==================== design 1
[src/rtl/regfile_writeback_queue.sv]
// regfile_writeback_queue: in-order write-back buffer feeding the register-file RAM write port
// Ports: iClk/iRst_n clock and synchronous active-low reset; iWrValid/iWrAddr/iWrData/oWrReady
// write-back handshake; iPortBusy blocks the drain; oRamEn/oRamWe/oRamAddr/oRamData registered
// RAM write port; iLookupAddr/oHit/oHitData forwarding lookup; oCount/oEmpty occupancy.
module regfile_writeback_queue #(
  parameter int DATA_WIDTH = 32,
  parameter int ADDR_WIDTH = 5,
  parameter int DEPTH = 4
) (
  input  logic                      iClk,
  input  logic                      iRst_n,
  input  logic                      iWrValid,
  input  logic [ADDR_WIDTH-1:0]     iWrAddr,
  input  logic [DATA_WIDTH-1:0]     iWrData,
  output logic                      oWrReady,
  input  logic                      iPortBusy,
  output logic                      oRamEn,
  output logic                      oRamWe,
  output logic [ADDR_WIDTH-1:0]     oRamAddr,
  output logic [DATA_WIDTH-1:0]     oRamData,
  input  logic [ADDR_WIDTH-1:0]     iLookupAddr,
  output logic                      oHit,
  output logic [DATA_WIDTH-1:0]     oHitData,
  output logic [$clog2(DEPTH):0]    oCount,
  output logic                      oEmpty
);
  localparam int PW = $clog2(DEPTH);
  localparam int CW = PW + 1;
  logic [ADDR_WIDTH-1:0] q_addr [DEPTH];
  logic [DATA_WIDTH-1:0] q_data [DEPTH];
  logic [PW-1:0] wr_ptr, rd_ptr, idx;
  logic [CW-1:0] count;
  logic push, pop;
  assign oWrReady = count != CW'(DEPTH);
  assign oCount = count;
  assign oEmpty = count == '0;
  // writes to r0 complete the handshake but never occupy an entry
  assign push = iWrValid && oWrReady && iWrAddr != '0;
  assign pop = count != '0 && !iPortBusy;
  always_ff @(posedge iClk) begin
    if (!iRst_n) begin
      wr_ptr <= '0;
      rd_ptr <= '0;
      count <= '0;
      oRamEn <= 1'b0;
      oRamWe <= 1'b0;
      oRamAddr <= '0;
      oRamData <= '0;
    end else begin
      count <= count + CW'(push) - CW'(pop);
      oRamEn <= pop;
      oRamWe <= pop;
      if (push) wr_ptr <= wr_ptr + 1'b1;
      if (pop) begin
        rd_ptr <= rd_ptr + 1'b1;
        oRamAddr <= q_addr[rd_ptr];
        oRamData <= q_data[rd_ptr];
      end
    end
  end
  always_ff @(posedge iClk) begin
    if (push) begin
      q_addr[wr_ptr] <= iWrAddr;
      q_data[wr_ptr] <= iWrData;
    end
  end
  // the in-flight entry is checked first so any queued match (always younger) overrides it;
  // queue entries are walked oldest to youngest so the youngest match wins
  always_comb begin
    oHit = 1'b0;
    oHitData = '0;
    idx = '0;
    if (oRamWe && oRamAddr == iLookupAddr) begin
      oHit = 1'b1;
      oHitData = oRamData;
    end
    for (int i = 0; i < DEPTH; i++) begin
      idx = rd_ptr + PW'(i);
      if (CW'(i) < count && q_addr[idx] == iLookupAddr) begin
        oHit = 1'b1;
        oHitData = q_data[idx];
      end
    end
    if (iLookupAddr == '0) begin
      oHit = 1'b0;
      oHitData = '0;
    end
  end
endmodule

[config.mk]
export PLATFORM = sky130hd
export DESIGN_NAME = regfile_writeback_queue
export DESIGN_NICKNAME = d
export VERILOG_FILES = /design/src/rtl/regfile_writeback_queue.sv
export SDC_FILE = /design/constraint.sdc
export NUM_CORES = 1
export LEC_CHECK = 0
export CORE_MARGIN = 2
export CORE_UTILIZATION = 50
export CTS_CLUSTER_SIZE = 25
export DETAILED_ROUTE_END_ITERATION = 8
export PLACE_DENSITY = 0.8
export RECOVER_POWER = 100
export SYNTH_ARGS = -nofsm -noshare
export SYNTH_HDL_FRONTEND = slang
export SYNTH_SLANG_ARGS = --single-unit
[constraint.sdc]
create_clock -name iClk -period 4.4 [get_ports iClk]
set_input_delay 1.32 -clock iClk [delete_from_list [all_inputs] [get_ports iClk]]
set_output_delay 1.32 -clock iClk [all_outputs]
set_load 0.05 [all_outputs]
==================== design 2
### config.mk
export PLATFORM = sky130hd
export DESIGN_NAME = flag_stage
export DESIGN_NICKNAME = d
export VERILOG_FILES = /design/src/rtl/flag_stage.sv
export SDC_FILE = /design/constraint.sdc
export NUM_CORES = 1
export LEC_CHECK = 0
export CORE_UTILIZATION = 45
export CTS_BUF_LIST = sky130_fd_sc_hd__clkbuf_4 sky130_fd_sc_hd__clkbuf_8
export CTS_CLUSTER_SIZE = 30
export DETAILED_ROUTE_END_ITERATION = 10
export PLACE_DENSITY = 0.78
export SYNTH_ARGS = -nofsm -noshare
export SYNTH_HDL_FRONTEND = slang
export SYNTH_SLANG_ARGS = --single-unit
### constraint.sdc
create_clock -name clk -period 1.95 [get_ports clk]
set_input_delay 0.2925 -clock clk [delete_from_list [all_inputs] [get_ports clk]]
set_output_delay 0.2925 -clock clk [all_outputs]
set_load 0.02 [all_outputs]
### src/rtl/flag_stage.sv
// Flag stage: a 2-entry result/flag FIFO plus the architectural CCR, updated on push under a per-flag mask.
// Define FLAG_STAGE_COND_EVAL_EN to build the condition-code evaluator; otherwise cond_true is tied to 0.
module flag_stage #(
  parameter int         op_size = 4,
  parameter logic [3:0] c_mask  = 4'b1000,
  parameter logic [3:0] v_mask  = 4'b0100,
  parameter logic [3:0] n_mask  = 4'b0010,
  parameter logic [3:0] z_mask  = 4'b0001
) (
  input  logic               clk,
  input  logic               rst,
  input  logic               in_valid,
  output logic               in_ready,
  input  logic [op_size-1:0] in_r,
  input  logic [3:0]         in_ccr,
  input  logic [3:0]         in_mask,
  output logic               out_valid,
  input  logic               out_ready,
  output logic [op_size-1:0] out_r,
  output logic [3:0]         out_ccr,
  output logic [3:0]         ccr,
  input  logic [3:0]         cond_sel,
  output logic               cond_true
);

  localparam int depth = 2;

  logic [1:0] count_q, count_d;
  logic       wr_ptr_q, wr_ptr_d;
  logic       rd_ptr_q, rd_ptr_d;
  logic [3:0] ccr_q, ccr_d;
  logic       push, pop;

  logic [depth-1:0][op_size-1:0] r_word;
  logic [depth-1:0][3:0]         ccr_word;

  assign in_ready  = (count_q < 2'd2);
  assign out_valid = (count_q != 2'd0);
  assign push      = in_valid & in_ready;
  assign pop       = out_valid & out_ready;

  // Storage entries carry no reset: occupancy alone decides what is visible.
  genvar gi;
  generate
    for (gi = 0; gi < depth; gi++) begin : g_entry
      logic [op_size-1:0] r_q, r_d;
      logic [3:0]         f_q, f_d;

      always_comb begin
        r_d = r_q;
        f_d = f_q;
        if (push && !rst && (wr_ptr_q == 1'(gi))) begin
          r_d = in_r;
          f_d = in_ccr;
        end
      end

      always_ff @(posedge clk) begin
        r_q <= r_d;
        f_q <= f_d;
      end

      assign r_word[gi]   = r_q;
      assign ccr_word[gi] = f_q;
    end
  endgenerate

  always_comb begin
    count_d  = count_q;
    wr_ptr_d = wr_ptr_q;
    rd_ptr_d = rd_ptr_q;
    ccr_d    = ccr_q;
    if (push) begin
      wr_ptr_d = ~wr_ptr_q;
      ccr_d    = (ccr_q & ~in_mask) | (in_ccr & in_mask);
    end
    if (pop) begin
      rd_ptr_d = ~rd_ptr_q;
    end
    case ({push, pop})
      2'b10:   count_d = count_q + 2'd1;
      2'b01:   count_d = count_q - 2'd1;
      default: count_d = count_q;
    endcase
  end

  always_ff @(posedge clk) begin
    if (rst) begin
      count_q  <= 2'd0;
      wr_ptr_q <= 1'b0;
      rd_ptr_q <= 1'b0;
      ccr_q    <= 4'b0000;
    end else begin
      count_q  <= count_d;
      wr_ptr_q <= wr_ptr_d;
      rd_ptr_q <= rd_ptr_d;
      ccr_q    <= ccr_d;
    end
  end

  assign out_r   = out_valid ? r_word[rd_ptr_q]   : '0;
  assign out_ccr = out_valid ? ccr_word[rd_ptr_q] : 4'b0000;
  assign ccr     = ccr_q;

`ifdef FLAG_STAGE_COND_EVAL_EN
  logic c_flag, v_flag, n_flag, z_flag;
  logic cond_eval;

  assign c_flag = |(ccr_q & c_mask);
  assign v_flag = |(ccr_q & v_mask);
  assign n_flag = |(ccr_q & n_mask);
  assign z_flag = |(ccr_q & z_mask);

  always_comb begin
    cond_eval = 1'b0;
    case (cond_sel)
      4'd0:    cond_eval = 1'b1;
      4'd1:    cond_eval = 1'b0;
      4'd2:    cond_eval = z_flag;
      4'd3:    cond_eval = ~z_flag;
      4'd4:    cond_eval = c_flag;
      4'd5:    cond_eval = ~c_flag;
      4'd6:    cond_eval = n_flag;
      4'd7:    cond_eval = ~n_flag;
      4'd8:    cond_eval = v_flag;
      4'd9:    cond_eval = ~v_flag;
      4'd10:   cond_eval = ~(n_flag ^ v_flag);
      4'd11:   cond_eval = n_flag ^ v_flag;
      4'd12:   cond_eval = ~z_flag & ~(n_flag ^ v_flag);
      4'd13:   cond_eval = z_flag | (n_flag ^ v_flag);
      4'd14:   cond_eval = ~c_flag & ~z_flag;
      4'd15:   cond_eval = c_flag | z_flag;
      default: cond_eval = 1'b0;
    endcase
  end

  assign cond_true = cond_eval;
`else
  logic unused_cond_sel;
  assign unused_cond_sel = ^cond_sel;
  assign cond_true       = 1'b0;
`endif

endmodule

==================== design 3
[config.mk]
export PLATFORM = sky130hd
export DESIGN_NAME = fir_out_quantizer
export DESIGN_NICKNAME = d
export VERILOG_FILES = /design/src/rtl/fir_pkg.sv /design/src/rtl/sync_fifo.sv /design/src/rtl/fir_out_quantizer.sv
export SDC_FILE = /design/constraint.sdc
export NUM_CORES = 1
export LEC_CHECK = 0
export ABC_AREA = 1
export CAP_MARGIN = 15
export CORE_MARGIN = 4
export CORE_UTILIZATION = 34
export DETAILED_ROUTE_END_ITERATION = 6
export SLEW_MARGIN = 40
export SYNTH_ARGS = -nofsm -noshare
export SYNTH_HDL_FRONTEND = slang
export SYNTH_SLANG_ARGS = --single-unit
[constraint.sdc]
create_clock -name clk -period 3.5 [get_ports clk]
set_clock_uncertainty 0.2 [all_clocks]
set_input_delay 0.35 -clock clk [delete_from_list [all_inputs] [get_ports clk]]
set_output_delay 0.35 -clock clk [all_outputs]
set_load 0.02 [all_outputs]
[src/rtl/fir_pkg.sv]
// rtl/fir_pkg.sv - shared FIR datapath widths and output buffering defaults
package fir_pkg;
    localparam int FirInWidth   = 38;
    localparam int FirOutWidth  = 16;
    localparam int FirFracShift = 15;
    localparam int FirOutDepth  = 8;
endpackage

[src/rtl/sync_fifo.sv]
// rtl/sync_fifo.sv - first-word fall-through FIFO with occupancy count
module sync_fifo #(
    parameter int Width = 16,
    parameter int Depth = 8
) (
    input  logic                   clk,
    input  logic                   rst_n,
    input  logic                   push,
    input  logic [Width-1:0]       wdata,
    input  logic                   pop,
    output logic [Width-1:0]       rdata,
    output logic                   full,
    output logic                   empty,
    output logic [$clog2(Depth):0] level
);
    localparam int AW = $clog2(Depth);
    localparam int LW = AW + 1;

    logic [Width-1:0] mem [Depth];
    logic [AW-1:0]    wr_ptr;
    logic [AW-1:0]    rd_ptr;
    logic             do_push;
    logic             do_pop;

    assign full    = (level == LW'(Depth));
    assign empty   = (level == '0);
    assign do_pop  = pop && !empty;
    // A full FIFO still takes a write when the head leaves on the same edge.
    assign do_push = push && (!full || do_pop);
    assign rdata   = empty ? '0 : mem[rd_ptr];

    always_ff @(posedge clk) begin
        if (do_push) begin
            mem[wr_ptr] <= wdata;
        end
    end

    always_ff @(posedge clk or negedge rst_n) begin
        if (!rst_n) begin
            wr_ptr <= '0;
            rd_ptr <= '0;
            level  <= '0;
        end else begin
            if (do_push) begin
                wr_ptr <= wr_ptr + 1'b1;
            end
            if (do_pop) begin
                rd_ptr <= rd_ptr + 1'b1;
            end
            case ({do_push, do_pop})
                2'b10:   level <= level + 1'b1;
                2'b01:   level <= level - 1'b1;
                default: level <= level;
            endcase
        end
    end
endmodule

[src/rtl/fir_out_quantizer.sv]
// rtl/fir_out_quantizer.sv - round, saturate and buffer FIR accumulator results
module fir_out_quantizer
    import fir_pkg::*;
#(
    parameter int InWidth   = FirInWidth,
    parameter int OutWidth  = FirOutWidth,
    parameter int FracShift = FirFracShift,
    parameter int Depth     = FirOutDepth
) (
    input  logic                   clk,
    input  logic                   rst,
    input  logic                   inValid,
    input  logic [InWidth-1:0]     din,
    input  logic                   clrFlags,
    input  logic                   outReady,
    output logic                   outValid,
    output logic [OutWidth-1:0]    dout,
    output logic [$clog2(Depth):0] level,
    output logic                   satFlag,
    output logic                   overflow
);
    localparam logic signed [InWidth:0] Half =
        {{(InWidth + 1 - FracShift){1'b0}}, 1'b1, {(FracShift - 1){1'b0}}};
    localparam logic signed [InWidth:0] QMax =
        {{(InWidth + 2 - OutWidth){1'b0}}, {(OutWidth - 1){1'b1}}};
    localparam logic signed [InWidth:0] QMin =
        {{(InWidth + 2 - OutWidth){1'b1}}, {(OutWidth - 1){1'b0}}};

    logic signed [InWidth:0] sum;
    logic signed [InWidth:0] q;
    logic [OutWidth-1:0]     q_sat;
    logic                    q_clamped;
    logic                    s1_valid;
    logic [OutWidth-1:0]     s1_data;
    logic                    s1_sat;
    logic                    fifo_full;
    logic                    fifo_empty;
    logic                    drop;

    // One extra bit keeps the rounding add from wrapping at the positive limit.
    always_comb begin
        sum       = $signed({din[InWidth-1], din}) + Half;
        q         = sum >>> FracShift;
        q_sat     = q[OutWidth-1:0];
        q_clamped = 1'b0;
        if (q > QMax) begin
            q_sat     = QMax[OutWidth-1:0];
            q_clamped = 1'b1;
        end else if (q < QMin) begin
            q_sat     = QMin[OutWidth-1:0];
            q_clamped = 1'b1;
        end
    end

    always_ff @(posedge clk or negedge rst) begin
        if (!rst) begin
            s1_valid <= 1'b0;
            s1_data  <= '0;
            s1_sat   <= 1'b0;
        end else begin
            s1_valid <= inValid;
            s1_data  <= q_sat;
            s1_sat   <= q_clamped;
        end
    end

    sync_fifo #(
        .Width (OutWidth),
        .Depth (Depth)
    ) u_fifo (
        .clk   (clk),
        .rst_n (rst),
        .push  (s1_valid),
        .wdata (s1_data),
        .pop   (outReady),
        .rdata (dout),
        .full  (fifo_full),
        .empty (fifo_empty),
        .level (level)
    );

    assign outValid = !fifo_empty;
    assign drop     = s1_valid && fifo_full && !(outValid && outReady);

    always_ff @(posedge clk or negedge rst) begin
        if (!rst) begin
            satFlag  <= 1'b0;
            overflow <= 1'b0;
        end else if (clrFlags) begin
            satFlag  <= 1'b0;
            overflow <= 1'b0;
        end else begin
            if (s1_valid && s1_sat && !drop) begin
                satFlag <= 1'b1;
            end
            if (drop) begin
                overflow <= 1'b1;
            end
        end
    end
endmodule

==================== design 4
**src/rtl/gty_reset_sequencer.sv**
```systemverilog
// Reset sequencer for one GTY quad: orders the QPLL reset and the shared TX/RX
// datapath resets, waits on lock and lane reset-done, and retries after faults.
module gty_reset_sequencer #(
  parameter int unsigned POWERUP_CYCLES     = 16384,
  parameter int unsigned QPLL_RESET_CYCLES  = 32,
  parameter int unsigned LOCK_STABLE_CYCLES = 1024,
  parameter int unsigned LOCK_TIMEOUT       = 262143,
  parameter int unsigned DONE_TIMEOUT       = 65535,
  parameter int unsigned BACKOFF_CYCLES     = 4096,
  parameter int unsigned NUM_LANES          = 4
) (
  input  logic                 clk_156m25,
  input  logic                 rst,
  input  logic                 restart,
  input  logic                 qpll_lock,
  input  logic                 refclk_lost,
  input  logic [NUM_LANES-1:0] tx_resetdone,
  input  logic [NUM_LANES-1:0] rx_resetdone,
  output logic                 qpll_reset,
  output logic                 tx_reset,
  output logic                 rx_reset,
  output logic                 tx_userrdy,
  output logic                 rx_userrdy,
  output logic                 link_ready,
  output logic [2:0]           state_out,
  output logic [1:0]           fault_code,
  output logic [7:0]           retry_count
);

  localparam int unsigned TW = 20;
  localparam int unsigned SW = 2 + 2 * NUM_LANES;

  localparam logic [TW-1:0] POWERUP_LAST = TW'(POWERUP_CYCLES - 1);
  localparam logic [TW-1:0] QRST_LAST    = TW'(QPLL_RESET_CYCLES - 1);
  localparam logic [TW-1:0] STABLE_N     = TW'(LOCK_STABLE_CYCLES);
  localparam logic [TW-1:0] LOCK_TO      = TW'(LOCK_TIMEOUT);
  localparam logic [TW-1:0] DONE_TO      = TW'(DONE_TIMEOUT);
  localparam logic [TW-1:0] BACKOFF_LAST = TW'(BACKOFF_CYCLES - 1);

  localparam logic [1:0] FC_LOCK_TO = 2'd1;
  localparam logic [1:0] FC_DONE_TO = 2'd2;
  localparam logic [1:0] FC_LOST    = 2'd3;

  typedef enum logic [2:0] {
    ST_POWERUP   = 3'd0,
    ST_QPLL_RST  = 3'd1,
    ST_WAIT_LOCK = 3'd2,
    ST_WAIT_TX   = 3'd3,
    ST_WAIT_RX   = 3'd4,
    ST_READY     = 3'd5,
    ST_FAULT     = 3'd6
  } state_e;

  state_e        state_q, state_d;
  logic [TW-1:0] timer_q, timer_d;
  logic [TW-1:0] stable_q, stable_d;
  logic [1:0]    fault_code_q, fault_code_d;
  logic [7:0]    retry_q, retry_d;
  logic [SW-1:0] sync1_q, sync1_d, sync2_q, sync2_d;

  logic qpll_reset_q, qpll_reset_d;
  logic tx_reset_q, tx_reset_d;
  logic rx_reset_q, rx_reset_d;
  logic tx_userrdy_q, tx_userrdy_d;
  logic rx_userrdy_q, rx_userrdy_d;
  logic link_ready_q, link_ready_d;

  logic tx_done_s, rx_done_s, lock_s, refclk_lost_s, lock_lost, restart_go;

  // Two-flop synchronizers for every asynchronous status input
  always_comb begin
    sync1_d = {refclk_lost, qpll_lock, rx_resetdone, tx_resetdone};
    sync2_d = sync1_q;
  end

  assign tx_done_s     = &sync2_q[NUM_LANES-1:0];
  assign rx_done_s     = &sync2_q[2*NUM_LANES-1:NUM_LANES];
  assign lock_s        = sync2_q[SW-2];
  assign refclk_lost_s = sync2_q[SW-1];
  assign lock_lost     = !lock_s || refclk_lost_s;
  assign restart_go    = restart && (state_q != ST_POWERUP);

  // Next-state, timer, lock-stability and fault bookkeeping
  always_comb begin
    state_d      = state_q;
    timer_d      = timer_q + TW'(1);
    stable_d     = '0;
    fault_code_d = fault_code_q;
    retry_d      = retry_q;
    unique case (state_q)
      ST_POWERUP: begin
        if (timer_q == POWERUP_LAST) state_d = ST_QPLL_RST;
      end
      ST_QPLL_RST: begin
        if (timer_q == QRST_LAST) state_d = ST_WAIT_LOCK;
      end
      ST_WAIT_LOCK: begin
        stable_d = lock_s ? stable_q + TW'(1) : '0;
        if (stable_d == STABLE_N) begin
          state_d = ST_WAIT_TX;
        end else if (timer_q == LOCK_TO) begin
          state_d      = ST_FAULT;
          fault_code_d = FC_LOCK_TO;
        end
      end
      ST_WAIT_TX: begin
        if (lock_lost) begin
          state_d      = ST_FAULT;
          fault_code_d = FC_LOST;
        end else if (tx_done_s) begin
          state_d = ST_WAIT_RX;
        end else if (timer_q == DONE_TO) begin
          state_d      = ST_FAULT;
          fault_code_d = FC_DONE_TO;
        end
      end
      ST_WAIT_RX: begin
        if (lock_lost) begin
          state_d      = ST_FAULT;
          fault_code_d = FC_LOST;
        end else if (rx_done_s) begin
          state_d = ST_READY;
        end else if (timer_q == DONE_TO) begin
          state_d      = ST_FAULT;
          fault_code_d = FC_DONE_TO;
        end
      end
      ST_READY: begin
        if (lock_lost) begin
          state_d      = ST_FAULT;
          fault_code_d = FC_LOST;
        end
      end
      ST_FAULT: begin
        if (timer_q == BACKOFF_LAST) state_d = ST_QPLL_RST;
      end
      default: state_d = ST_POWERUP;
    endcase

    // Software restart outranks every fault and advance; it leaves fault history alone
    if (restart_go) begin
      state_d      = ST_QPLL_RST;
      fault_code_d = fault_code_q;
    end

    if (state_d == ST_FAULT && state_q != ST_FAULT && retry_q != 8'hFF) begin
      retry_d = retry_q + 8'd1;
    end

    if (state_d != state_q || restart_go) timer_d = '0;
  end

  // Outputs decoded from the next state so they register together with it
  always_comb begin
    qpll_reset_d = 1'b1;
    tx_reset_d   = 1'b1;
    rx_reset_d   = 1'b1;
    tx_userrdy_d = 1'b0;
    rx_userrdy_d = 1'b0;
    link_ready_d = 1'b0;
    unique case (state_d)
      ST_WAIT_LOCK: begin
        qpll_reset_d = 1'b0;
      end
      ST_WAIT_TX: begin
        qpll_reset_d = 1'b0;
        tx_reset_d   = 1'b0;
        tx_userrdy_d = 1'b1;
      end
      ST_WAIT_RX: begin
        qpll_reset_d = 1'b0;
        tx_reset_d   = 1'b0;
        tx_userrdy_d = 1'b1;
        rx_reset_d   = 1'b0;
        rx_userrdy_d = 1'b1;
      end
      ST_READY: begin
        qpll_reset_d = 1'b0;
        tx_reset_d   = 1'b0;
        tx_userrdy_d = 1'b1;
        rx_reset_d   = 1'b0;
        rx_userrdy_d = 1'b1;
        link_ready_d = 1'b1;
      end
      default: begin
        qpll_reset_d = 1'b1;
      end
    endcase
  end

  always_ff @(posedge clk_156m25 or posedge rst) begin
    if (rst) begin
      state_q      <= ST_POWERUP;
      timer_q      <= '0;
      stable_q     <= '0;
      fault_code_q <= '0;
      retry_q      <= '0;
      sync1_q      <= '0;
      sync2_q      <= '0;
      qpll_reset_q <= 1'b1;
      tx_reset_q   <= 1'b1;
      rx_reset_q   <= 1'b1;
      tx_userrdy_q <= 1'b0;
      rx_userrdy_q <= 1'b0;
      link_ready_q <= 1'b0;
    end else begin
      state_q      <= state_d;
      timer_q      <= timer_d;
      stable_q     <= stable_d;
      fault_code_q <= fault_code_d;
      retry_q      <= retry_d;
      sync1_q      <= sync1_d;
      sync2_q      <= sync2_d;
      qpll_reset_q <= qpll_reset_d;
      tx_reset_q   <= tx_reset_d;
      rx_reset_q   <= rx_reset_d;
      tx_userrdy_q <= tx_userrdy_d;
      rx_userrdy_q <= rx_userrdy_d;
      link_ready_q <= link_ready_d;
    end
  end

  assign qpll_reset  = qpll_reset_q;
  assign tx_reset    = tx_reset_q;
  assign rx_reset    = rx_reset_q;
  assign tx_userrdy  = tx_userrdy_q;
  assign rx_userrdy  = rx_userrdy_q;
  assign link_ready  = link_ready_q;
  assign state_out   = state_q;
  assign fault_code  = fault_code_q;
  assign retry_count = retry_q;

endmodule

```
**config.mk**
```make
export PLATFORM = sky130hd
export DESIGN_NAME = gty_reset_sequencer
export DESIGN_NICKNAME = d
export VERILOG_FILES = /design/src/rtl/gty_reset_sequencer.sv
export SDC_FILE = /design/constraint.sdc
export NUM_CORES = 1
export LEC_CHECK = 0
export ABC_CLOCK_PERIOD_IN_PS = 2700
export CAP_MARGIN = 20
export CELL_PAD_IN_SITES_DETAIL_PLACEMENT = 2
export CELL_PAD_IN_SITES_GLOBAL_PLACEMENT = 2
export CORE_MARGIN = 3
export CORE_UTILIZATION = 35
export CTS_BUF_LIST = sky130_fd_sc_hd__clkbuf_2
export CTS_CLUSTER_DIAMETER = 80
export CTS_CLUSTER_SIZE = 25
export DETAILED_ROUTE_END_ITERATION = 6
export GPL_ROUTABILITY_DRIVEN = 0
export PLACE_DENSITY_LB_ADDON = 0.1
export RECOVER_POWER = 50
export SYNTH_ARGS = -nofsm -noshare
export SYNTH_HDL_FRONTEND = slang
export SYNTH_SLANG_ARGS = --single-unit
```
**constraint.sdc**
```tcl
create_clock -name clk_156m25 -period 2.7 [get_ports clk_156m25]
set_input_delay 0.54 -clock clk_156m25 [delete_from_list [all_inputs] [get_ports clk_156m25]]
set_output_delay 0.54 -clock clk_156m25 [all_outputs]
set_load 0.01 [all_outputs]
```
### The clock network, design 3

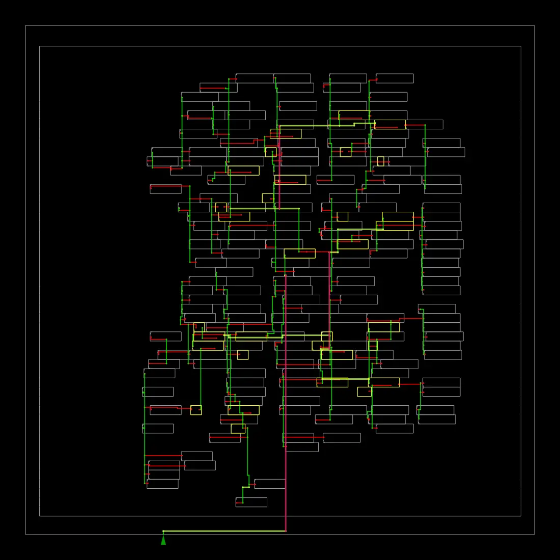
clock buf count: 17
clock sinks: 158
seq_cells: 158
TritonCTS buffer count: 17

==> flow_summary.ini, design 3 <==
; synthesis and place-and-route metrics
[yosys]
yosys_warnings = 0
adder_share_pct = 1.38
synth-edff-count = 128
synthesis.instances = 640
floorplan.nets = 690
most_common_cell = nor2_1

[floorplanning]
pin_count = 66

[cells_and_area]
drive_gt1_share_pct = 9.23
most-common-layout-cells = nor2_1, edfxtp_1, nand2_1
comb.multi_input.count = 428

[global_routing]
use_met2_pct = 22.4
top_usage_layer = met2
grt_max_degree = 66

[job]
drv_cap = 0

[routing]
wl_met1_um = 6280

[clock_tree]
clk_path_buf_depth = 2

[outcome]
outcome = complete, no violations

[setup_path]
rrSetupSlack_ns = 0.90
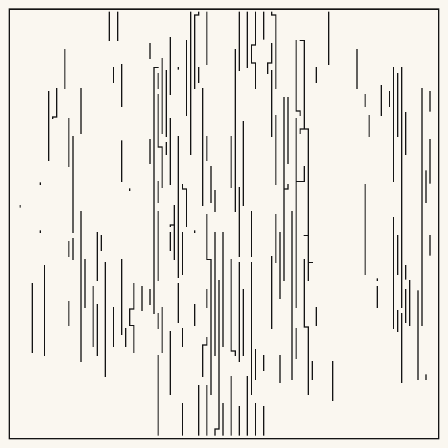
*Met2 routing, design 2*
main direction = vertical
nets with wire on the layer = 113
longest straight run = 27.9 µm
final WL: 1750 µm
Vias: 664
met2 Track Usage GR: 30.8%

==> flow_summary.ini, design 2 <==
; synthesis and place-and-route metrics
[floorplanning]
fp.dieW_um = 48.5

[cells_and_area]
n_all_buffers = 37
fin_cells = 140
final-nonclk-buf-share_pct = 26.4
most-common-layout-cells = clkdlybuf4s50_1, edfxtp_1, nor2_1
inverters = 3

[yosys]
xor_share_pct = 3.60
ys_area_um2 = 973
yosys_warnings = 0
ys.flops = 24
ys_cells = 76
topCellsByArea = edfxtp_1, dfxtp_1, mux2i_1

[clock_tree]
clk_path_buf_depth = 2
ctsRootBufferMaster = clkbuf_4
ctsHoldBuffers = 0

[outcome]
outcome = complete, no violations

[setup_path]
start_kind = register
max_stage_delay_ns = 0.61

[routing]
dr_wl_met3_um = 46

[timing]
period_needed_ns = 1.89
### Met2 routing, design 1

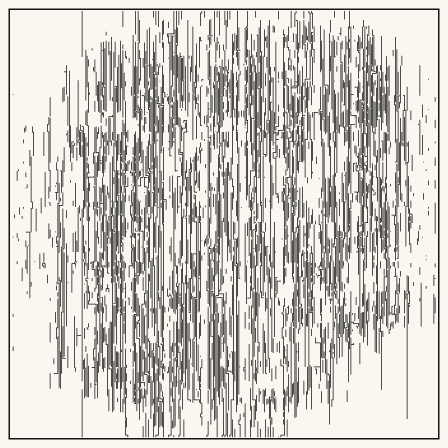
wire length on this layer = 17,600 µm
nets with wire on the layer = 910
share of all routed wire = 52%
longest straight run = 66.0 µm
main direction = vertical
met2 Track Usage GR: 44.9%
final WL: 33,600 µm
Vias: 8,439

==> flow_summary.ini, design 1 <==
; synthesis and place-and-route metrics
[cells_and_area]
fin_cells = 1229
syn2layout_area_growth_pct = 40.9
num_antenna_cells = 2

[timing]
final_max_slew_viol_count = 117
finalSetupViolations = 32
finalWorstSetupSlack_ns = -0.138

[yosys]
synthArstFlopShare_pct = 0
syn-cell-area_um2 = 11300
adder_share_pct = 1.06
synth.distinct_cells = 36

[global_routing]
grt_pass1_vias = 8360

[floorplanning]
fp.dieW_um = 154

[outcome]
outcome = finished, violations left
violations = max-capacitance violations, max-slew violations, negative setup slack

[job]
drv_cap = 4

[routing]
antenna_left = 0
wl_met2_um = 17600

[min_path]
min_from = oRamData[0]

[power_and_ir_drop]
combPwrFrac_pct = 48.5
p_total_mw = 7.79

[setup_path]
crit_buf_inv = 6
### Metal 4, design 4

Supply wires on this layer in grey.
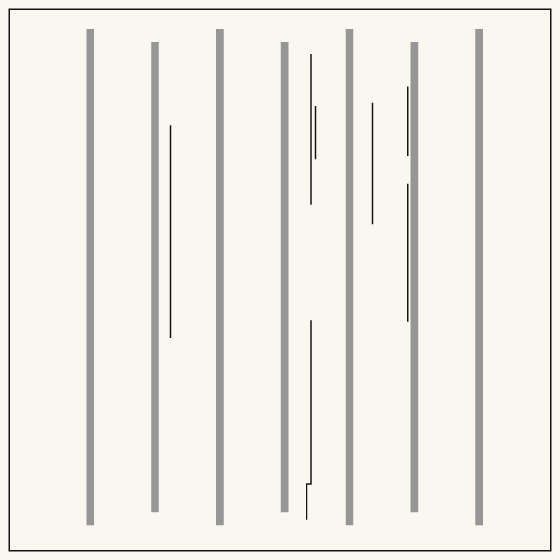
nets with wire on the layer = 6
wire length on this layer = 197 µm
main direction = vertical
longest straight run = 44.2 µm
share of all routed wire = 1.4%

### Met3 routing, design 4

The bar under the picture is 20 µm long.
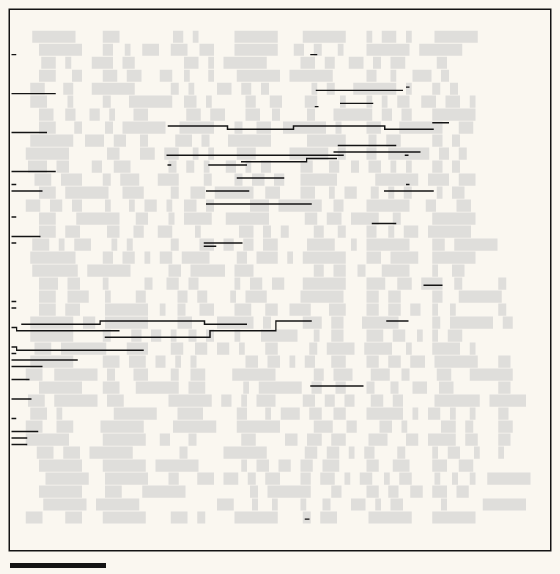
share of all routed wire = 3.6%
main direction = horizontal
final WL: 13,600 µm
routing usage on met3: 4.06%
Vias: 3,593

==> flow_summary.ini, design 4 <==
; synthesis and place-and-route metrics
[timing]
final_max_slew_viol_count = 0
finalSetupViolations = 36
finalWorstSetupSlack_ns = -0.220

[routing]
vias_per_cell = 5.50

[clock_tree]
h-tree-depth = 3

[setup_path]
critical_path_arrival_ns = 3.49
cp_num_cells = 10
cpLargestDelayFamily = simple AND/OR/NAND/NOR gates

[cells_and_area]
largestClassByArea = combinational gates
design_area_um2 = 5460

[floorplanning]
fp_util_pct = 36.4

[outcome]
violations = negative setup slack
outcome = finished, violations left

[power_and_ir_drop]
p_per_area_nw_per_um2 = 614
combPwrFrac_pct = 38.9
leakage_nw = 2.37

[yosys]
adder_share_pct = 0.936
xor_share_pct = 9.80

==================== design 5
### Metal 4, design 5

Supply wires on this layer in grey.
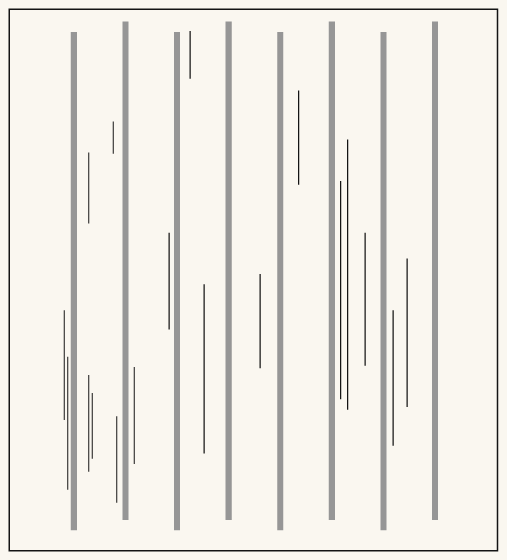

### config.mk
export PLATFORM = sky130hd
export DESIGN_NAME = mem_access
export DESIGN_NICKNAME = d
export VERILOG_FILES = /design/src/rtl/mem_access_pkg.sv /design/src/rtl/mem_access_load_ext.sv /design/src/rtl/mem_access.sv
export SDC_FILE = /design/constraint.sdc
export NUM_CORES = 1
export LEC_CHECK = 0
export CAP_MARGIN = 20
export CELL_PAD_IN_SITES_DETAIL_PLACEMENT = 1
export CELL_PAD_IN_SITES_GLOBAL_PLACEMENT = 1
export CORE_AREA = 3 3 125 139
export CTS_CLUSTER_SIZE = 20
export DETAILED_ROUTE_END_ITERATION = 10
export DIE_AREA = 0 0 128 142
export PLACE_DENSITY = 0.93
export SLEW_MARGIN = 20
export SYNTH_ARGS = -nofsm -noshare
export SYNTH_HDL_FRONTEND = slang
export SYNTH_SLANG_ARGS = --single-unit
### constraint.sdc
create_clock -name mem_access_clk_M_i -period 5.1 [get_ports mem_access_clk_M_i]
set_input_delay 0.765 -clock mem_access_clk_M_i [delete_from_list [all_inputs] [get_ports mem_access_clk_M_i]]
set_output_delay 0.765 -clock mem_access_clk_M_i [all_outputs]
set_load 0.02 [all_outputs]
### src/rtl/mem_access_pkg.sv
// Shared definitions for the M-stage memory access block: op and FSM encodings,
// default bus timeout, and lane/alignment helpers.
package mem_access_pkg;

  typedef enum logic [3:0] {
    OP_NONE = 4'd0,
    OP_LW   = 4'd1,
    OP_LH   = 4'd2,
    OP_LHU  = 4'd3,
    OP_LB   = 4'd4,
    OP_LBU  = 4'd5,
    OP_SW   = 4'd6,
    OP_SH   = 4'd7,
    OP_SB   = 4'd8
  } op_e;

  typedef enum logic [1:0] {
    ST_IDLE = 2'd0,
    ST_REQ  = 2'd1,
    ST_DONE = 2'd2
  } state_e;

  localparam int unsigned TIMEOUT_DEFAULT = 255;

  function automatic logic is_load(input op_e op);
    case (op)
      OP_LW, OP_LH, OP_LHU, OP_LB, OP_LBU: return 1'b1;
      default:                             return 1'b0;
    endcase
  endfunction

  function automatic logic is_store(input op_e op);
    case (op)
      OP_SW, OP_SH, OP_SB: return 1'b1;
      default:             return 1'b0;
    endcase
  endfunction

  function automatic logic is_aligned(input op_e op, input logic [1:0] lo);
    case (op)
      OP_LW, OP_SW:         return (lo == 2'b00);
      OP_LH, OP_LHU, OP_SH: return !lo[0];
      default:              return 1'b1;
    endcase
  endfunction

  function automatic logic [3:0] byte_en(input op_e op, input logic [1:0] lo);
    case (op)
      OP_LH, OP_LHU, OP_SH: return lo[1] ? 4'b1100 : 4'b0011;
      OP_LB, OP_LBU, OP_SB: return 4'b0001 << lo;
      default:              return 4'b1111;
    endcase
  endfunction

  function automatic logic [31:0] lane_wdata(input op_e op, input logic [31:0] d);
    case (op)
      OP_SB:   return {4{d[7:0]}};
      OP_SH:   return {2{d[15:0]}};
      default: return d;
    endcase
  endfunction

endpackage

### src/rtl/mem_access_load_ext.sv
// Selects the addressed byte/halfword lane of the bus read word and
// sign- or zero-extends it according to the load op.
module load_ext
  import mem_access_pkg::*;
(
  input  op_e         op,
  input  logic [1:0]  lane,
  input  logic [31:0] rdt,
  output logic [31:0] data
);

  logic [7:0]  sel_b;
  logic [15:0] sel_h;

  always_comb begin
    case (lane)
      2'd0:    sel_b = rdt[7:0];
      2'd1:    sel_b = rdt[15:8];
      2'd2:    sel_b = rdt[23:16];
      default: sel_b = rdt[31:24];
    endcase
    sel_h = lane[1] ? rdt[31:16] : rdt[15:0];
  end

  always_comb begin
    case (op)
      OP_LB:   data = {{24{sel_b[7]}}, sel_b};
      OP_LBU:  data = {24'd0, sel_b};
      OP_LH:   data = {{16{sel_h[15]}}, sel_h};
      OP_LHU:  data = {16'd0, sel_h};
      default: data = rdt;
    endcase
  end

endmodule

### src/rtl/mem_access.sv
// M-stage memory access controller: aligns and issues one bus access per op,
// stalls the pipeline until ack or timeout, and extends load data for W.
module mem_access
  import mem_access_pkg::*;
#(
  parameter int unsigned TIMEOUT = TIMEOUT_DEFAULT
) (
  input  logic        mem_access_clk_M_i,
  input  logic        mem_access_rstn_M_i,
  input  logic        mem_access_vld_M_i,
  input  logic [3:0]  mem_access_op_M_i,
  input  logic [31:0] mem_access_alo_M_i,
  input  logic [31:0] mem_access_rtd_M_i,
  input  logic        mem_access_clr_M_i,
  output logic        mem_access_req_M_o,
  output logic        mem_access_we_M_o,
  output logic [31:0] mem_access_adr_M_o,
  output logic [3:0]  mem_access_be_M_o,
  output logic [31:0] mem_access_wdt_M_o,
  input  logic        mem_access_ack_M_i,
  input  logic [31:0] mem_access_rdt_M_i,
  output logic        mem_access_stall_M_o,
  output logic [31:0] mem_access_dmd_M_o,
  output logic        mem_access_adel_M_o,
  output logic        mem_access_ades_M_o,
  output logic        mem_access_berr_M_o
);

  state_e      state;
  op_e         op_in;
  op_e         op_q;
  logic [1:0]  lane_q;
  logic [7:0]  wait_cnt;
  logic        we_q;
  logic        berr_q;
  logic [31:0] adr_q;
  logic [31:0] wdt_q;
  logic [31:0] dmd_q;
  logic [3:0]  be_q;
  logic [31:0] ext_data;
  logic        live;
  logic        aligned;
  logic        accept;
  logic        misalign;
  logic        timeout;

  assign op_in = op_e'(mem_access_op_M_i);

  // Input-dependent outputs are gated by reset so they read 0 while it is held.
  always_comb begin
    live     = mem_access_rstn_M_i && (state == ST_IDLE) && mem_access_vld_M_i &&
               !mem_access_clr_M_i && (is_load(op_in) || is_store(op_in));
    aligned  = is_aligned(op_in, mem_access_alo_M_i[1:0]);
    accept   = live && aligned;
    misalign = live && !aligned;
    // Last permitted wait cycle without ack; berr is registered so it shows in DONE.
    timeout  = (state == ST_REQ) && !mem_access_ack_M_i && (wait_cnt == 8'(TIMEOUT - 1));
  end

  load_ext u_load_ext (
    .op   (op_q),
    .lane (lane_q),
    .rdt  (mem_access_rdt_M_i),
    .data (ext_data)
  );

  always_ff @(posedge mem_access_clk_M_i or negedge mem_access_rstn_M_i) begin
    if (!mem_access_rstn_M_i) begin
      state    <= ST_IDLE;
      op_q     <= OP_NONE;
      lane_q   <= '0;
      wait_cnt <= '0;
      we_q     <= 1'b0;
      berr_q   <= 1'b0;
      adr_q    <= '0;
      wdt_q    <= '0;
      dmd_q    <= '0;
      be_q     <= '0;
    end else begin
      berr_q <= 1'b0;
      case (state)
        ST_IDLE: begin
          if (accept) begin
            state    <= ST_REQ;
            adr_q    <= {mem_access_alo_M_i[31:2], 2'b00};
            be_q     <= byte_en(op_in, mem_access_alo_M_i[1:0]);
            we_q     <= is_store(op_in);
            wdt_q    <= lane_wdata(op_in, mem_access_rtd_M_i);
            op_q     <= op_in;
            lane_q   <= mem_access_alo_M_i[1:0];
            wait_cnt <= '0;
          end
        end
        ST_REQ: begin
          if (mem_access_ack_M_i) begin
            if (is_load(op_q)) dmd_q <= ext_data;
            state <= ST_DONE;
          end else if (timeout) begin
            berr_q <= 1'b1;
            if (is_load(op_q)) dmd_q <= '0;
            state <= ST_DONE;
          end else begin
            wait_cnt <= wait_cnt + 8'd1;
          end
        end
        ST_DONE: state <= ST_IDLE;
        default: state <= ST_IDLE;
      endcase
    end
  end

  assign mem_access_req_M_o   = (state == ST_REQ);
  assign mem_access_we_M_o    = we_q;
  assign mem_access_adr_M_o   = adr_q;
  assign mem_access_be_M_o    = be_q;
  assign mem_access_wdt_M_o   = wdt_q;
  assign mem_access_stall_M_o = accept || (state == ST_REQ);
  assign mem_access_dmd_M_o   = dmd_q;
  assign mem_access_adel_M_o  = misalign && is_load(op_in);
  assign mem_access_ades_M_o  = misalign && is_store(op_in);
  assign mem_access_berr_M_o  = berr_q;

endmodule

==================== design 6
`src/rtl/display_arbiter.sv`:
```
// Shares the 4-digit display among a live background and three
// prioritised sources that each hold the display for HOLD_CYCLES.
module display_arbiter #(
  parameter int HOLD_CYCLES = 50_000_000,
  parameter int CNT_W       = 26
) (
  input  logic        clk,
  input  logic        rst_n,
  input  logic [15:0] bg_data,
  input  logic [2:0]  req,
  input  logic [15:0] data1,
  input  logic [15:0] data2,
  input  logic [15:0] data3,
  output logic [15:0] big_bin,
  output logic [1:0]  owner,
  output logic        busy,
  output logic [2:0]  ack,
  output logic [2:0]  done
);

  typedef enum logic {IDLE, HOLD} state_t;

  state_t             state_q, state_d;
  logic [2:0]         pend_q, pend_d;
  logic [15:0]        pdata1, pdata2, pdata3;
  logic [CNT_W-1:0]   cnt_q, cnt_d;
  logic [15:0]        bin_d;
  logic [1:0]         owner_d;
  logic               busy_d;
  logic [2:0]         ack_d, done_d;
  logic [1:0]         top, gsel;
  logic               grant;
  logic [15:0]        gdata;

  function automatic logic [2:0] onehot(input logic [1:0] i);
    unique case (i)
      2'd1:    return 3'b001;
      2'd2:    return 3'b010;
      2'd3:    return 3'b100;
      default: return 3'b000;
    endcase
  endfunction

  always_comb begin
    top = 2'd0;
    if (pend_q[2])      top = 2'd3;
    else if (pend_q[1]) top = 2'd2;
    else if (pend_q[0]) top = 2'd1;
  end

  always_comb begin
    gdata = pdata1;
    unique case (gsel)
      2'd2:    gdata = pdata2;
      2'd3:    gdata = pdata3;
      default: gdata = pdata1;
    endcase
  end

  always_comb begin
    state_d = state_q;
    cnt_d   = cnt_q;
    bin_d   = big_bin;
    owner_d = owner;
    busy_d  = busy;
    ack_d   = '0;
    done_d  = '0;
    grant   = 1'b0;
    gsel    = top;
    unique case (state_q)
      IDLE: begin
        bin_d   = bg_data;
        owner_d = 2'd0;
        busy_d  = 1'b0;
        grant   = (top != 2'd0);
      end
      HOLD: begin
        if (top > owner) begin
          done_d = onehot(owner);
          grant  = 1'b1;
        end else if ((pend_q & onehot(owner)) != 3'b000) begin
          gsel  = owner;
          grant = 1'b1;
        end else if (cnt_q == '0) begin
          done_d = onehot(owner);
          if (top != 2'd0) begin
            grant = 1'b1;
          end else begin
            state_d = IDLE;
            bin_d   = bg_data;
            owner_d = 2'd0;
            busy_d  = 1'b0;
          end
        end else begin
          cnt_d = cnt_q - 1'b1;
        end
      end
      default: state_d = IDLE;
    endcase
    if (grant) begin
      state_d = HOLD;
      bin_d   = gdata;
      owner_d = gsel;
      busy_d  = 1'b1;
      ack_d   = onehot(gsel);
      cnt_d   = CNT_W'(HOLD_CYCLES - 1);
    end
    // a capture on the grant edge re-arms the source with the newer word
    pend_d = (pend_q & ~ack_d) | req;
  end

  always_ff @(posedge clk or negedge rst_n) begin
    if (!rst_n) begin
      state_q <= IDLE;
      pend_q  <= '0;
      pdata1  <= '0;
      pdata2  <= '0;
      pdata3  <= '0;
      cnt_q   <= '0;
      big_bin <= '0;
      owner   <= '0;
      busy    <= 1'b0;
      ack     <= '0;
      done    <= '0;
    end else begin
      state_q <= state_d;
      pend_q  <= pend_d;
      if (req[0]) pdata1 <= data1;
      if (req[1]) pdata2 <= data2;
      if (req[2]) pdata3 <= data3;
      cnt_q   <= cnt_d;
      big_bin <= bin_d;
      owner   <= owner_d;
      busy    <= busy_d;
      ack     <= ack_d;
      done    <= done_d;
    end
  end

endmodule

```
`config.mk`:
```
export PLATFORM = sky130hd
export DESIGN_NAME = display_arbiter
export DESIGN_NICKNAME = d
export VERILOG_FILES = /design/src/rtl/display_arbiter.sv
export SDC_FILE = /design/constraint.sdc
export NUM_CORES = 1
export LEC_CHECK = 0
export CORE_MARGIN = 2
export CORE_UTILIZATION = 25
export DETAILED_ROUTE_END_ITERATION = 8
export HOLD_SLACK_MARGIN = 0.08
export PLACE_DENSITY = 0.42
export SLEW_MARGIN = 20
export SYNTH_ARGS = -nofsm -noshare
export SYNTH_HDL_FRONTEND = slang
export SYNTH_SLANG_ARGS = --single-unit
```
`constraint.sdc`:
```
create_clock -name clk -period 3.2 [get_ports clk]
set_input_delay 0.8 -clock clk [delete_from_list [all_inputs] [get_ports clk]]
set_output_delay 0.8 -clock clk [all_outputs]
set_load 0.03 [all_outputs]
```
==================== design 7
File: config.mk
export PLATFORM = sky130hd
export DESIGN_NAME = viterbi_feed_ctrl_flat
export DESIGN_NICKNAME = d
export VERILOG_FILES = /design/src/rtl/viterbi_feed_ctrl_if.sv /design/src/rtl/viterbi_feed_ctrl.sv /design/src/flat_wrapper.sv
export SDC_FILE = /design/constraint.sdc
export NUM_CORES = 1
export LEC_CHECK = 0
export ABC_AREA = 0
export CORE_ASPECT_RATIO = 1.1
export CORE_MARGIN = 1
export CORE_UTILIZATION = 35
export CTS_CLUSTER_DIAMETER = 80
export DETAILED_ROUTE_END_ITERATION = 8
export GPL_ROUTABILITY_DRIVEN = 0
export GPL_TIMING_DRIVEN = 0
export PLACE_DENSITY_LB_ADDON = 0.2
export REMOVE_ABC_BUFFERS = 1
export SLEW_MARGIN = 30
export SYNTH_ARGS = -nofsm -noshare
export SYNTH_HDL_FRONTEND = slang
export SYNTH_SLANG_ARGS = --single-unit
export TNS_END_PERCENT = 5
File: constraint.sdc
create_clock -name clk_i -period 6.3 [get_ports clk_i]
set_input_delay 1.89 -clock clk_i [delete_from_list [all_inputs] [get_ports clk_i]]
set_output_delay 1.89 -clock clk_i [all_outputs]
set_load 0.02 [all_outputs]
File: src/rtl/viterbi_feed_ctrl_if.sv
// rtl/viterbi_feed_ctrl_if.sv - coded-bit input stream and decoder symbol stream for viterbi_feed_ctrl
interface viterbi_feed_ctrl_if;
    // coded bit stream from the deinterleaver
    logic       in_tdata;
    logic       in_tvalid;
    logic       in_tready;
    // soft-erasure symbol towards the Viterbi decoder, [1]=A, [0]=B
    logic [1:0] dec_tdata;
    logic [1:0] dec_erase;
    logic       dec_tvalid;
    logic       dec_tready;
    // one pulse per decoded bit emitted by the decoder
    logic       dec_out_valid;

    modport master (
        output in_tdata,
        output in_tvalid,
        input  in_tready,
        input  dec_tdata,
        input  dec_erase,
        input  dec_tvalid,
        output dec_tready,
        output dec_out_valid
    );

    modport slave (
        input  in_tdata,
        input  in_tvalid,
        output in_tready,
        output dec_tdata,
        output dec_erase,
        output dec_tvalid,
        input  dec_tready,
        input  dec_out_valid
    );
endinterface

File: src/rtl/viterbi_feed_ctrl.sv
// rtl/viterbi_feed_ctrl.sv - depuncturing frame sequencer in front of the 802.11a Viterbi decoder
module viterbi_feed_ctrl #(
    parameter int CNT_W = 16
) (
    input  logic             clk_i,
    input  logic             rst_ni,
    input  logic             start_i,
    input  logic [1:0]       rate_sel_i,
    input  logic [CNT_W-1:0] num_symbols_i,
    input  logic             abort_i,
    viterbi_feed_ctrl_if.slave bus,
    output logic [CNT_W-1:0] out_count_o,
    output logic             busy_o,
    output logic             done_o
);

    typedef enum logic [2:0] {
        S_IDLE    = 3'd0,
        S_COLLECT = 3'd1,
        S_ISSUE   = 3'd2,
        S_DRAIN   = 3'd3,
        S_DONE    = 3'd4
    } state_t;

    state_t           state_q, state_d;
    // rate_q doubles as the index of the last puncture phase (0: 1/2, 1: 2/3, 2: 3/4)
    logic [1:0]       rate_q, rate_d;
    logic [CNT_W-1:0] num_q, num_d;
    logic [1:0]       phase_q, phase_d;
    logic             second_q, second_d;
    logic             sym_a_q, sym_a_d;
    logic             sym_b_q, sym_b_d;
    logic [1:0]       erase_q, erase_d;
    logic [CNT_W-1:0] symcnt_q, symcnt_d;
    logic [CNT_W-1:0] out_count_q, out_count_d;

    logic             start_ok;
    logic             accept;
    logic             phase_last;
    logic             issue_fire;
    logic             last_sym;

    assign start_ok   = (state_q == S_IDLE) && start_i && !abort_i;
    assign accept     = (state_q == S_COLLECT) && bus.in_tvalid && !abort_i;
    // phase 0 carries two coded bits, every other phase a single bit
    assign phase_last = (phase_q != 2'd0) || second_q;
    assign issue_fire = (state_q == S_ISSUE) && bus.dec_tready && !abort_i;
    assign last_sym   = (symcnt_q + CNT_W'(1)) == num_q;

    // datapath next-state: frame latch, depuncture capture, symbol and output counters
    always_comb begin
        rate_d      = rate_q;
        num_d       = num_q;
        phase_d     = phase_q;
        second_d    = second_q;
        sym_a_d     = sym_a_q;
        sym_b_d     = sym_b_q;
        erase_d     = erase_q;
        symcnt_d    = symcnt_q;
        out_count_d = out_count_q;
        if (start_ok) begin
            rate_d      = (rate_sel_i == 2'd3) ? 2'd0 : rate_sel_i;
            num_d       = num_symbols_i;
            phase_d     = 2'd0;
            second_d    = 1'b0;
            symcnt_d    = '0;
            out_count_d = '0;
        end else begin
            if (accept) begin
                case (phase_q)
                    2'd0: begin
                        if (!second_q) begin
                            sym_a_d  = bus.in_tdata;
                            second_d = 1'b1;
                        end else begin
                            sym_b_d  = bus.in_tdata;
                            second_d = 1'b0;
                            erase_d  = 2'b00;
                        end
                    end
                    2'd1: begin
                        sym_a_d = bus.in_tdata;
                        sym_b_d = 1'b0;
                        erase_d = 2'b01;
                    end
                    default: begin
                        sym_a_d = 1'b0;
                        sym_b_d = bus.in_tdata;
                        erase_d = 2'b10;
                    end
                endcase
            end
            if (issue_fire) begin
                symcnt_d = symcnt_q + CNT_W'(1);
                phase_d  = (phase_q == rate_q) ? 2'd0 : phase_q + 2'd1;
            end
            // saturating decoded-bit count; an aborted frame keeps its count
            if ((state_q != S_IDLE) && !abort_i && bus.dec_out_valid && (out_count_q != num_q)) begin
                out_count_d = out_count_q + CNT_W'(1);
            end
        end
    end

    // datapath registers
    always_ff @(posedge clk_i or negedge rst_ni) begin
        if (!rst_ni) begin
            rate_q      <= 2'd0;
            num_q       <= '0;
            phase_q     <= 2'd0;
            second_q    <= 1'b0;
            sym_a_q     <= 1'b0;
            sym_b_q     <= 1'b0;
            erase_q     <= 2'b00;
            symcnt_q    <= '0;
            out_count_q <= '0;
        end else begin
            rate_q      <= rate_d;
            num_q       <= num_d;
            phase_q     <= phase_d;
            second_q    <= second_d;
            sym_a_q     <= sym_a_d;
            sym_b_q     <= sym_b_d;
            erase_q     <= erase_d;
            symcnt_q    <= symcnt_d;
            out_count_q <= out_count_d;
        end
    end

    // state register
    always_ff @(posedge clk_i or negedge rst_ni) begin
        if (!rst_ni) begin
            state_q <= S_IDLE;
        end else begin
            state_q <= state_d;
        end
    end

    // next-state logic; abort overrides every other transition
    always_comb begin
        state_d = state_q;
        if (abort_i) begin
            state_d = S_IDLE;
        end else begin
            case (state_q)
                S_IDLE: begin
                    if (start_i) begin
                        state_d = (num_symbols_i == '0) ? S_DONE : S_COLLECT;
                    end
                end
                S_COLLECT: begin
                    if (accept && phase_last) begin
                        state_d = S_ISSUE;
                    end
                end
                S_ISSUE: begin
                    if (bus.dec_tready) begin
                        state_d = last_sym ? S_DRAIN : S_COLLECT;
                    end
                end
                S_DRAIN: begin
                    // look at the next count so Done follows the final decoded bit by one cycle
                    if (out_count_d == num_q) begin
                        state_d = S_DONE;
                    end
                end
                S_DONE: begin
                    state_d = S_IDLE;
                end
                default: begin
                    state_d = S_IDLE;
                end
            endcase
        end
    end

    // outputs decoded from state and registered symbol; nothing passes straight through from inputs
    always_comb begin
        bus.in_tready  = (state_q == S_COLLECT);
        bus.dec_tvalid = (state_q == S_ISSUE);
        bus.dec_tdata  = (state_q == S_ISSUE) ? {sym_a_q, sym_b_q} : 2'b00;
        bus.dec_erase  = (state_q == S_ISSUE) ? erase_q : 2'b00;
        busy_o         = (state_q != S_IDLE);
        done_o         = (state_q == S_DONE);
        out_count_o    = out_count_q;
    end

endmodule

File: src/flat_wrapper.sv
// flat-port wrapper written by rule: the top's interface ports become plain ports
module viterbi_feed_ctrl_flat 
#(
    parameter int CNT_W = 16
)
  (clk_i, rst_ni, start_i, rate_sel_i, num_symbols_i, abort_i, out_count_o, busy_o, done_o, bus_in_tdata, bus_in_tvalid, bus_in_tready, bus_dec_tdata, bus_dec_erase, bus_dec_tvalid, bus_dec_tready, bus_dec_out_valid);
  viterbi_feed_ctrl_if bus_i ();
  input  logic clk_i;
  input  logic rst_ni;
  input  logic start_i;
  input  logic [1:0] rate_sel_i;
  input  logic [CNT_W-1:0] num_symbols_i;
  input  logic abort_i;
  output logic [CNT_W-1:0] out_count_o;
  output logic busy_o;
  output logic done_o;
  input wire logic [$bits(bus_i.in_tdata)-1:0] bus_in_tdata;
  input wire logic [$bits(bus_i.in_tvalid)-1:0] bus_in_tvalid;
  output wire logic [$bits(bus_i.in_tready)-1:0] bus_in_tready;
  output wire logic [$bits(bus_i.dec_tdata)-1:0] bus_dec_tdata;
  output wire logic [$bits(bus_i.dec_erase)-1:0] bus_dec_erase;
  output wire logic [$bits(bus_i.dec_tvalid)-1:0] bus_dec_tvalid;
  input wire logic [$bits(bus_i.dec_tready)-1:0] bus_dec_tready;
  input wire logic [$bits(bus_i.dec_out_valid)-1:0] bus_dec_out_valid;
  assign bus_i.in_tdata = bus_in_tdata;
  assign bus_i.in_tvalid = bus_in_tvalid;
  assign bus_in_tready = bus_i.in_tready;
  assign bus_dec_tdata = bus_i.dec_tdata;
  assign bus_dec_erase = bus_i.dec_erase;
  assign bus_dec_tvalid = bus_i.dec_tvalid;
  assign bus_i.dec_tready = bus_dec_tready;
  assign bus_i.dec_out_valid = bus_dec_out_valid;
  viterbi_feed_ctrl #(.CNT_W(CNT_W)) u_core (.clk_i(clk_i), .rst_ni(rst_ni), .start_i(start_i), .rate_sel_i(rate_sel_i), .num_symbols_i(num_symbols_i), .abort_i(abort_i), .bus(bus_i), .out_count_o(out_count_o), .busy_o(busy_o), .done_o(done_o));
endmodule
### M1 wires, design 5

The bar under the picture is 50 µm long. Supply wires on this layer in grey.
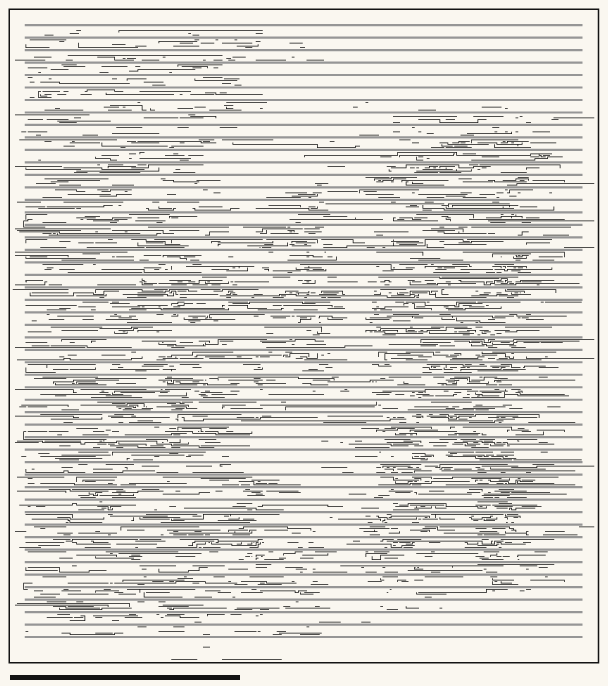
main direction = horizontal
nets with wire on the layer = 732
longest straight run = 35.4 µm
wire length on this layer = 8,690 µm
share of all routed wire = 38%

### Met3 routing, design 5

The bar under the picture is 50 µm long.
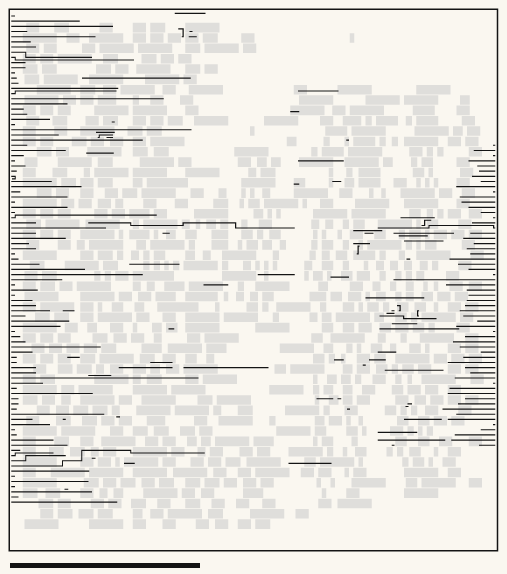
longest straight run = 49.0 µm
wire length on this layer = 1,960 µm
share of all routed wire = 8.6%
nets with wire on the layer = 194
main direction = horizontal

About 'Metal 4' of design 5:
nets with wire on the layer = 14
main direction = vertical
Vias: 5,371
final WL: 22,900 µm

==> flow_summary.ini, design 5 <==
; synthesis and place-and-route metrics
[clock_tree]
cts.sink_count = 116

[yosys]
yosysSeqAreaShare_pct = 47.9
common_cells = dfrtp_1, mux2_2, o21ai_0, nor2_1, a21oi_1
ys_cells = 531

[timing]
worst_pin_slew_ns = 1.07
final_max_slew_viol_count = 0
period_needed_ns = 4.49

[cells_and_area]
most-common-layout-cells = clkdlybuf4s50_1, dfrtp_1, mux2_2

[power_and_ir_drop]
p_seq_mw = 1.45
combPwrFrac_pct = 38.7

[routing]
wl_met1_um = 8690

[setup_path]
crit_path_frequent_cell = clkdlybuf4s50_1
cpLargestDelayFamily = buffers and inverters

[global_routing]
top_usage_layer = met2
use_met3_pct = 8.37

[job]
warnings = 27

[outcome]
outcome = complete, no violations
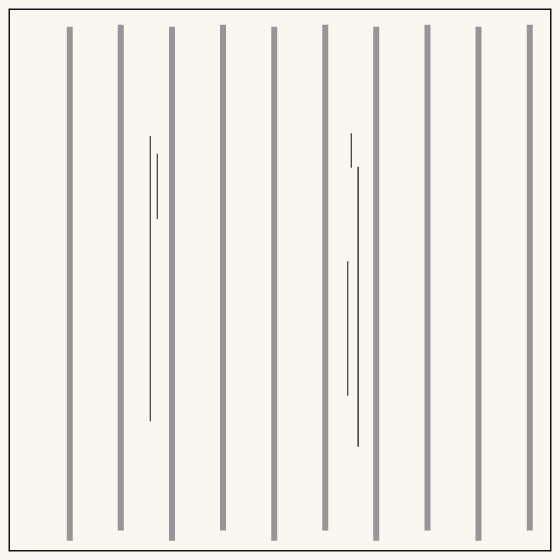
*Metal 4, design 6*
Supply wires on this layer in grey.
main direction = vertical
share of all routed wire = 1.6%
longest straight run = 75.5 µm
wire length on this layer = 211 µm
nets with wire on the layer = 3
final WL: 13,400 µm
Vias: 3,669

==> flow_summary.ini, design 6 <==
; synthesis and place-and-route metrics
[min_path]
hold_path_class = input port to async pin

[setup_path]
r2r_start = cnt_q[8]
reg2reg_to = cnt_q[15]
critical_path_class = register to register
crit_path_start = cnt_q[8]
max_stage_delay_ns = 0.57

[cells_and_area]
fillCellCount = 1999
syn2layout_area_growth_pct = 33.1
top_register = cnt_q
seq_cells = 103
num_antenna_cells = 0

[outcome]
outcome = complete, no violations

[global_routing]
grt_pass1_vias = 3967
grt_max_degree = 64

[yosys]
most_common_cell = dfrtp_1
ff_type = dfrtp_1
synthArstFlopShare_pct = 100
yosysSeqAreaShare_pct = 53.1
common_cells = dfrtp_1, mux2_2, nand2_1, o211ai_1, nor2_1

[routing]
drc_errors = 0
dr_wl_met3_um = 770
antenna_left = 0

[floorplanning]
die_area_um2 = 20600
fp_util_pct = 25.7
fp-row-count = 50

[clock_tree]
cts-resized-gates = 0
clk_latency_ns = 0.36
### M1 wires, design 7

The bar under the picture is 20 µm long. Supply wires on this layer in grey.
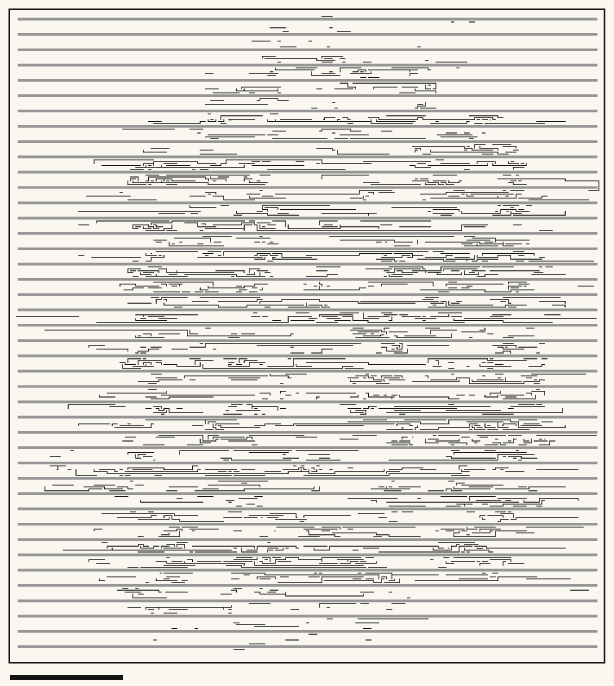
main direction = horizontal
wire length on this layer = 5,050 µm
met1 GRT Util: 24.0%
final WL: 11,100 µm
Vias: 3,737

### Metal 4, design 7

Supply wires on this layer in grey.
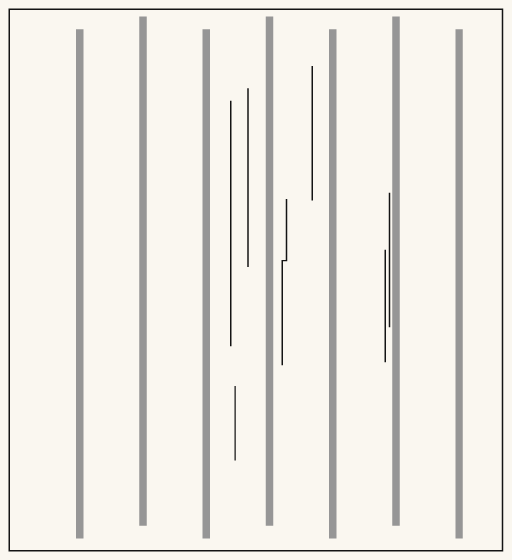
wire length on this layer = 223 µm
main direction = vertical

==> flow_summary.ini, design 7 <==
; synthesis and place-and-route metrics
[outcome]
outcome = complete, no violations

[timing]
max_slew_margin_pct = 47.1
grt_setup_unrepaired = no
finalSetupViolations = 0
period_needed_ns = 5.30
min_period_over_period_pct = 84.2
holdWs_ns = 0.475
clock_skew_ns = 0.00540

[yosys]
synthMuxAreaShare_pct = 1.67
ys_cells = 506
most_common_cell = nand2_1
top_area_share_pct = 36.4
ys.flops = 60
yosysSeqAreaShare_pct = 36.4
synth-edff-count = 0

[clock_tree]
cts_tree = built
cts_buffers = 9

[setup_path]
start_kind = input port
cp_num_cells = 9
cp-end-kind = register

[power_and_ir_drop]
p_per_area_nw_per_um2 = 346
power_frac_clock_pct = 27.2

[placement]
dp_cells = 676

[cells_and_area]
fin_cells = 692
sh_comb_area_pct = 48.7
n_clock_buffer = 12

[floorplanning]
pin_count = 50
dieHeight_um = 116

[routing]
antenna_left = 0

==> layout pictures side by side <==
The clock network.
panel A
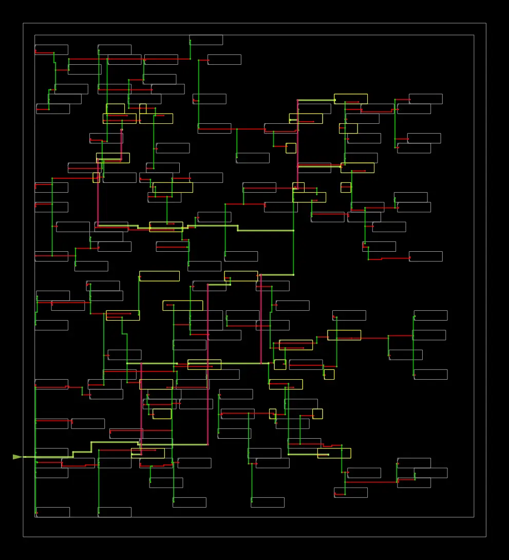
panel B
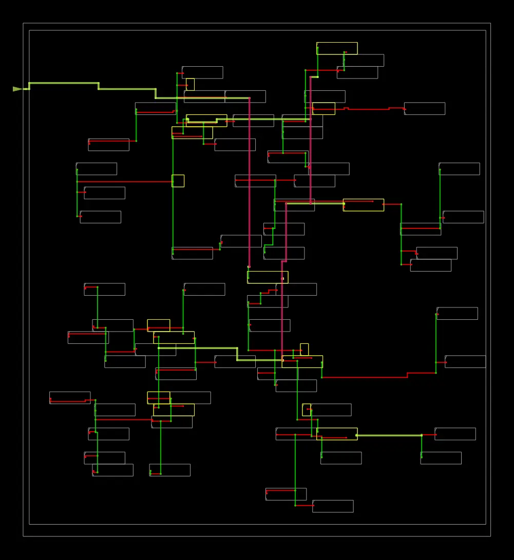
panel C
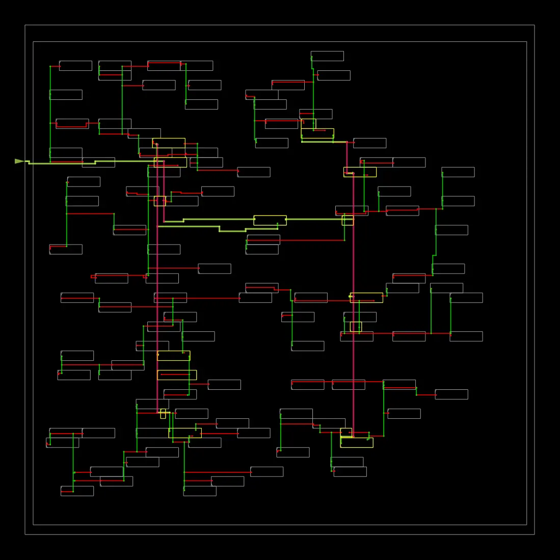
| from | picture |
|---|---|
| design 5 | panel A |
| design 6 | panel C |
| design 7 | panel B |
Of these, most clock buffers: panel A


==================== design 8
### Met3 routing, design 8

The bar under the picture is 20 µm long.
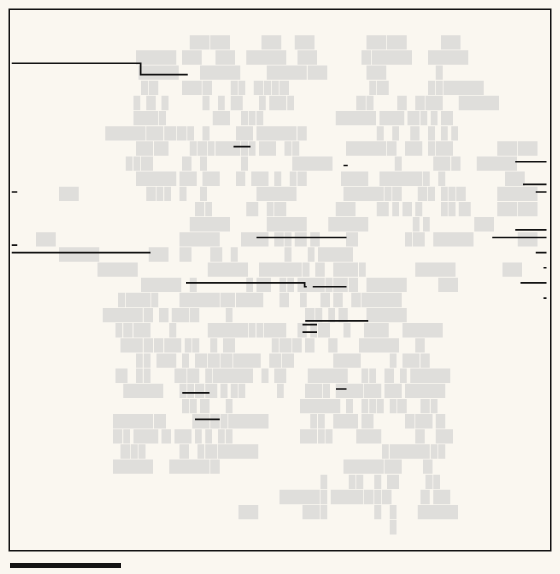

## config.mk

```make
export PLATFORM = sky130hd
export DESIGN_NAME = sync_decoder
export DESIGN_NICKNAME = d
export VERILOG_FILES = /design/src/rtl/osd_video_pkg.sv /design/src/rtl/sync_pulse_meter.sv /design/src/rtl/sync_decoder.sv
export SDC_FILE = /design/constraint.sdc
export NUM_CORES = 1
export LEC_CHECK = 0
export ABC_AREA = 1
export CAP_MARGIN = 5
export CORE_MARGIN = 2
export CORE_UTILIZATION = 30
export DETAILED_ROUTE_END_ITERATION = 8
export MAX_ROUTING_LAYER = met4
export PLACE_DENSITY_LB_ADDON = 0.25
export SYNTH_ARGS = -nofsm -noshare
export SYNTH_HDL_FRONTEND = slang
export SYNTH_SLANG_ARGS = --single-unit
```

## constraint.sdc

```tcl
create_clock -name clk -period 2.2 [get_ports clk]
set_clock_uncertainty 0.15 [all_clocks]
set_input_delay 0.55 -clock clk [delete_from_list [all_inputs] [get_ports clk]]
set_output_delay 0.55 -clock clk [all_outputs]
set_load 0.005 [all_outputs]
```

## src/rtl/osd_video_pkg.sv

```systemverilog
// Shared OSD video types and PAL timing defaults (16 MHz pixel-side clock), used by the
// sync decoder here and by the DAC-side frame generator.
package osd_video_pkg;

    typedef enum logic [2:0] {
        GLITCH,
        EQ,
        HSYNC,
        BROAD,
        INVALID
    } pulse_class_t;

    typedef enum logic {
        SEARCH,
        LOCKED
    } sync_state_t;

    localparam int PAL_CNT_W        = 11;
    localparam int PAL_LINE_W       = 10;
    localparam int PAL_LINE_CYCLES  = 1024;
    localparam int PAL_MIN_PULSE    = 16;
    localparam int PAL_HSYNC_MIN    = 60;
    localparam int PAL_HSYNC_NOM    = 75;
    localparam int PAL_HSYNC_MAX    = 150;
    localparam int PAL_BROAD_MIN    = 300;
    localparam int PAL_BROAD_NOM    = 437;
    localparam int PAL_BROAD_COUNT  = 3;
    localparam int PAL_LINE_TIMEOUT = 1536;

    // Gap between HSYNC_MAX and BROAD_MIN is deliberately INVALID: such widths mean we are not
    // looking at a PAL source (or the comparator threshold is wrong).
    function automatic pulse_class_t classify_pulse(
        input int w,
        input int min_pulse,
        input int hsync_min,
        input int hsync_max,
        input int broad_min
    );
        pulse_class_t cls;
        if (w < min_pulse)       cls = GLITCH;
        else if (w < hsync_min)  cls = EQ;
        else if (w <= hsync_max) cls = HSYNC;
        else if (w >= broad_min) cls = BROAD;
        else                     cls = INVALID;
        return cls;
    endfunction

endpackage

```

## src/rtl/sync_pulse_meter.sv

```systemverilog
// Synchronises the sync comparator, measures each low pulse and classifies it at the rising edge.
// Latency: class valid 2 cycles after sync_in rises (3 with SYNC_GLITCH_FILTER_EN); no backpressure.
module sync_pulse_meter
    import osd_video_pkg::*;
#(
    parameter int CNT_W     = PAL_CNT_W,
    parameter int MIN_PULSE = PAL_MIN_PULSE,
    parameter int HSYNC_MIN = PAL_HSYNC_MIN,
    parameter int HSYNC_MAX = PAL_HSYNC_MAX,
    parameter int BROAD_MIN = PAL_BROAD_MIN
)(
    input  logic         i_clk,
    input  logic         i_rst_n,
    input  logic         i_sync_in,
    output logic         o_pulse_valid,
    output pulse_class_t o_pulse_class
);

    logic             r_meta;
    logic             r_sync;
    logic             r_sync_d;
    logic [CNT_W-1:0] r_low_cnt;
    logic             w_sync_s;
    logic             w_rise;

    always_ff @(posedge i_clk) begin
        if (!i_rst_n) begin
            r_meta <= 1'b1;
            r_sync <= 1'b1;
        end else begin
            r_meta <= i_sync_in;
            r_sync <= r_meta;
        end
    end

`ifdef SYNC_GLITCH_FILTER_EN
    logic r_hist1;
    logic r_hist2;

    always_ff @(posedge i_clk) begin
        if (!i_rst_n) begin
            r_hist1 <= 1'b1;
            r_hist2 <= 1'b1;
        end else begin
            r_hist1 <= r_sync;
            r_hist2 <= r_hist1;
        end
    end

    // Majority of three samples: both edges are delayed by one cycle, so widths are preserved.
    assign w_sync_s = (r_sync & r_hist1) | (r_sync & r_hist2) | (r_hist1 & r_hist2);
`else
    assign w_sync_s = r_sync;
`endif

    always_ff @(posedge i_clk) begin
        if (!i_rst_n) begin
            r_sync_d  <= 1'b1;
            r_low_cnt <= '0;
        end else begin
            r_sync_d <= w_sync_s;
            if (w_sync_s) begin
                r_low_cnt <= '0;
            end else if (r_low_cnt != '1) begin
                r_low_cnt <= r_low_cnt + 1'b1;
            end
        end
    end

    // r_low_cnt still holds the full width in the rise cycle; it clears on the following edge.
    assign w_rise        = w_sync_s & ~r_sync_d;
    assign o_pulse_valid = w_rise;
    assign o_pulse_class = classify_pulse(int'(r_low_cnt), MIN_PULSE, HSYNC_MIN, HSYNC_MAX, BROAD_MIN);

endmodule

```

## src/rtl/sync_decoder.sv

```systemverilog
// Recovers hsync/vsync, line and in-line position, and lock from composite sync; SYNC_GLITCH_FILTER_EN adds a majority filter.
// Latency: strobes 3 cycles after sync_in rises (4 with filter); free-running, no backpressure.
module sync_decoder
    import osd_video_pkg::*;
#(
    parameter int CNT_W        = PAL_CNT_W,
    parameter int MIN_PULSE    = PAL_MIN_PULSE,
    parameter int HSYNC_MIN    = PAL_HSYNC_MIN,
    parameter int HSYNC_MAX    = PAL_HSYNC_MAX,
    parameter int BROAD_MIN    = PAL_BROAD_MIN,
    parameter int BROAD_COUNT  = PAL_BROAD_COUNT,
    parameter int LINE_TIMEOUT = PAL_LINE_TIMEOUT,
    parameter int LINE_W       = PAL_LINE_W
)(
    input  logic              clk,
    input  logic              rst,
    input  logic              sync_in,
    output logic              hsync,
    output logic              vsync,
    output logic              locked,
    output logic [LINE_W-1:0] line_count,
    output logic [CNT_W-1:0]  x_count
);

    localparam int               BR_W      = $clog2(BROAD_COUNT + 1);
    localparam logic [BR_W-1:0]  L_BR_SAT  = BR_W'(BROAD_COUNT);
    localparam logic [CNT_W-1:0] L_TIMEOUT = CNT_W'(LINE_TIMEOUT);

    logic              w_pulse_valid;
    pulse_class_t      w_pulse_class;

    sync_state_t       r_state;
    sync_state_t       w_state_nxt;
    logic              r_hsync;
    logic              r_vsync;
    logic [BR_W-1:0]   r_broad_run;
    logic [LINE_W-1:0] r_line_count;
    logic [CNT_W-1:0]  r_x_count;
    logic [CNT_W-1:0]  r_since_sync;

    logic              w_event;
    logic              w_timeout;
    logic              w_hsync_nxt;
    logic              w_vsync_nxt;
    logic [BR_W-1:0]   w_broad_nxt;
    logic              w_clr_x;
    logic              w_clr_since;
    logic              w_line_inc;
    logic              w_line_clr;

    sync_pulse_meter #(
        .CNT_W     (CNT_W),
        .MIN_PULSE (MIN_PULSE),
        .HSYNC_MIN (HSYNC_MIN),
        .HSYNC_MAX (HSYNC_MAX),
        .BROAD_MIN (BROAD_MIN)
    ) u_meter (
        .i_clk         (clk),
        .i_rst_n       (rst),
        .i_sync_in     (sync_in),
        .o_pulse_valid (w_pulse_valid),
        .o_pulse_class (w_pulse_class)
    );

    // Glitches are invisible to everything, including the timeout arbitration below.
    assign w_event   = w_pulse_valid && (w_pulse_class != GLITCH);
    assign w_timeout = (r_state == LOCKED) && (r_since_sync == L_TIMEOUT);

    always_ff @(posedge clk) begin
        if (!rst) begin
            r_state <= SEARCH;
        end else begin
            r_state <= w_state_nxt;
        end
    end

    always_comb begin
        w_state_nxt = r_state;
        w_hsync_nxt = 1'b0;
        w_vsync_nxt = 1'b0;
        w_broad_nxt = r_broad_run;
        w_clr_x     = 1'b0;
        w_clr_since = 1'b0;
        w_line_inc  = 1'b0;
        w_line_clr  = 1'b0;
        if (w_event) begin
            case (w_pulse_class)
                EQ: begin
                    w_clr_since = 1'b1;
                end
                HSYNC: begin
                    w_hsync_nxt = 1'b1;
                    w_clr_x     = 1'b1;
                    w_clr_since = 1'b1;
                    w_broad_nxt = '0;
                    w_line_inc  = (r_state == LOCKED);
                end
                BROAD: begin
                    w_clr_since = 1'b1;
                    if (r_broad_run != L_BR_SAT) begin
                        w_broad_nxt = r_broad_run + 1'b1;
                        if (r_broad_run == L_BR_SAT - 1'b1) begin
                            w_vsync_nxt = 1'b1;
                            w_line_clr  = 1'b1;
                            w_state_nxt = LOCKED;
                        end
                    end
                end
                INVALID: begin
                    w_broad_nxt = '0;
                    w_state_nxt = SEARCH;
                end
                default: ;
            endcase
        end else if (w_timeout) begin
            w_state_nxt = SEARCH;
        end
    end

    // Position counters advance on every cycle in which they are not cleared.
    always_ff @(posedge clk) begin
        if (!rst) begin
            r_hsync      <= 1'b0;
            r_vsync      <= 1'b0;
            r_broad_run  <= '0;
            r_line_count <= '0;
            r_x_count    <= '0;
            r_since_sync <= '0;
        end else begin
            r_hsync     <= w_hsync_nxt;
            r_vsync     <= w_vsync_nxt;
            r_broad_run <= w_broad_nxt;

            if (w_clr_x) begin
                r_x_count <= '0;
            end else if (r_x_count != '1) begin
                r_x_count <= r_x_count + 1'b1;
            end

            if (w_clr_since) begin
                r_since_sync <= '0;
            end else if (r_since_sync != '1) begin
                r_since_sync <= r_since_sync + 1'b1;
            end

            if (w_line_clr || (w_state_nxt == SEARCH)) begin
                r_line_count <= '0;
            end else if (w_line_inc && (r_line_count != '1)) begin
                r_line_count <= r_line_count + 1'b1;
            end
        end
    end

    assign hsync      = r_hsync;
    assign vsync      = r_vsync;
    assign locked     = (r_state == LOCKED);
    assign line_count = r_line_count;
    assign x_count    = r_x_count;

endmodule

```

==================== design 9
## src/rtl/snapshot_scheduler.sv

```systemverilog
// Checkpoint-slot sequencer for the speculative register snapshot bank.
// Optional statistics counters are enabled by defining SNAPSHOT_SCHED_STATS_EN.
module snapshot_scheduler #(
    parameter int NUM_SLOTS = 2,
    parameter int SLOT_W    = $clog2(NUM_SLOTS)
) (
    input  logic              clk,
    input  logic              rst,
    input  logic              take_req,
    input  logic              wb_busy,
    input  logic              resolve_valid,
    input  logic              resolve_mispredict,
    output logic              take_ack,
    output logic              take_stall,
    output logic              snap_we,
    output logic [SLOT_W-1:0] snap_slot,
    output logic              restore_we,
    output logic [SLOT_W-1:0] restore_slot,
    output logic [SLOT_W:0]   occupancy,
    output logic              resolve_err
`ifdef SNAPSHOT_SCHED_STATS_EN
    ,
    output logic [31:0]       stat_snaps,
    output logic [31:0]       stat_restores,
    output logic [31:0]       stat_full_stalls
`endif
);

    typedef enum logic [1:0] {IDLE, DRAIN, CAPTURE, RESTORE} state_t;

    localparam logic [SLOT_W:0] FULL = (SLOT_W+1)'(NUM_SLOTS);

    state_t            state, state_nx;
    logic [SLOT_W-1:0] head, head_nx, tail, tail_nx;
    logic [SLOT_W:0]   occ_nx;
    logic              full, mispredict, good_resolve;

    assign full         = (occupancy == FULL);
    assign mispredict   = resolve_valid && resolve_mispredict && (occupancy != '0);
    assign good_resolve = resolve_valid && !resolve_mispredict && (occupancy != '0);
    assign take_stall   = (state != IDLE) || full;
    assign snap_slot    = tail;
    assign restore_slot = head;

    always_comb begin
        state_nx   = state;
        snap_we    = 1'b0;
        take_ack   = 1'b0;
        restore_we = 1'b0;
        case (state)
            IDLE: begin
                if (mispredict)
                    state_nx = RESTORE;
                else if (take_req && !full)
                    state_nx = DRAIN;
            end
            DRAIN: begin
                if (mispredict)
                    state_nx = RESTORE;
                else if (!wb_busy)
                    state_nx = CAPTURE;
            end
            CAPTURE: begin
                // A mispredict in the capture cycle kills the capture outright
                if (mispredict) begin
                    state_nx = RESTORE;
                end else begin
                    snap_we  = 1'b1;
                    take_ack = 1'b1;
                    state_nx = IDLE;
                end
            end
            RESTORE: begin
                restore_we = 1'b1;
                state_nx   = IDLE;
            end
            default: state_nx = IDLE;
        endcase
    end

    always_comb begin
        head_nx = head;
        tail_nx = tail;
        occ_nx  = occupancy + {{SLOT_W{1'b0}}, snap_we} - {{SLOT_W{1'b0}}, good_resolve};
        if (good_resolve)
            head_nx = head + SLOT_W'(1);
        if (snap_we)
            tail_nx = tail + SLOT_W'(1);
        // Restore discards every live checkpoint, so the ring restarts at slot 0
        if (state == RESTORE) begin
            head_nx = '0;
            tail_nx = '0;
            occ_nx  = '0;
        end
    end

    always_ff @(posedge clk or posedge rst) begin
        if (rst) begin
            state       <= IDLE;
            head        <= '0;
            tail        <= '0;
            occupancy   <= '0;
            resolve_err <= 1'b0;
        end else begin
            state     <= state_nx;
            head      <= head_nx;
            tail      <= tail_nx;
            occupancy <= occ_nx;
            if (resolve_valid && occupancy == '0)
                resolve_err <= 1'b1;
        end
    end

`ifdef SNAPSHOT_SCHED_STATS_EN
    function automatic logic [31:0] sat_inc(input logic [31:0] v);
        return (v == 32'hFFFF_FFFF) ? v : v + 32'd1;
    endfunction

    always_ff @(posedge clk or posedge rst) begin
        if (rst) begin
            stat_snaps       <= '0;
            stat_restores    <= '0;
            stat_full_stalls <= '0;
        end else begin
            if (snap_we)
                stat_snaps <= sat_inc(stat_snaps);
            if (restore_we)
                stat_restores <= sat_inc(stat_restores);
            if (take_req && full)
                stat_full_stalls <= sat_inc(stat_full_stalls);
        end
    end
`endif

endmodule

```

## config.mk

```make
export PLATFORM = sky130hd
export DESIGN_NAME = snapshot_scheduler
export DESIGN_NICKNAME = d
export VERILOG_FILES = /design/src/rtl/snapshot_scheduler.sv
export SDC_FILE = /design/constraint.sdc
export NUM_CORES = 1
export LEC_CHECK = 0
export CAP_MARGIN = 10
export CORE_AREA = 2 2 39 41
export DETAILED_ROUTE_END_ITERATION = 8
export DIE_AREA = 0 0 41 43
export DONT_BUFFER_PORTS = 1
export GPL_TIMING_DRIVEN = 0
export PLACE_DENSITY = 0.49
export SYNTH_ARGS = -nofsm -noshare
export SYNTH_HDL_FRONTEND = slang
export SYNTH_SLANG_ARGS = --single-unit
```

## constraint.sdc

```tcl
create_clock -name clk -period 1.89 [get_ports clk]
set_input_delay 0.189 -clock clk [delete_from_list [all_inputs] [get_ports clk]]
set_output_delay 0.189 -clock clk [all_outputs]
set_load 0.01 [all_outputs]
```

==================== design 10
===== config.mk =====
export PLATFORM = sky130hd
export DESIGN_NAME = mem_port_arbiter
export DESIGN_NICKNAME = d
export VERILOG_FILES = /design/src/rtl/tinyml_mem_pkg.sv /design/src/rtl/rr_priority_picker.sv /design/src/rtl/mem_port_arbiter.sv
export SDC_FILE = /design/constraint.sdc
export NUM_CORES = 1
export LEC_CHECK = 0
export CELL_PAD_IN_SITES_DETAIL_PLACEMENT = 0
export CELL_PAD_IN_SITES_GLOBAL_PLACEMENT = 2
export CORE_MARGIN = 1.5
export CORE_UTILIZATION = 21
export CTS_CLUSTER_SIZE = 24
export DETAILED_ROUTE_END_ITERATION = 12
export GPL_TIMING_DRIVEN = 0
export PLACE_DENSITY_LB_ADDON = 0.25
export SLEW_MARGIN = 30
export SYNTH_ARGS = -nofsm -noshare
export SYNTH_HDL_FRONTEND = slang
export SYNTH_SLANG_ARGS = --single-unit

===== constraint.sdc =====
create_clock -name clk -period 4.5 [get_ports clk]
set_clock_uncertainty 0.1 [all_clocks]
set_input_delay 0.9 -clock clk [delete_from_list [all_inputs] [get_ports clk]]
set_output_delay 0.9 -clock clk [all_outputs]
set_load 0.005 [all_outputs]

===== src/rtl/tinyml_mem_pkg.sv =====
// Shared types and requester indices for the unified-memory port arbiter.
package tinyml_mem_pkg;

    typedef enum logic [0:0] {
        ARB_RR   = 1'b0,
        ARB_LOCK = 1'b1
    } arb_state_t;

    localparam int unsigned REQ_FETCH = 0;
    localparam int unsigned REQ_EXEC  = 1;
    localparam int unsigned REQ_HOST  = 2;

endpackage


===== src/rtl/rr_priority_picker.sv =====
// Combinational round-robin picker: first requesting index at or after ptr,
// wrapping modulo N.
module rr_priority_picker #(
    parameter int unsigned N     = 3,
    parameter int unsigned IDX_W = 2
) (
    input  logic [N-1:0]     req,
    input  logic [IDX_W-1:0] ptr,
    output logic [N-1:0]     gnt,
    output logic [IDX_W-1:0] idx,
    output logic             found
);

    int unsigned j;

    always_comb begin
        gnt   = '0;
        idx   = '0;
        found = 1'b0;
        j     = 0;
        for (int unsigned i = 0; i < N; i++) begin
            j = 32'(ptr) + i;
            if (j >= N) j = j - N;
            if (!found && req[j[IDX_W-1:0]]) begin
                found               = 1'b1;
                gnt[j[IDX_W-1:0]]   = 1'b1;
                idx                 = j[IDX_W-1:0];
            end
        end
    end

endmodule


===== src/rtl/mem_port_arbiter.sv =====
// Round-robin arbiter with bounded burst lock for the single-port unified
// memory; read data is steered back to the requester that issued the read.
module mem_port_arbiter
    import tinyml_mem_pkg::*;
#(
    parameter int unsigned ADDR_WIDTH = 16,
    parameter int unsigned DATA_WIDTH = 8,
    parameter int unsigned NUM_REQ    = 3,
    parameter int unsigned MAX_BURST  = 16
) (
    input  logic                       clk,
    input  logic                       rst_n,
    input  logic [NUM_REQ-1:0]         req_i,
    input  logic [NUM_REQ-1:0]         we_i,
    input  logic [NUM_REQ-1:0]         lock_i,
    input  logic [ADDR_WIDTH-1:0]      addr_i  [NUM_REQ],
    input  logic [DATA_WIDTH-1:0]      wdata_i [NUM_REQ],
    output logic [NUM_REQ-1:0]         gnt_o,
    output logic [NUM_REQ-1:0]         rvalid_o,
    output logic [DATA_WIDTH-1:0]      rdata_o,
    output logic                       mem_we,
    output logic [ADDR_WIDTH-1:0]      mem_addr,
    output logic [DATA_WIDTH-1:0]      mem_wdata,
    input  logic [DATA_WIDTH-1:0]      mem_rdata,
    output logic [$clog2(NUM_REQ)-1:0] owner_o
);

    localparam int unsigned IDX_W = $clog2(NUM_REQ);
    localparam int unsigned CNT_W = $clog2(MAX_BURST + 1);

    arb_state_t         state, state_nxt;
    logic [IDX_W-1:0]   rr_ptr, rr_ptr_nxt;
    logic [IDX_W-1:0]   lock_owner, lock_owner_nxt;
    logic [CNT_W-1:0]   burst_cnt, burst_cnt_nxt;
    logic [NUM_REQ-1:0] rd_pending;
    logic [IDX_W-1:0]   owner_q;

    logic [NUM_REQ-1:0] owner_mask, others_req, pick_req, pick_gnt, gnt;
    logic [IDX_W-1:0]   pick_idx, gnt_idx;
    logic               pick_found, force_rot, rr_mode, gnt_any;

    always_comb begin
        owner_mask = NUM_REQ'(1) << lock_owner;
        others_req = req_i & ~owner_mask;
        pick_req   = (state == ARB_LOCK) ? others_req : req_i;
        force_rot  = (state == ARB_LOCK) && req_i[lock_owner] &&
                     (burst_cnt == CNT_W'(MAX_BURST)) && (|others_req);
    end

    rr_priority_picker #(
        .N     (NUM_REQ),
        .IDX_W (IDX_W)
    ) u_picker (
        .req   (pick_req),
        .ptr   (rr_ptr),
        .gnt   (pick_gnt),
        .idx   (pick_idx),
        .found (pick_found)
    );

    // A forced rotation arbitrates the same cycle among the other requesters,
    // so the lock owner gets exactly MAX_BURST back-to-back grants.
    always_comb begin
        state_nxt      = state;
        rr_ptr_nxt     = rr_ptr;
        lock_owner_nxt = lock_owner;
        burst_cnt_nxt  = burst_cnt;
        gnt            = '0;
        gnt_idx        = lock_owner;
        rr_mode        = 1'b0;

        case (state)
            ARB_RR: rr_mode = 1'b1;
            ARB_LOCK: begin
                if (!req_i[lock_owner]) begin
                    state_nxt = ARB_RR;
                end else if (force_rot) begin
                    rr_mode = 1'b1;
                end else begin
                    gnt = owner_mask;
                    if (burst_cnt != CNT_W'(MAX_BURST)) burst_cnt_nxt = burst_cnt + CNT_W'(1);
                    if (!lock_i[lock_owner]) state_nxt = ARB_RR;
                end
            end
            default: state_nxt = ARB_RR;
        endcase

        if (rr_mode) begin
            state_nxt = ARB_RR;
            if (pick_found) begin
                gnt        = pick_gnt;
                gnt_idx    = pick_idx;
                rr_ptr_nxt = (pick_idx == IDX_W'(NUM_REQ - 1)) ? '0 : pick_idx + IDX_W'(1);
                if (lock_i[pick_idx]) begin
                    state_nxt      = ARB_LOCK;
                    lock_owner_nxt = pick_idx;
                    burst_cnt_nxt  = CNT_W'(1);
                end
            end
        end
    end

    always_comb begin
        gnt_o     = rst_n ? gnt : '0;
        gnt_any   = |gnt_o;
        mem_we    = gnt_any & we_i[gnt_idx];
        mem_addr  = gnt_any ? addr_i[gnt_idx] : '0;
        mem_wdata = gnt_any ? wdata_i[gnt_idx] : '0;
        rvalid_o  = rd_pending;
        rdata_o   = rst_n ? mem_rdata : '0;
        owner_o   = owner_q;
    end

    always_ff @(posedge clk or negedge rst_n) begin
        if (!rst_n) begin
            state      <= ARB_RR;
            rr_ptr     <= '0;
            lock_owner <= '0;
            burst_cnt  <= '0;
            rd_pending <= '0;
            owner_q    <= '0;
        end else begin
            state      <= state_nxt;
            rr_ptr     <= rr_ptr_nxt;
            lock_owner <= lock_owner_nxt;
            burst_cnt  <= burst_cnt_nxt;
            rd_pending <= gnt_o & ~we_i;
            if (gnt_any) owner_q <= gnt_idx;
        end
    end

endmodule


==================== design 11
<file path="config.mk">
export PLATFORM = sky130hd
export DESIGN_NAME = pc_unit
export DESIGN_NICKNAME = d
export VERILOG_FILES = /design/src/rtl/pc_unit.sv
export SDC_FILE = /design/constraint.sdc
export NUM_CORES = 1
export LEC_CHECK = 0
export CAP_MARGIN = 20
export CORE_MARGIN = 5
export CORE_UTILIZATION = 54
export DETAILED_ROUTE_END_ITERATION = 8
export GPL_ROUTABILITY_DRIVEN = 0
export GPL_TIMING_DRIVEN = 0
export PLACE_DENSITY = 0.87
export SLEW_MARGIN = 15
export SYNTH_ARGS = -nofsm -noshare
export SYNTH_HDL_FRONTEND = slang
export SYNTH_SLANG_ARGS = --single-unit
</file>
<file path="constraint.sdc">
create_clock -name clk -period 7.83 [get_ports clk]
set_clock_uncertainty 0.05 [all_clocks]
set_input_delay 1.566 -clock clk [delete_from_list [all_inputs] [get_ports clk]]
set_output_delay 1.566 -clock clk [all_outputs]
set_load 0.005 [all_outputs]
</file>
<file path="src/rtl/pc_unit.sv">
// Program-counter stage: next-fetch selection, boot cycle and misaligned-target trap.
// Optional retired-instruction counter enabled by defining PC_INSTRET_EN.
module pc_unit #(
    parameter logic [31:0] PC_RESET = 32'h0000_0000
) (
    input  logic        clk,
    input  logic        rst,
    input  logic        pc_en,
    input  logic        branch_taken,
    input  logic        jump,
    input  logic        jalr,
    input  logic [31:0] imm,
    input  logic [31:0] ru_X1,
    output logic [31:0] pc,
    output logic [31:0] pc_plus4,
    output logic [31:0] next_pc,
    output logic        pc_valid,
    output logic        trap,
    output logic [31:0] trap_addr
`ifdef PC_INSTRET_EN
    ,
    output logic [31:0] instret
`endif
);

    typedef enum logic [1:0] {
        BOOT = 2'd0,
        RUN  = 2'd1,
        HALT = 2'd2
    } state_t;

    state_t      state_r;
    state_t      state_nxt_s;
    logic [31:0] pc_r;
    logic        pc_valid_r;
    logic        trap_r;
    logic [31:0] trap_addr_r;
    logic [31:0] rel_target_s;
    logic [31:0] jalr_target_s;
    logic [31:0] target_s;
    logic        load_s;
    logic        trap_set_s;

    function automatic logic is_misaligned(input logic [31:0] addr);
        return (addr[1:0] != 2'b00);
    endfunction

    assign pc_plus4      = pc_r + 32'd4;
    assign rel_target_s  = pc_r + imm;
    assign jalr_target_s = (ru_X1 + imm) & 32'hFFFF_FFFE;

    // Target selection: jalr over jump over taken branch over sequential
    always_comb begin
        target_s = pc_plus4;
        if (jalr) begin
            target_s = jalr_target_s;
        end else if (jump || branch_taken) begin
            target_s = rel_target_s;
        end else begin
            target_s = pc_plus4;
        end
    end

    assign next_pc = target_s;

    // FSM next state plus PC-load / trap-capture decisions
    always_comb begin
        state_nxt_s = state_r;
        load_s      = 1'b0;
        trap_set_s  = 1'b0;
        case (state_r)
            BOOT: begin
                state_nxt_s = RUN;
            end
            RUN: begin
                if (pc_en) begin
                    if (is_misaligned(target_s)) begin
                        trap_set_s  = 1'b1;
                        state_nxt_s = HALT;
                    end else begin
                        load_s = 1'b1;
                    end
                end else begin
                    state_nxt_s = RUN;
                end
            end
            HALT: begin
                state_nxt_s = HALT;
            end
            default: begin
                state_nxt_s = BOOT;
            end
        endcase
    end

    // State, PC and trap registers
    always_ff @(posedge clk or posedge rst) begin
        if (rst) begin
            state_r     <= BOOT;
            pc_r        <= PC_RESET;
            pc_valid_r  <= 1'b0;
            trap_r      <= 1'b0;
            trap_addr_r <= 32'h0000_0000;
        end else begin
            state_r    <= state_nxt_s;
            pc_valid_r <= (state_nxt_s == RUN);
            if (load_s) begin
                pc_r <= target_s;
            end
            if (trap_set_s) begin
                trap_r      <= 1'b1;
                trap_addr_r <= target_s;
            end
        end
    end

`ifdef PC_INSTRET_EN
    logic [31:0] instret_r;

    // Retired-instruction count: one per aligned enabled RUN edge, wraps naturally
    always_ff @(posedge clk or posedge rst) begin
        if (rst) begin
            instret_r <= 32'h0000_0000;
        end else if (load_s) begin
            instret_r <= instret_r + 32'd1;
        end
    end

    assign instret = instret_r;
`endif

    assign pc        = pc_r;
    assign pc_valid  = pc_valid_r;
    assign trap      = trap_r;
    assign trap_addr = trap_addr_r;

endmodule

</file>
### Metal 4, design 11

Supply wires on this layer in grey.
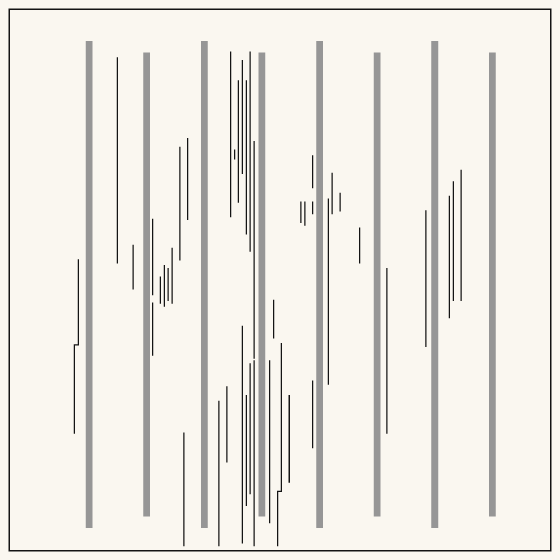
wire length on this layer = 1,050 µm
main direction = vertical
share of all routed wire = 3.7%

==> flow_summary.ini, design 11 <==
; synthesis and place-and-route metrics
[timing]
grt_setup_unrepaired = no

[outcome]
outcome = complete, no violations

[cells_and_area]
n_clock_buffer = 12
n_all_buffers = 244
final_core_util_pct = 74.6
final-nonclk-buf-share_pct = 22.1

[power_and_ir_drop]
combPwrFrac_pct = 66.5
p_seq_uw = 747
pwr-share-seq_pct = 21.9

[yosys]
ys_cells = 947
yosysTopAreaCell = dfrtp_1

[routing]
wl_um = 28000

[setup_path]
r2r_start = pc[15]
max_stage_delay_ns = 0.81

[placement]
placed_area_um2 = 9660

[global_routing]
top_usage_layer = met2
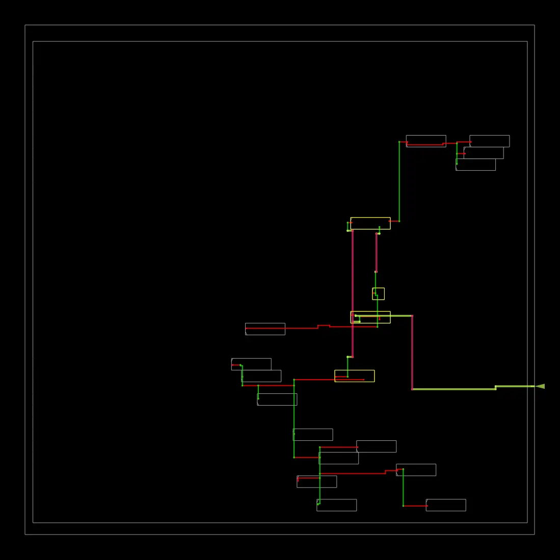
*The clock network, design 10*
seq_cells: 15
clock sinks: 15
clock buf count: 3

### M1 wires, design 10

The bar under the picture is 20 µm long. Supply wires on this layer in grey.
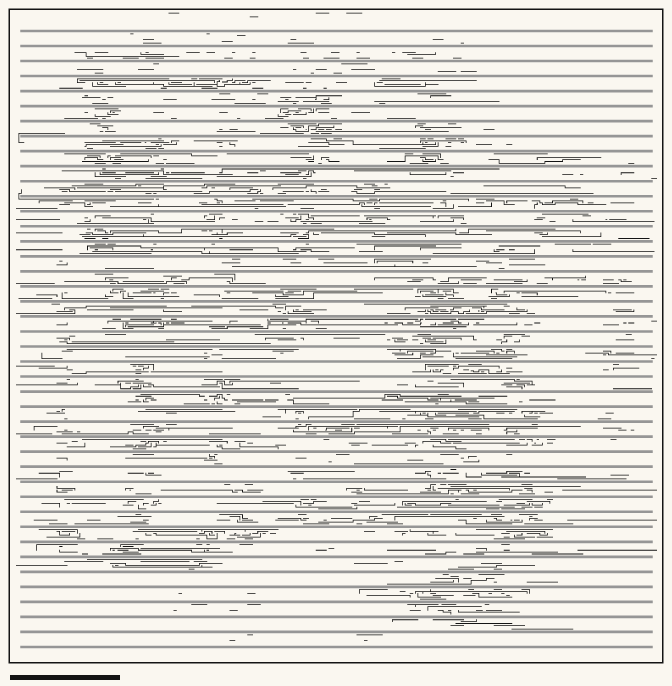
main direction = horizontal
nets with wire on the layer = 584
wire length on this layer = 5,660 µm
share of all routed wire = 45%

==> flow_summary.ini, design 10 <==
; synthesis and place-and-route metrics
[outcome]
outcome = complete, no violations

[yosys]
ff_type = dfrtp_1
top_area_share_pct = 14.8
xor_share_pct = 1.26

[setup_path]
crit_buf_inv = 6
rrSetupSlack_ns = 1.19
critical_path_arrival_ns = 3.34
r2r_start = rr_ptr[0]

[cells_and_area]
num_antenna_cells = 0
largest_reg_flops = 5
design_area_um2 = 4580
top_register = burst_cnt
fin_cells = 750

[floorplanning]
taps = 172
core_um2 = 12800

[power_and_ir_drop]
leakage_nw = 1.74
p_seq_uw = 226

[routing]
dr_wl_met3_um = 798
drt_first_pass_iters = 4

[clock_tree]
cts_buffers = 3
post_cts_buffers = 4

[job]
drv_cap = 0

[placement]
dp_cells = 740
### Gate-type map, design 9

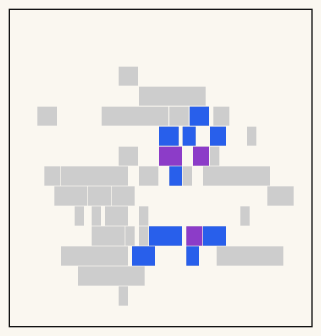
inverting AOI/OAI gates -> blue  # cells 9, most used o21ai_0, where middle
AND and OR gates -> purple  # cells 3
most frequent logic cell in the layout: dfrtp_1
multi-input combinational area share: 39.4%
fin cells: 58

==> flow_summary.ini, design 9 <==
; synthesis and place-and-route metrics
[outcome]
outcome = complete, no violations

[yosys]
ys_sh_aoi_pct = 22.0
synth-edff-count = 0
ys_sh_simple_pct = 12.0

[power_and_ir_drop]
clk-power_uw = 142
leakage_nw = 0.197
power_frac_clock_pct = 20.0

[setup_path]
critPathSlowestCell = dfrtp_1
critical_path_class = register to register
r2r_cells = 6

[timing]
final_max_slew_viol_count = 0
finalHoldViolations = 0
finalSetupViolations = 0
worst_pin_slew_ns = 0.496

[min_path]
hold_path_class = input port to register

[cells_and_area]
n_all_buffers = 3
clock_cell_area_share_pct = 6.09

[floorplanning]
dieHeight_um = 43

[clock_tree]
cts_buffers = 3

[placement]
dp_cells = 53
place_congestion = 0.702
### The clock network, design 8

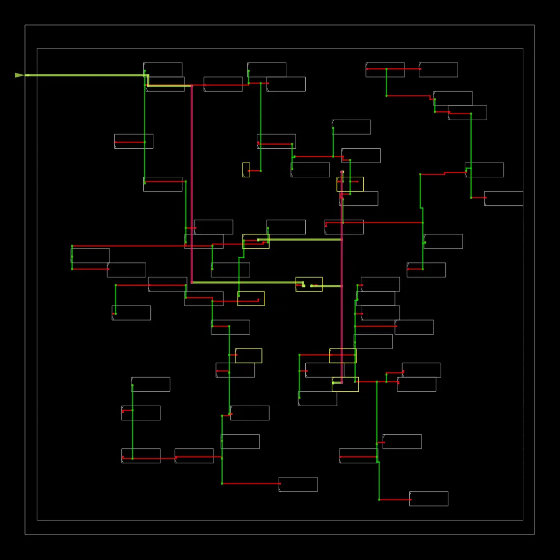
seq_cells: 51
TritonCTS buffer count: 5
clock sinks: 51
clock buf count: 8
clock network power: 596 µW

About 'Met3 routing' of design 8:
longest straight run = 24.6 µm
wire length on this layer = 164 µm
main direction = horizontal
share of all routed wire = 3.1%

==> flow_summary.ini, design 8 <==
; synthesis and place-and-route metrics
[global_routing]
use_met2_pct = 19.9
use_met3_pct = 2.89

[yosys]
yosysSeqAreaShare_pct = 39.4
ys_sh_simple_pct = 31.6
ys_cells = 338
ff_type = dfxtp_1

[min_path]
hold_path_depth = 1
min_to = u_meter.r_sync

[placement]
dp_hpwl_um = 3990

[setup_path]
start_kind = register
critical_path_class = register to output pin
max_stage_delay_ns = 0.55

[routing]
wl_per_cell_um = 11.1

[cells_and_area]
final_core_util_pct = 37.3
final-nonclk-buf-share_pct = 9.37

[outcome]
outcome = complete, no violations

[floorplanning]
dieHeight_um = 96.9
pin_count = 27
taps = 105

[clock_tree]
clk_latency_ns = 0.30
clk_path_buf_depth = 2

[timing]
finalWorstSetupSlack_ns = 0.179

## Gallery

Met2 routing.
shot_01.png
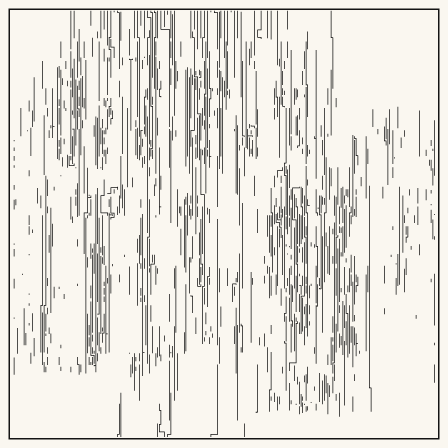
shot_02.png
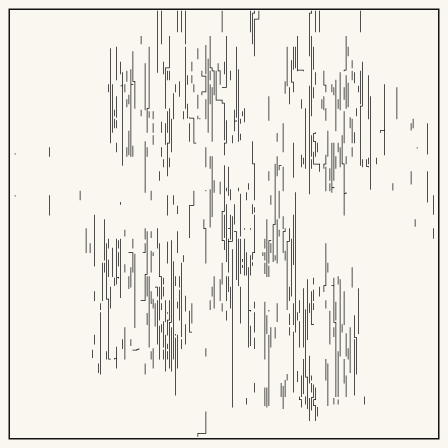
shot_03.png
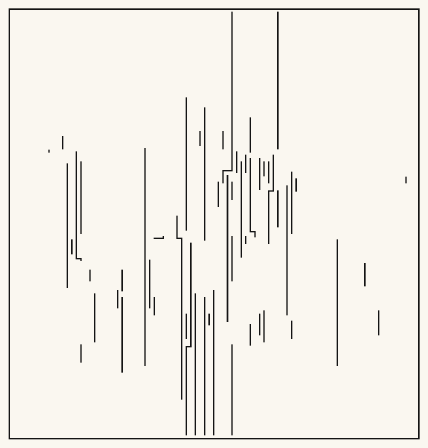
shot_04.png
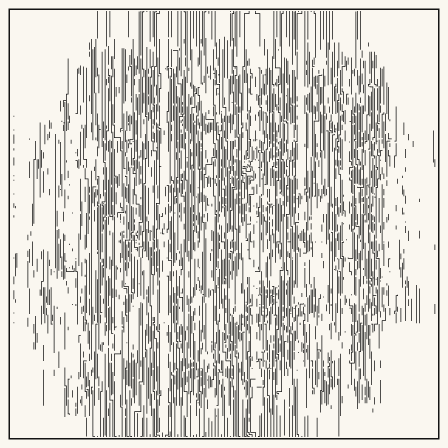
shot_04.png: design 11
shot_03.png: design 9
shot_01.png: design 10
shot_02.png: design 8

Key to shot_03.png:
share of all routed wire = 48%
main direction = vertical


==================== design 12
### M1 wires, design 12

The bar under the picture is 100 µm long. Supply wires on this layer in grey.
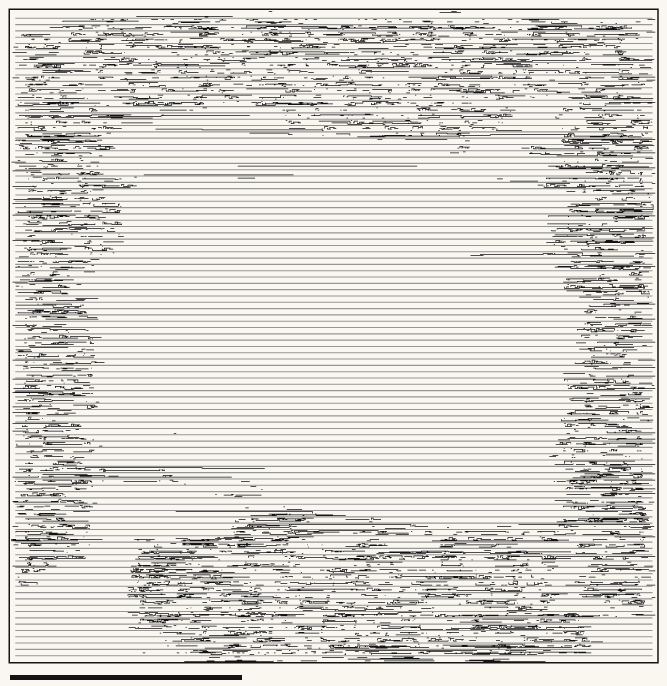
### Met2 routing, design 12

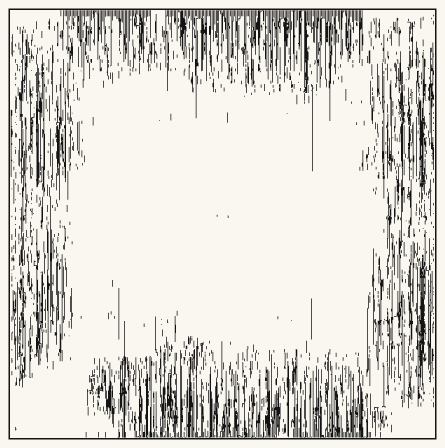
--- src/rtl/axonerve_kvs_cmd_issuer.sv ---
// Request front end for the AXONERVE KVS kernel: decodes opcode requests into one-hot command
// strobes under a kernel-ready / FIFO-full / outstanding-window throttle.
// Optional statistics counters are built when AXONERVE_KVS_ISSUER_STATS_EN is defined.
module axonerve_kvs_cmd_issuer #(
   parameter int unsigned MAX_OUTSTANDING = 16,
   parameter int unsigned CNT_W           = 32
) (
   input  logic             I_CLK,
   input  logic             I_RST,
   input  logic             I_REQ_VALID,
   output logic             O_REQ_READY,
   input  logic [2:0]       I_REQ_OP,
   input  logic [127:0]     I_REQ_KEY,
   input  logic [127:0]     I_REQ_MSK,
   input  logic [6:0]       I_REQ_PRI,
   input  logic [31:0]      I_REQ_VALUE,
   input  logic             I_FLUSH,
   output logic             O_FLUSH_DONE,
   input  logic             I_KRN_READY,
   input  logic             I_KRN_WAIT,
   input  logic             I_KRN_CMD_FULL,
   input  logic             I_KRN_ACK,
   output logic             O_CMD_VALID,
   output logic             O_CMD_ERASE,
   output logic             O_CMD_WRITE,
   output logic             O_CMD_READ,
   output logic             O_CMD_SEARCH,
   output logic             O_CMD_UPDATE,
   output logic [127:0]     O_KEY_DAT,
   output logic [127:0]     O_EKEY_MSK,
   output logic [6:0]       O_KEY_PRI,
   output logic [31:0]      O_KEY_VALUE,
   output logic [7:0]       O_OUTSTANDING,
   output logic             O_ACK_UNDERFLOW,
   output logic [CNT_W-1:0] O_ISSUE_CNT,
   output logic [CNT_W-1:0] O_ACK_CNT,
   output logic [CNT_W-1:0] O_ILLEGAL_CNT
);

   typedef enum logic [1:0] {StWaitKrn, StRun, StDrain} state_e;

   state_e         state_q, state_d;
   logic           cv_q, cv_d;
   logic [4:0]     cmd_q, cmd_d;
   logic [127:0]   key_q, key_d;
   logic [127:0]   msk_q, msk_d;
   logic [6:0]     pri_q, pri_d;
   logic [31:0]    val_q, val_d;
   logic [7:0]     out_q, out_d;
   logic           unf_q, unf_d;
   logic [8:0]     occ;
   logic           req_ready;
   logic           flush_done;
   logic           krn_drop;
   logic           accept;
   logic           legal;

   always_comb begin
      state_d    = state_q;
      cv_d       = 1'b0;
      cmd_d      = cmd_q;
      key_d      = key_q;
      msk_d      = msk_q;
      pri_d      = pri_q;
      val_d      = val_q;
      out_d      = out_q;
      unf_d      = unf_q;
      req_ready  = 1'b0;
      flush_done = 1'b0;
      krn_drop   = 1'b0;
      // Window occupancy includes the command sitting in the output register.
      occ        = {1'b0, out_q} + {8'd0, cv_q};

      unique case (state_q)
         StWaitKrn: begin
            if (I_KRN_READY && !I_KRN_WAIT) state_d = StRun;
         end
         StRun: begin
            // Also gated by I_KRN_READY so a request is never consumed in the cycle the kernel drops.
            req_ready = I_KRN_READY && !I_KRN_CMD_FULL && !I_KRN_WAIT && !I_FLUSH &&
                        (occ < 9'(MAX_OUTSTANDING));
            if (!I_KRN_READY) begin
               state_d  = StWaitKrn;
               krn_drop = 1'b1;
            end else if (I_FLUSH) begin
               state_d = StDrain;
            end
         end
         StDrain: begin
            if (!I_KRN_READY) begin
               state_d  = StWaitKrn;
               krn_drop = 1'b1;
            end else if (out_q == 8'd0 && !cv_q) begin
               flush_done = 1'b1;
               state_d    = StRun;
            end
         end
         default: state_d = StWaitKrn;
      endcase

      accept = I_REQ_VALID && req_ready;
      legal  = (I_REQ_OP <= 3'd4);

      if (accept && legal) begin
         cv_d  = 1'b1;
         key_d = I_REQ_KEY;
         msk_d = I_REQ_MSK;
         pri_d = I_REQ_PRI;
         val_d = I_REQ_VALUE;
         unique case (I_REQ_OP)
            3'd0:    cmd_d = 5'b00001;
            3'd1:    cmd_d = 5'b00010;
            3'd2:    cmd_d = 5'b00100;
            3'd3:    cmd_d = 5'b01000;
            default: cmd_d = 5'b10000;
         endcase
      end

      unique case ({cv_q, I_KRN_ACK})
         2'b10: out_d = out_q + 8'd1;
         2'b01: begin
            if (out_q == 8'd0) unf_d = 1'b1;
            else               out_d = out_q - 8'd1;
         end
         default: out_d = out_q;
      endcase

      // Kernel reset: everything in flight is lost on its side.
      if (krn_drop) begin
         out_d = 8'd0;
         cv_d  = 1'b0;
      end
   end

   always_ff @(posedge I_CLK) begin
      if (I_RST) begin
         state_q <= StWaitKrn;
         cv_q    <= 1'b0;
         cmd_q   <= 5'd0;
         key_q   <= 128'd0;
         msk_q   <= 128'd0;
         pri_q   <= 7'd0;
         val_q   <= 32'd0;
         out_q   <= 8'd0;
         unf_q   <= 1'b0;
      end else begin
         state_q <= state_d;
         cv_q    <= cv_d;
         cmd_q   <= cmd_d;
         key_q   <= key_d;
         msk_q   <= msk_d;
         pri_q   <= pri_d;
         val_q   <= val_d;
         out_q   <= out_d;
         unf_q   <= unf_d;
      end
   end

   assign O_REQ_READY     = req_ready;
   assign O_FLUSH_DONE    = flush_done;
   assign O_CMD_VALID     = cv_q;
   assign O_CMD_ERASE     = cv_q & cmd_q[0];
   assign O_CMD_WRITE     = cv_q & cmd_q[1];
   assign O_CMD_READ      = cv_q & cmd_q[2];
   assign O_CMD_SEARCH    = cv_q & cmd_q[3];
   assign O_CMD_UPDATE    = cv_q & cmd_q[4];
   assign O_KEY_DAT       = key_q;
   assign O_EKEY_MSK      = msk_q;
   assign O_KEY_PRI       = pri_q;
   assign O_KEY_VALUE     = val_q;
   assign O_OUTSTANDING   = out_q;
   assign O_ACK_UNDERFLOW = unf_q;

`ifdef AXONERVE_KVS_ISSUER_STATS_EN
   logic [CNT_W-1:0] issue_cnt_q, issue_cnt_d;
   logic [CNT_W-1:0] ack_cnt_q, ack_cnt_d;
   logic [CNT_W-1:0] ill_cnt_q, ill_cnt_d;

   always_comb begin
      issue_cnt_d = issue_cnt_q + CNT_W'(cv_q);
      ack_cnt_d   = ack_cnt_q + CNT_W'(I_KRN_ACK);
      ill_cnt_d   = ill_cnt_q + CNT_W'(accept && !legal);
   end

   always_ff @(posedge I_CLK) begin
      if (I_RST) begin
         issue_cnt_q <= '0;
         ack_cnt_q   <= '0;
         ill_cnt_q   <= '0;
      end else begin
         issue_cnt_q <= issue_cnt_d;
         ack_cnt_q   <= ack_cnt_d;
         ill_cnt_q   <= ill_cnt_d;
      end
   end

   assign O_ISSUE_CNT   = issue_cnt_q;
   assign O_ACK_CNT     = ack_cnt_q;
   assign O_ILLEGAL_CNT = ill_cnt_q;
`else
   assign O_ISSUE_CNT   = '0;
   assign O_ACK_CNT     = '0;
   assign O_ILLEGAL_CNT = '0;
`endif

endmodule

--- config.mk ---
export PLATFORM = sky130hd
export DESIGN_NAME = axonerve_kvs_cmd_issuer
export DESIGN_NICKNAME = d
export VERILOG_FILES = /design/src/rtl/axonerve_kvs_cmd_issuer.sv
export SDC_FILE = /design/constraint.sdc
export NUM_CORES = 1
export LEC_CHECK = 0
export ABC_AREA = 1
export CORE_AREA = 2 2 277 279
export DETAILED_ROUTE_END_ITERATION = 8
export DIE_AREA = 0 0 279 281
export PLACE_DENSITY = 0.54
export SYNTH_ARGS = -nofsm -noshare
export SYNTH_HDL_FRONTEND = slang
export SYNTH_SLANG_ARGS = --single-unit
--- constraint.sdc ---
create_clock -name I_CLK -period 3.08 [get_ports I_CLK]
set_clock_uncertainty 0.15 [all_clocks]
set_input_delay 0.616 -clock I_CLK [delete_from_list [all_inputs] [get_ports I_CLK]]
set_output_delay 0.616 -clock I_CLK [all_outputs]
set_load 0.02 [all_outputs]
==> flow_summary.ini <==
; synthesis and place-and-route metrics
[power_and_ir_drop]
clk-power_mw = 4.54
pwr-share-seq_pct = 40.4
comb_cell_power_mw = 1.71
power-top-group = the clock network

[yosys]
common_cells = inv_1, nand2_1, nor2_1, dfxtp_1, o21ai_0
top_area_share_pct = 43.3
synth-edff-count = 0

[global_routing]
grt_max_degree = 89

[placement]
dp_cells = 3692
dp_hpwl_um = 34600

[cells_and_area]
inverters = 630
final_core_util_pct = 29.8
comb.multi_input.count = 1117
largestClassByArea = buffers
n_clock_buffer = 62

[floorplanning]
core_um2 = 75400

[outcome]
outcome = complete, no violations
## Picture notes: 'M1 wires' of design 12
longest straight run = 77.3 µm
share of all routed wire = 41%
main direction = horizontal
nets with wire on the layer = 2,785

## Picture notes: 'Met2 routing' of design 12
wire length on this layer = 21.7 mm
main direction = vertical
longest straight run = 81.6 µm
nets with wire on the layer = 2,133
share of all routed wire = 47%
Vias: 13,300
met2 Track Usage GR: 19.1%
final WL: 46,100 µm



==> layout pictures side by side <==
The clock network.
(a)
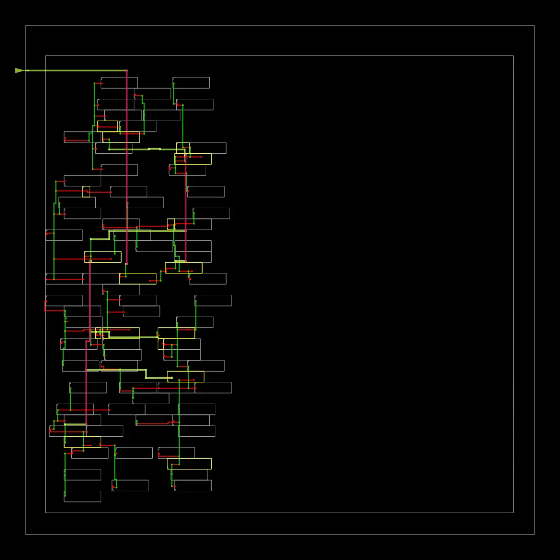
(b)
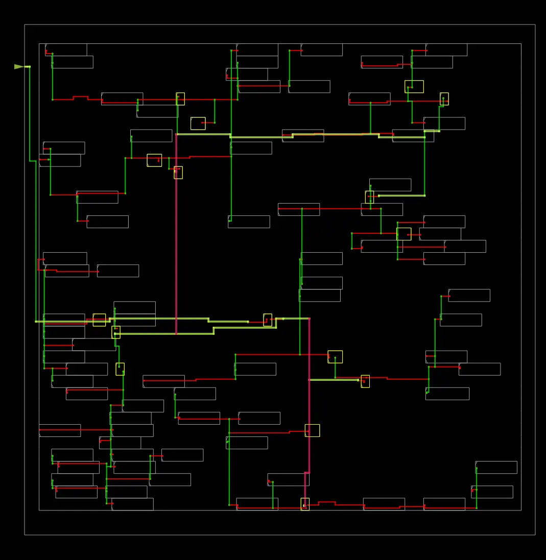
(c)
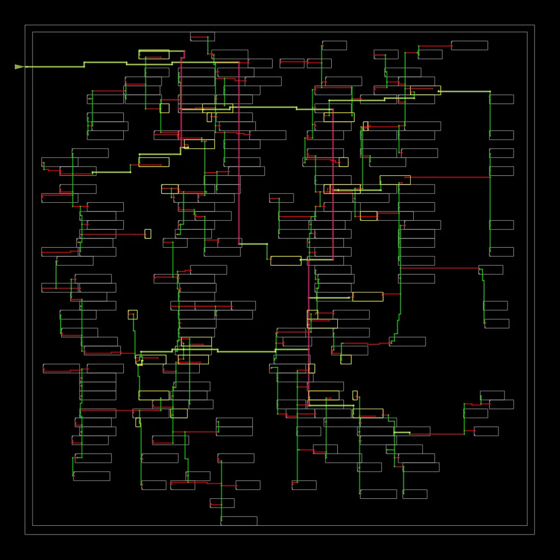
(d)
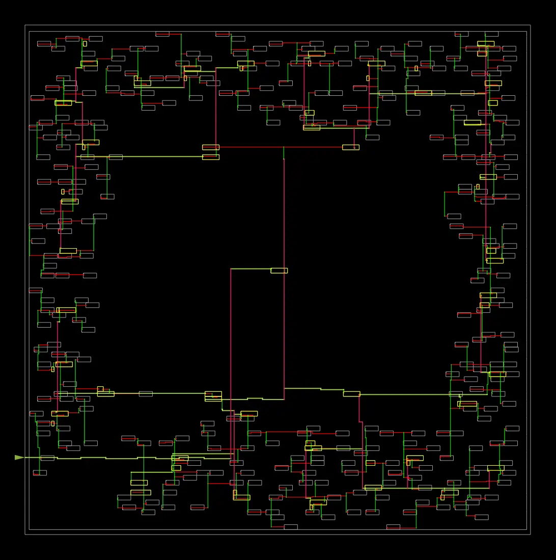
(e)
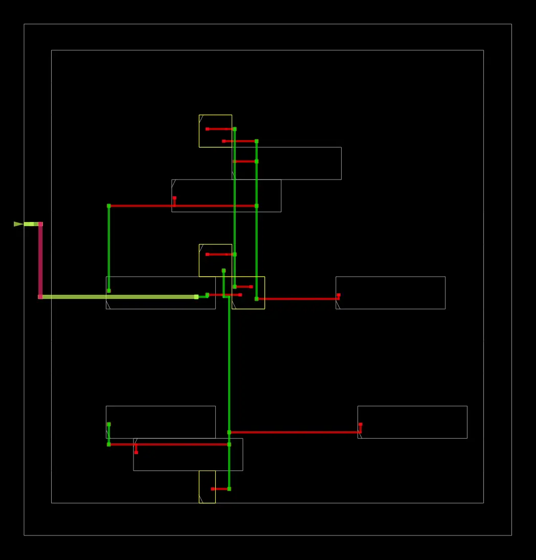
(f)
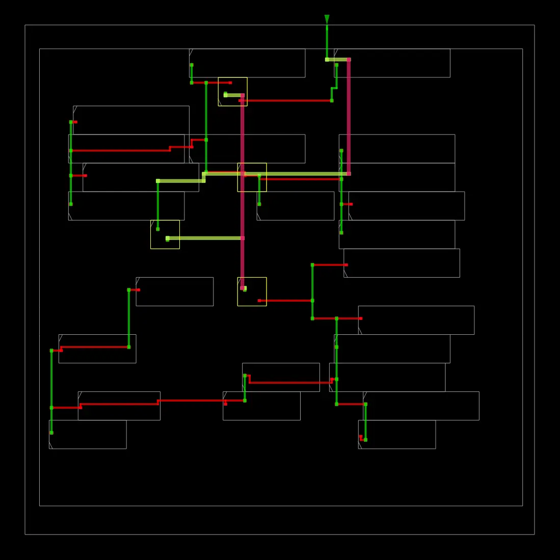
(e) -> design 9
(c) -> design 1
(f) -> design 2
(b) -> design 4
(a) -> design 11
(d) -> design 12
The one with the most clock buffers is (d).
The one with the fewest sequential cells is (e).


==> screenshots <==
Gate-type map.
image #1
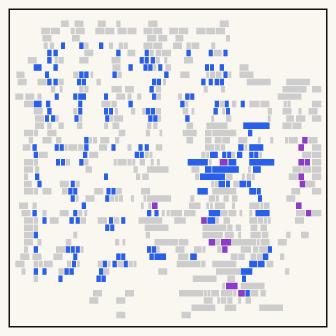
image #2
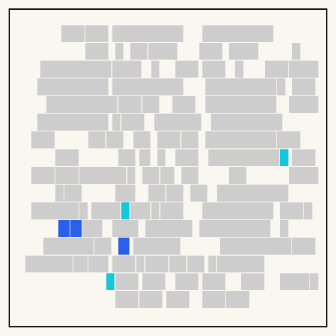
image #3
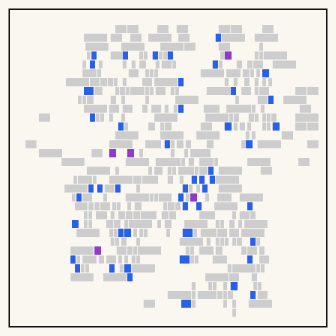
Image #2 comes from design 2.
Image #1 comes from design 10.
Image #3 comes from design 8.

Power and IR drop assume default switching activity.
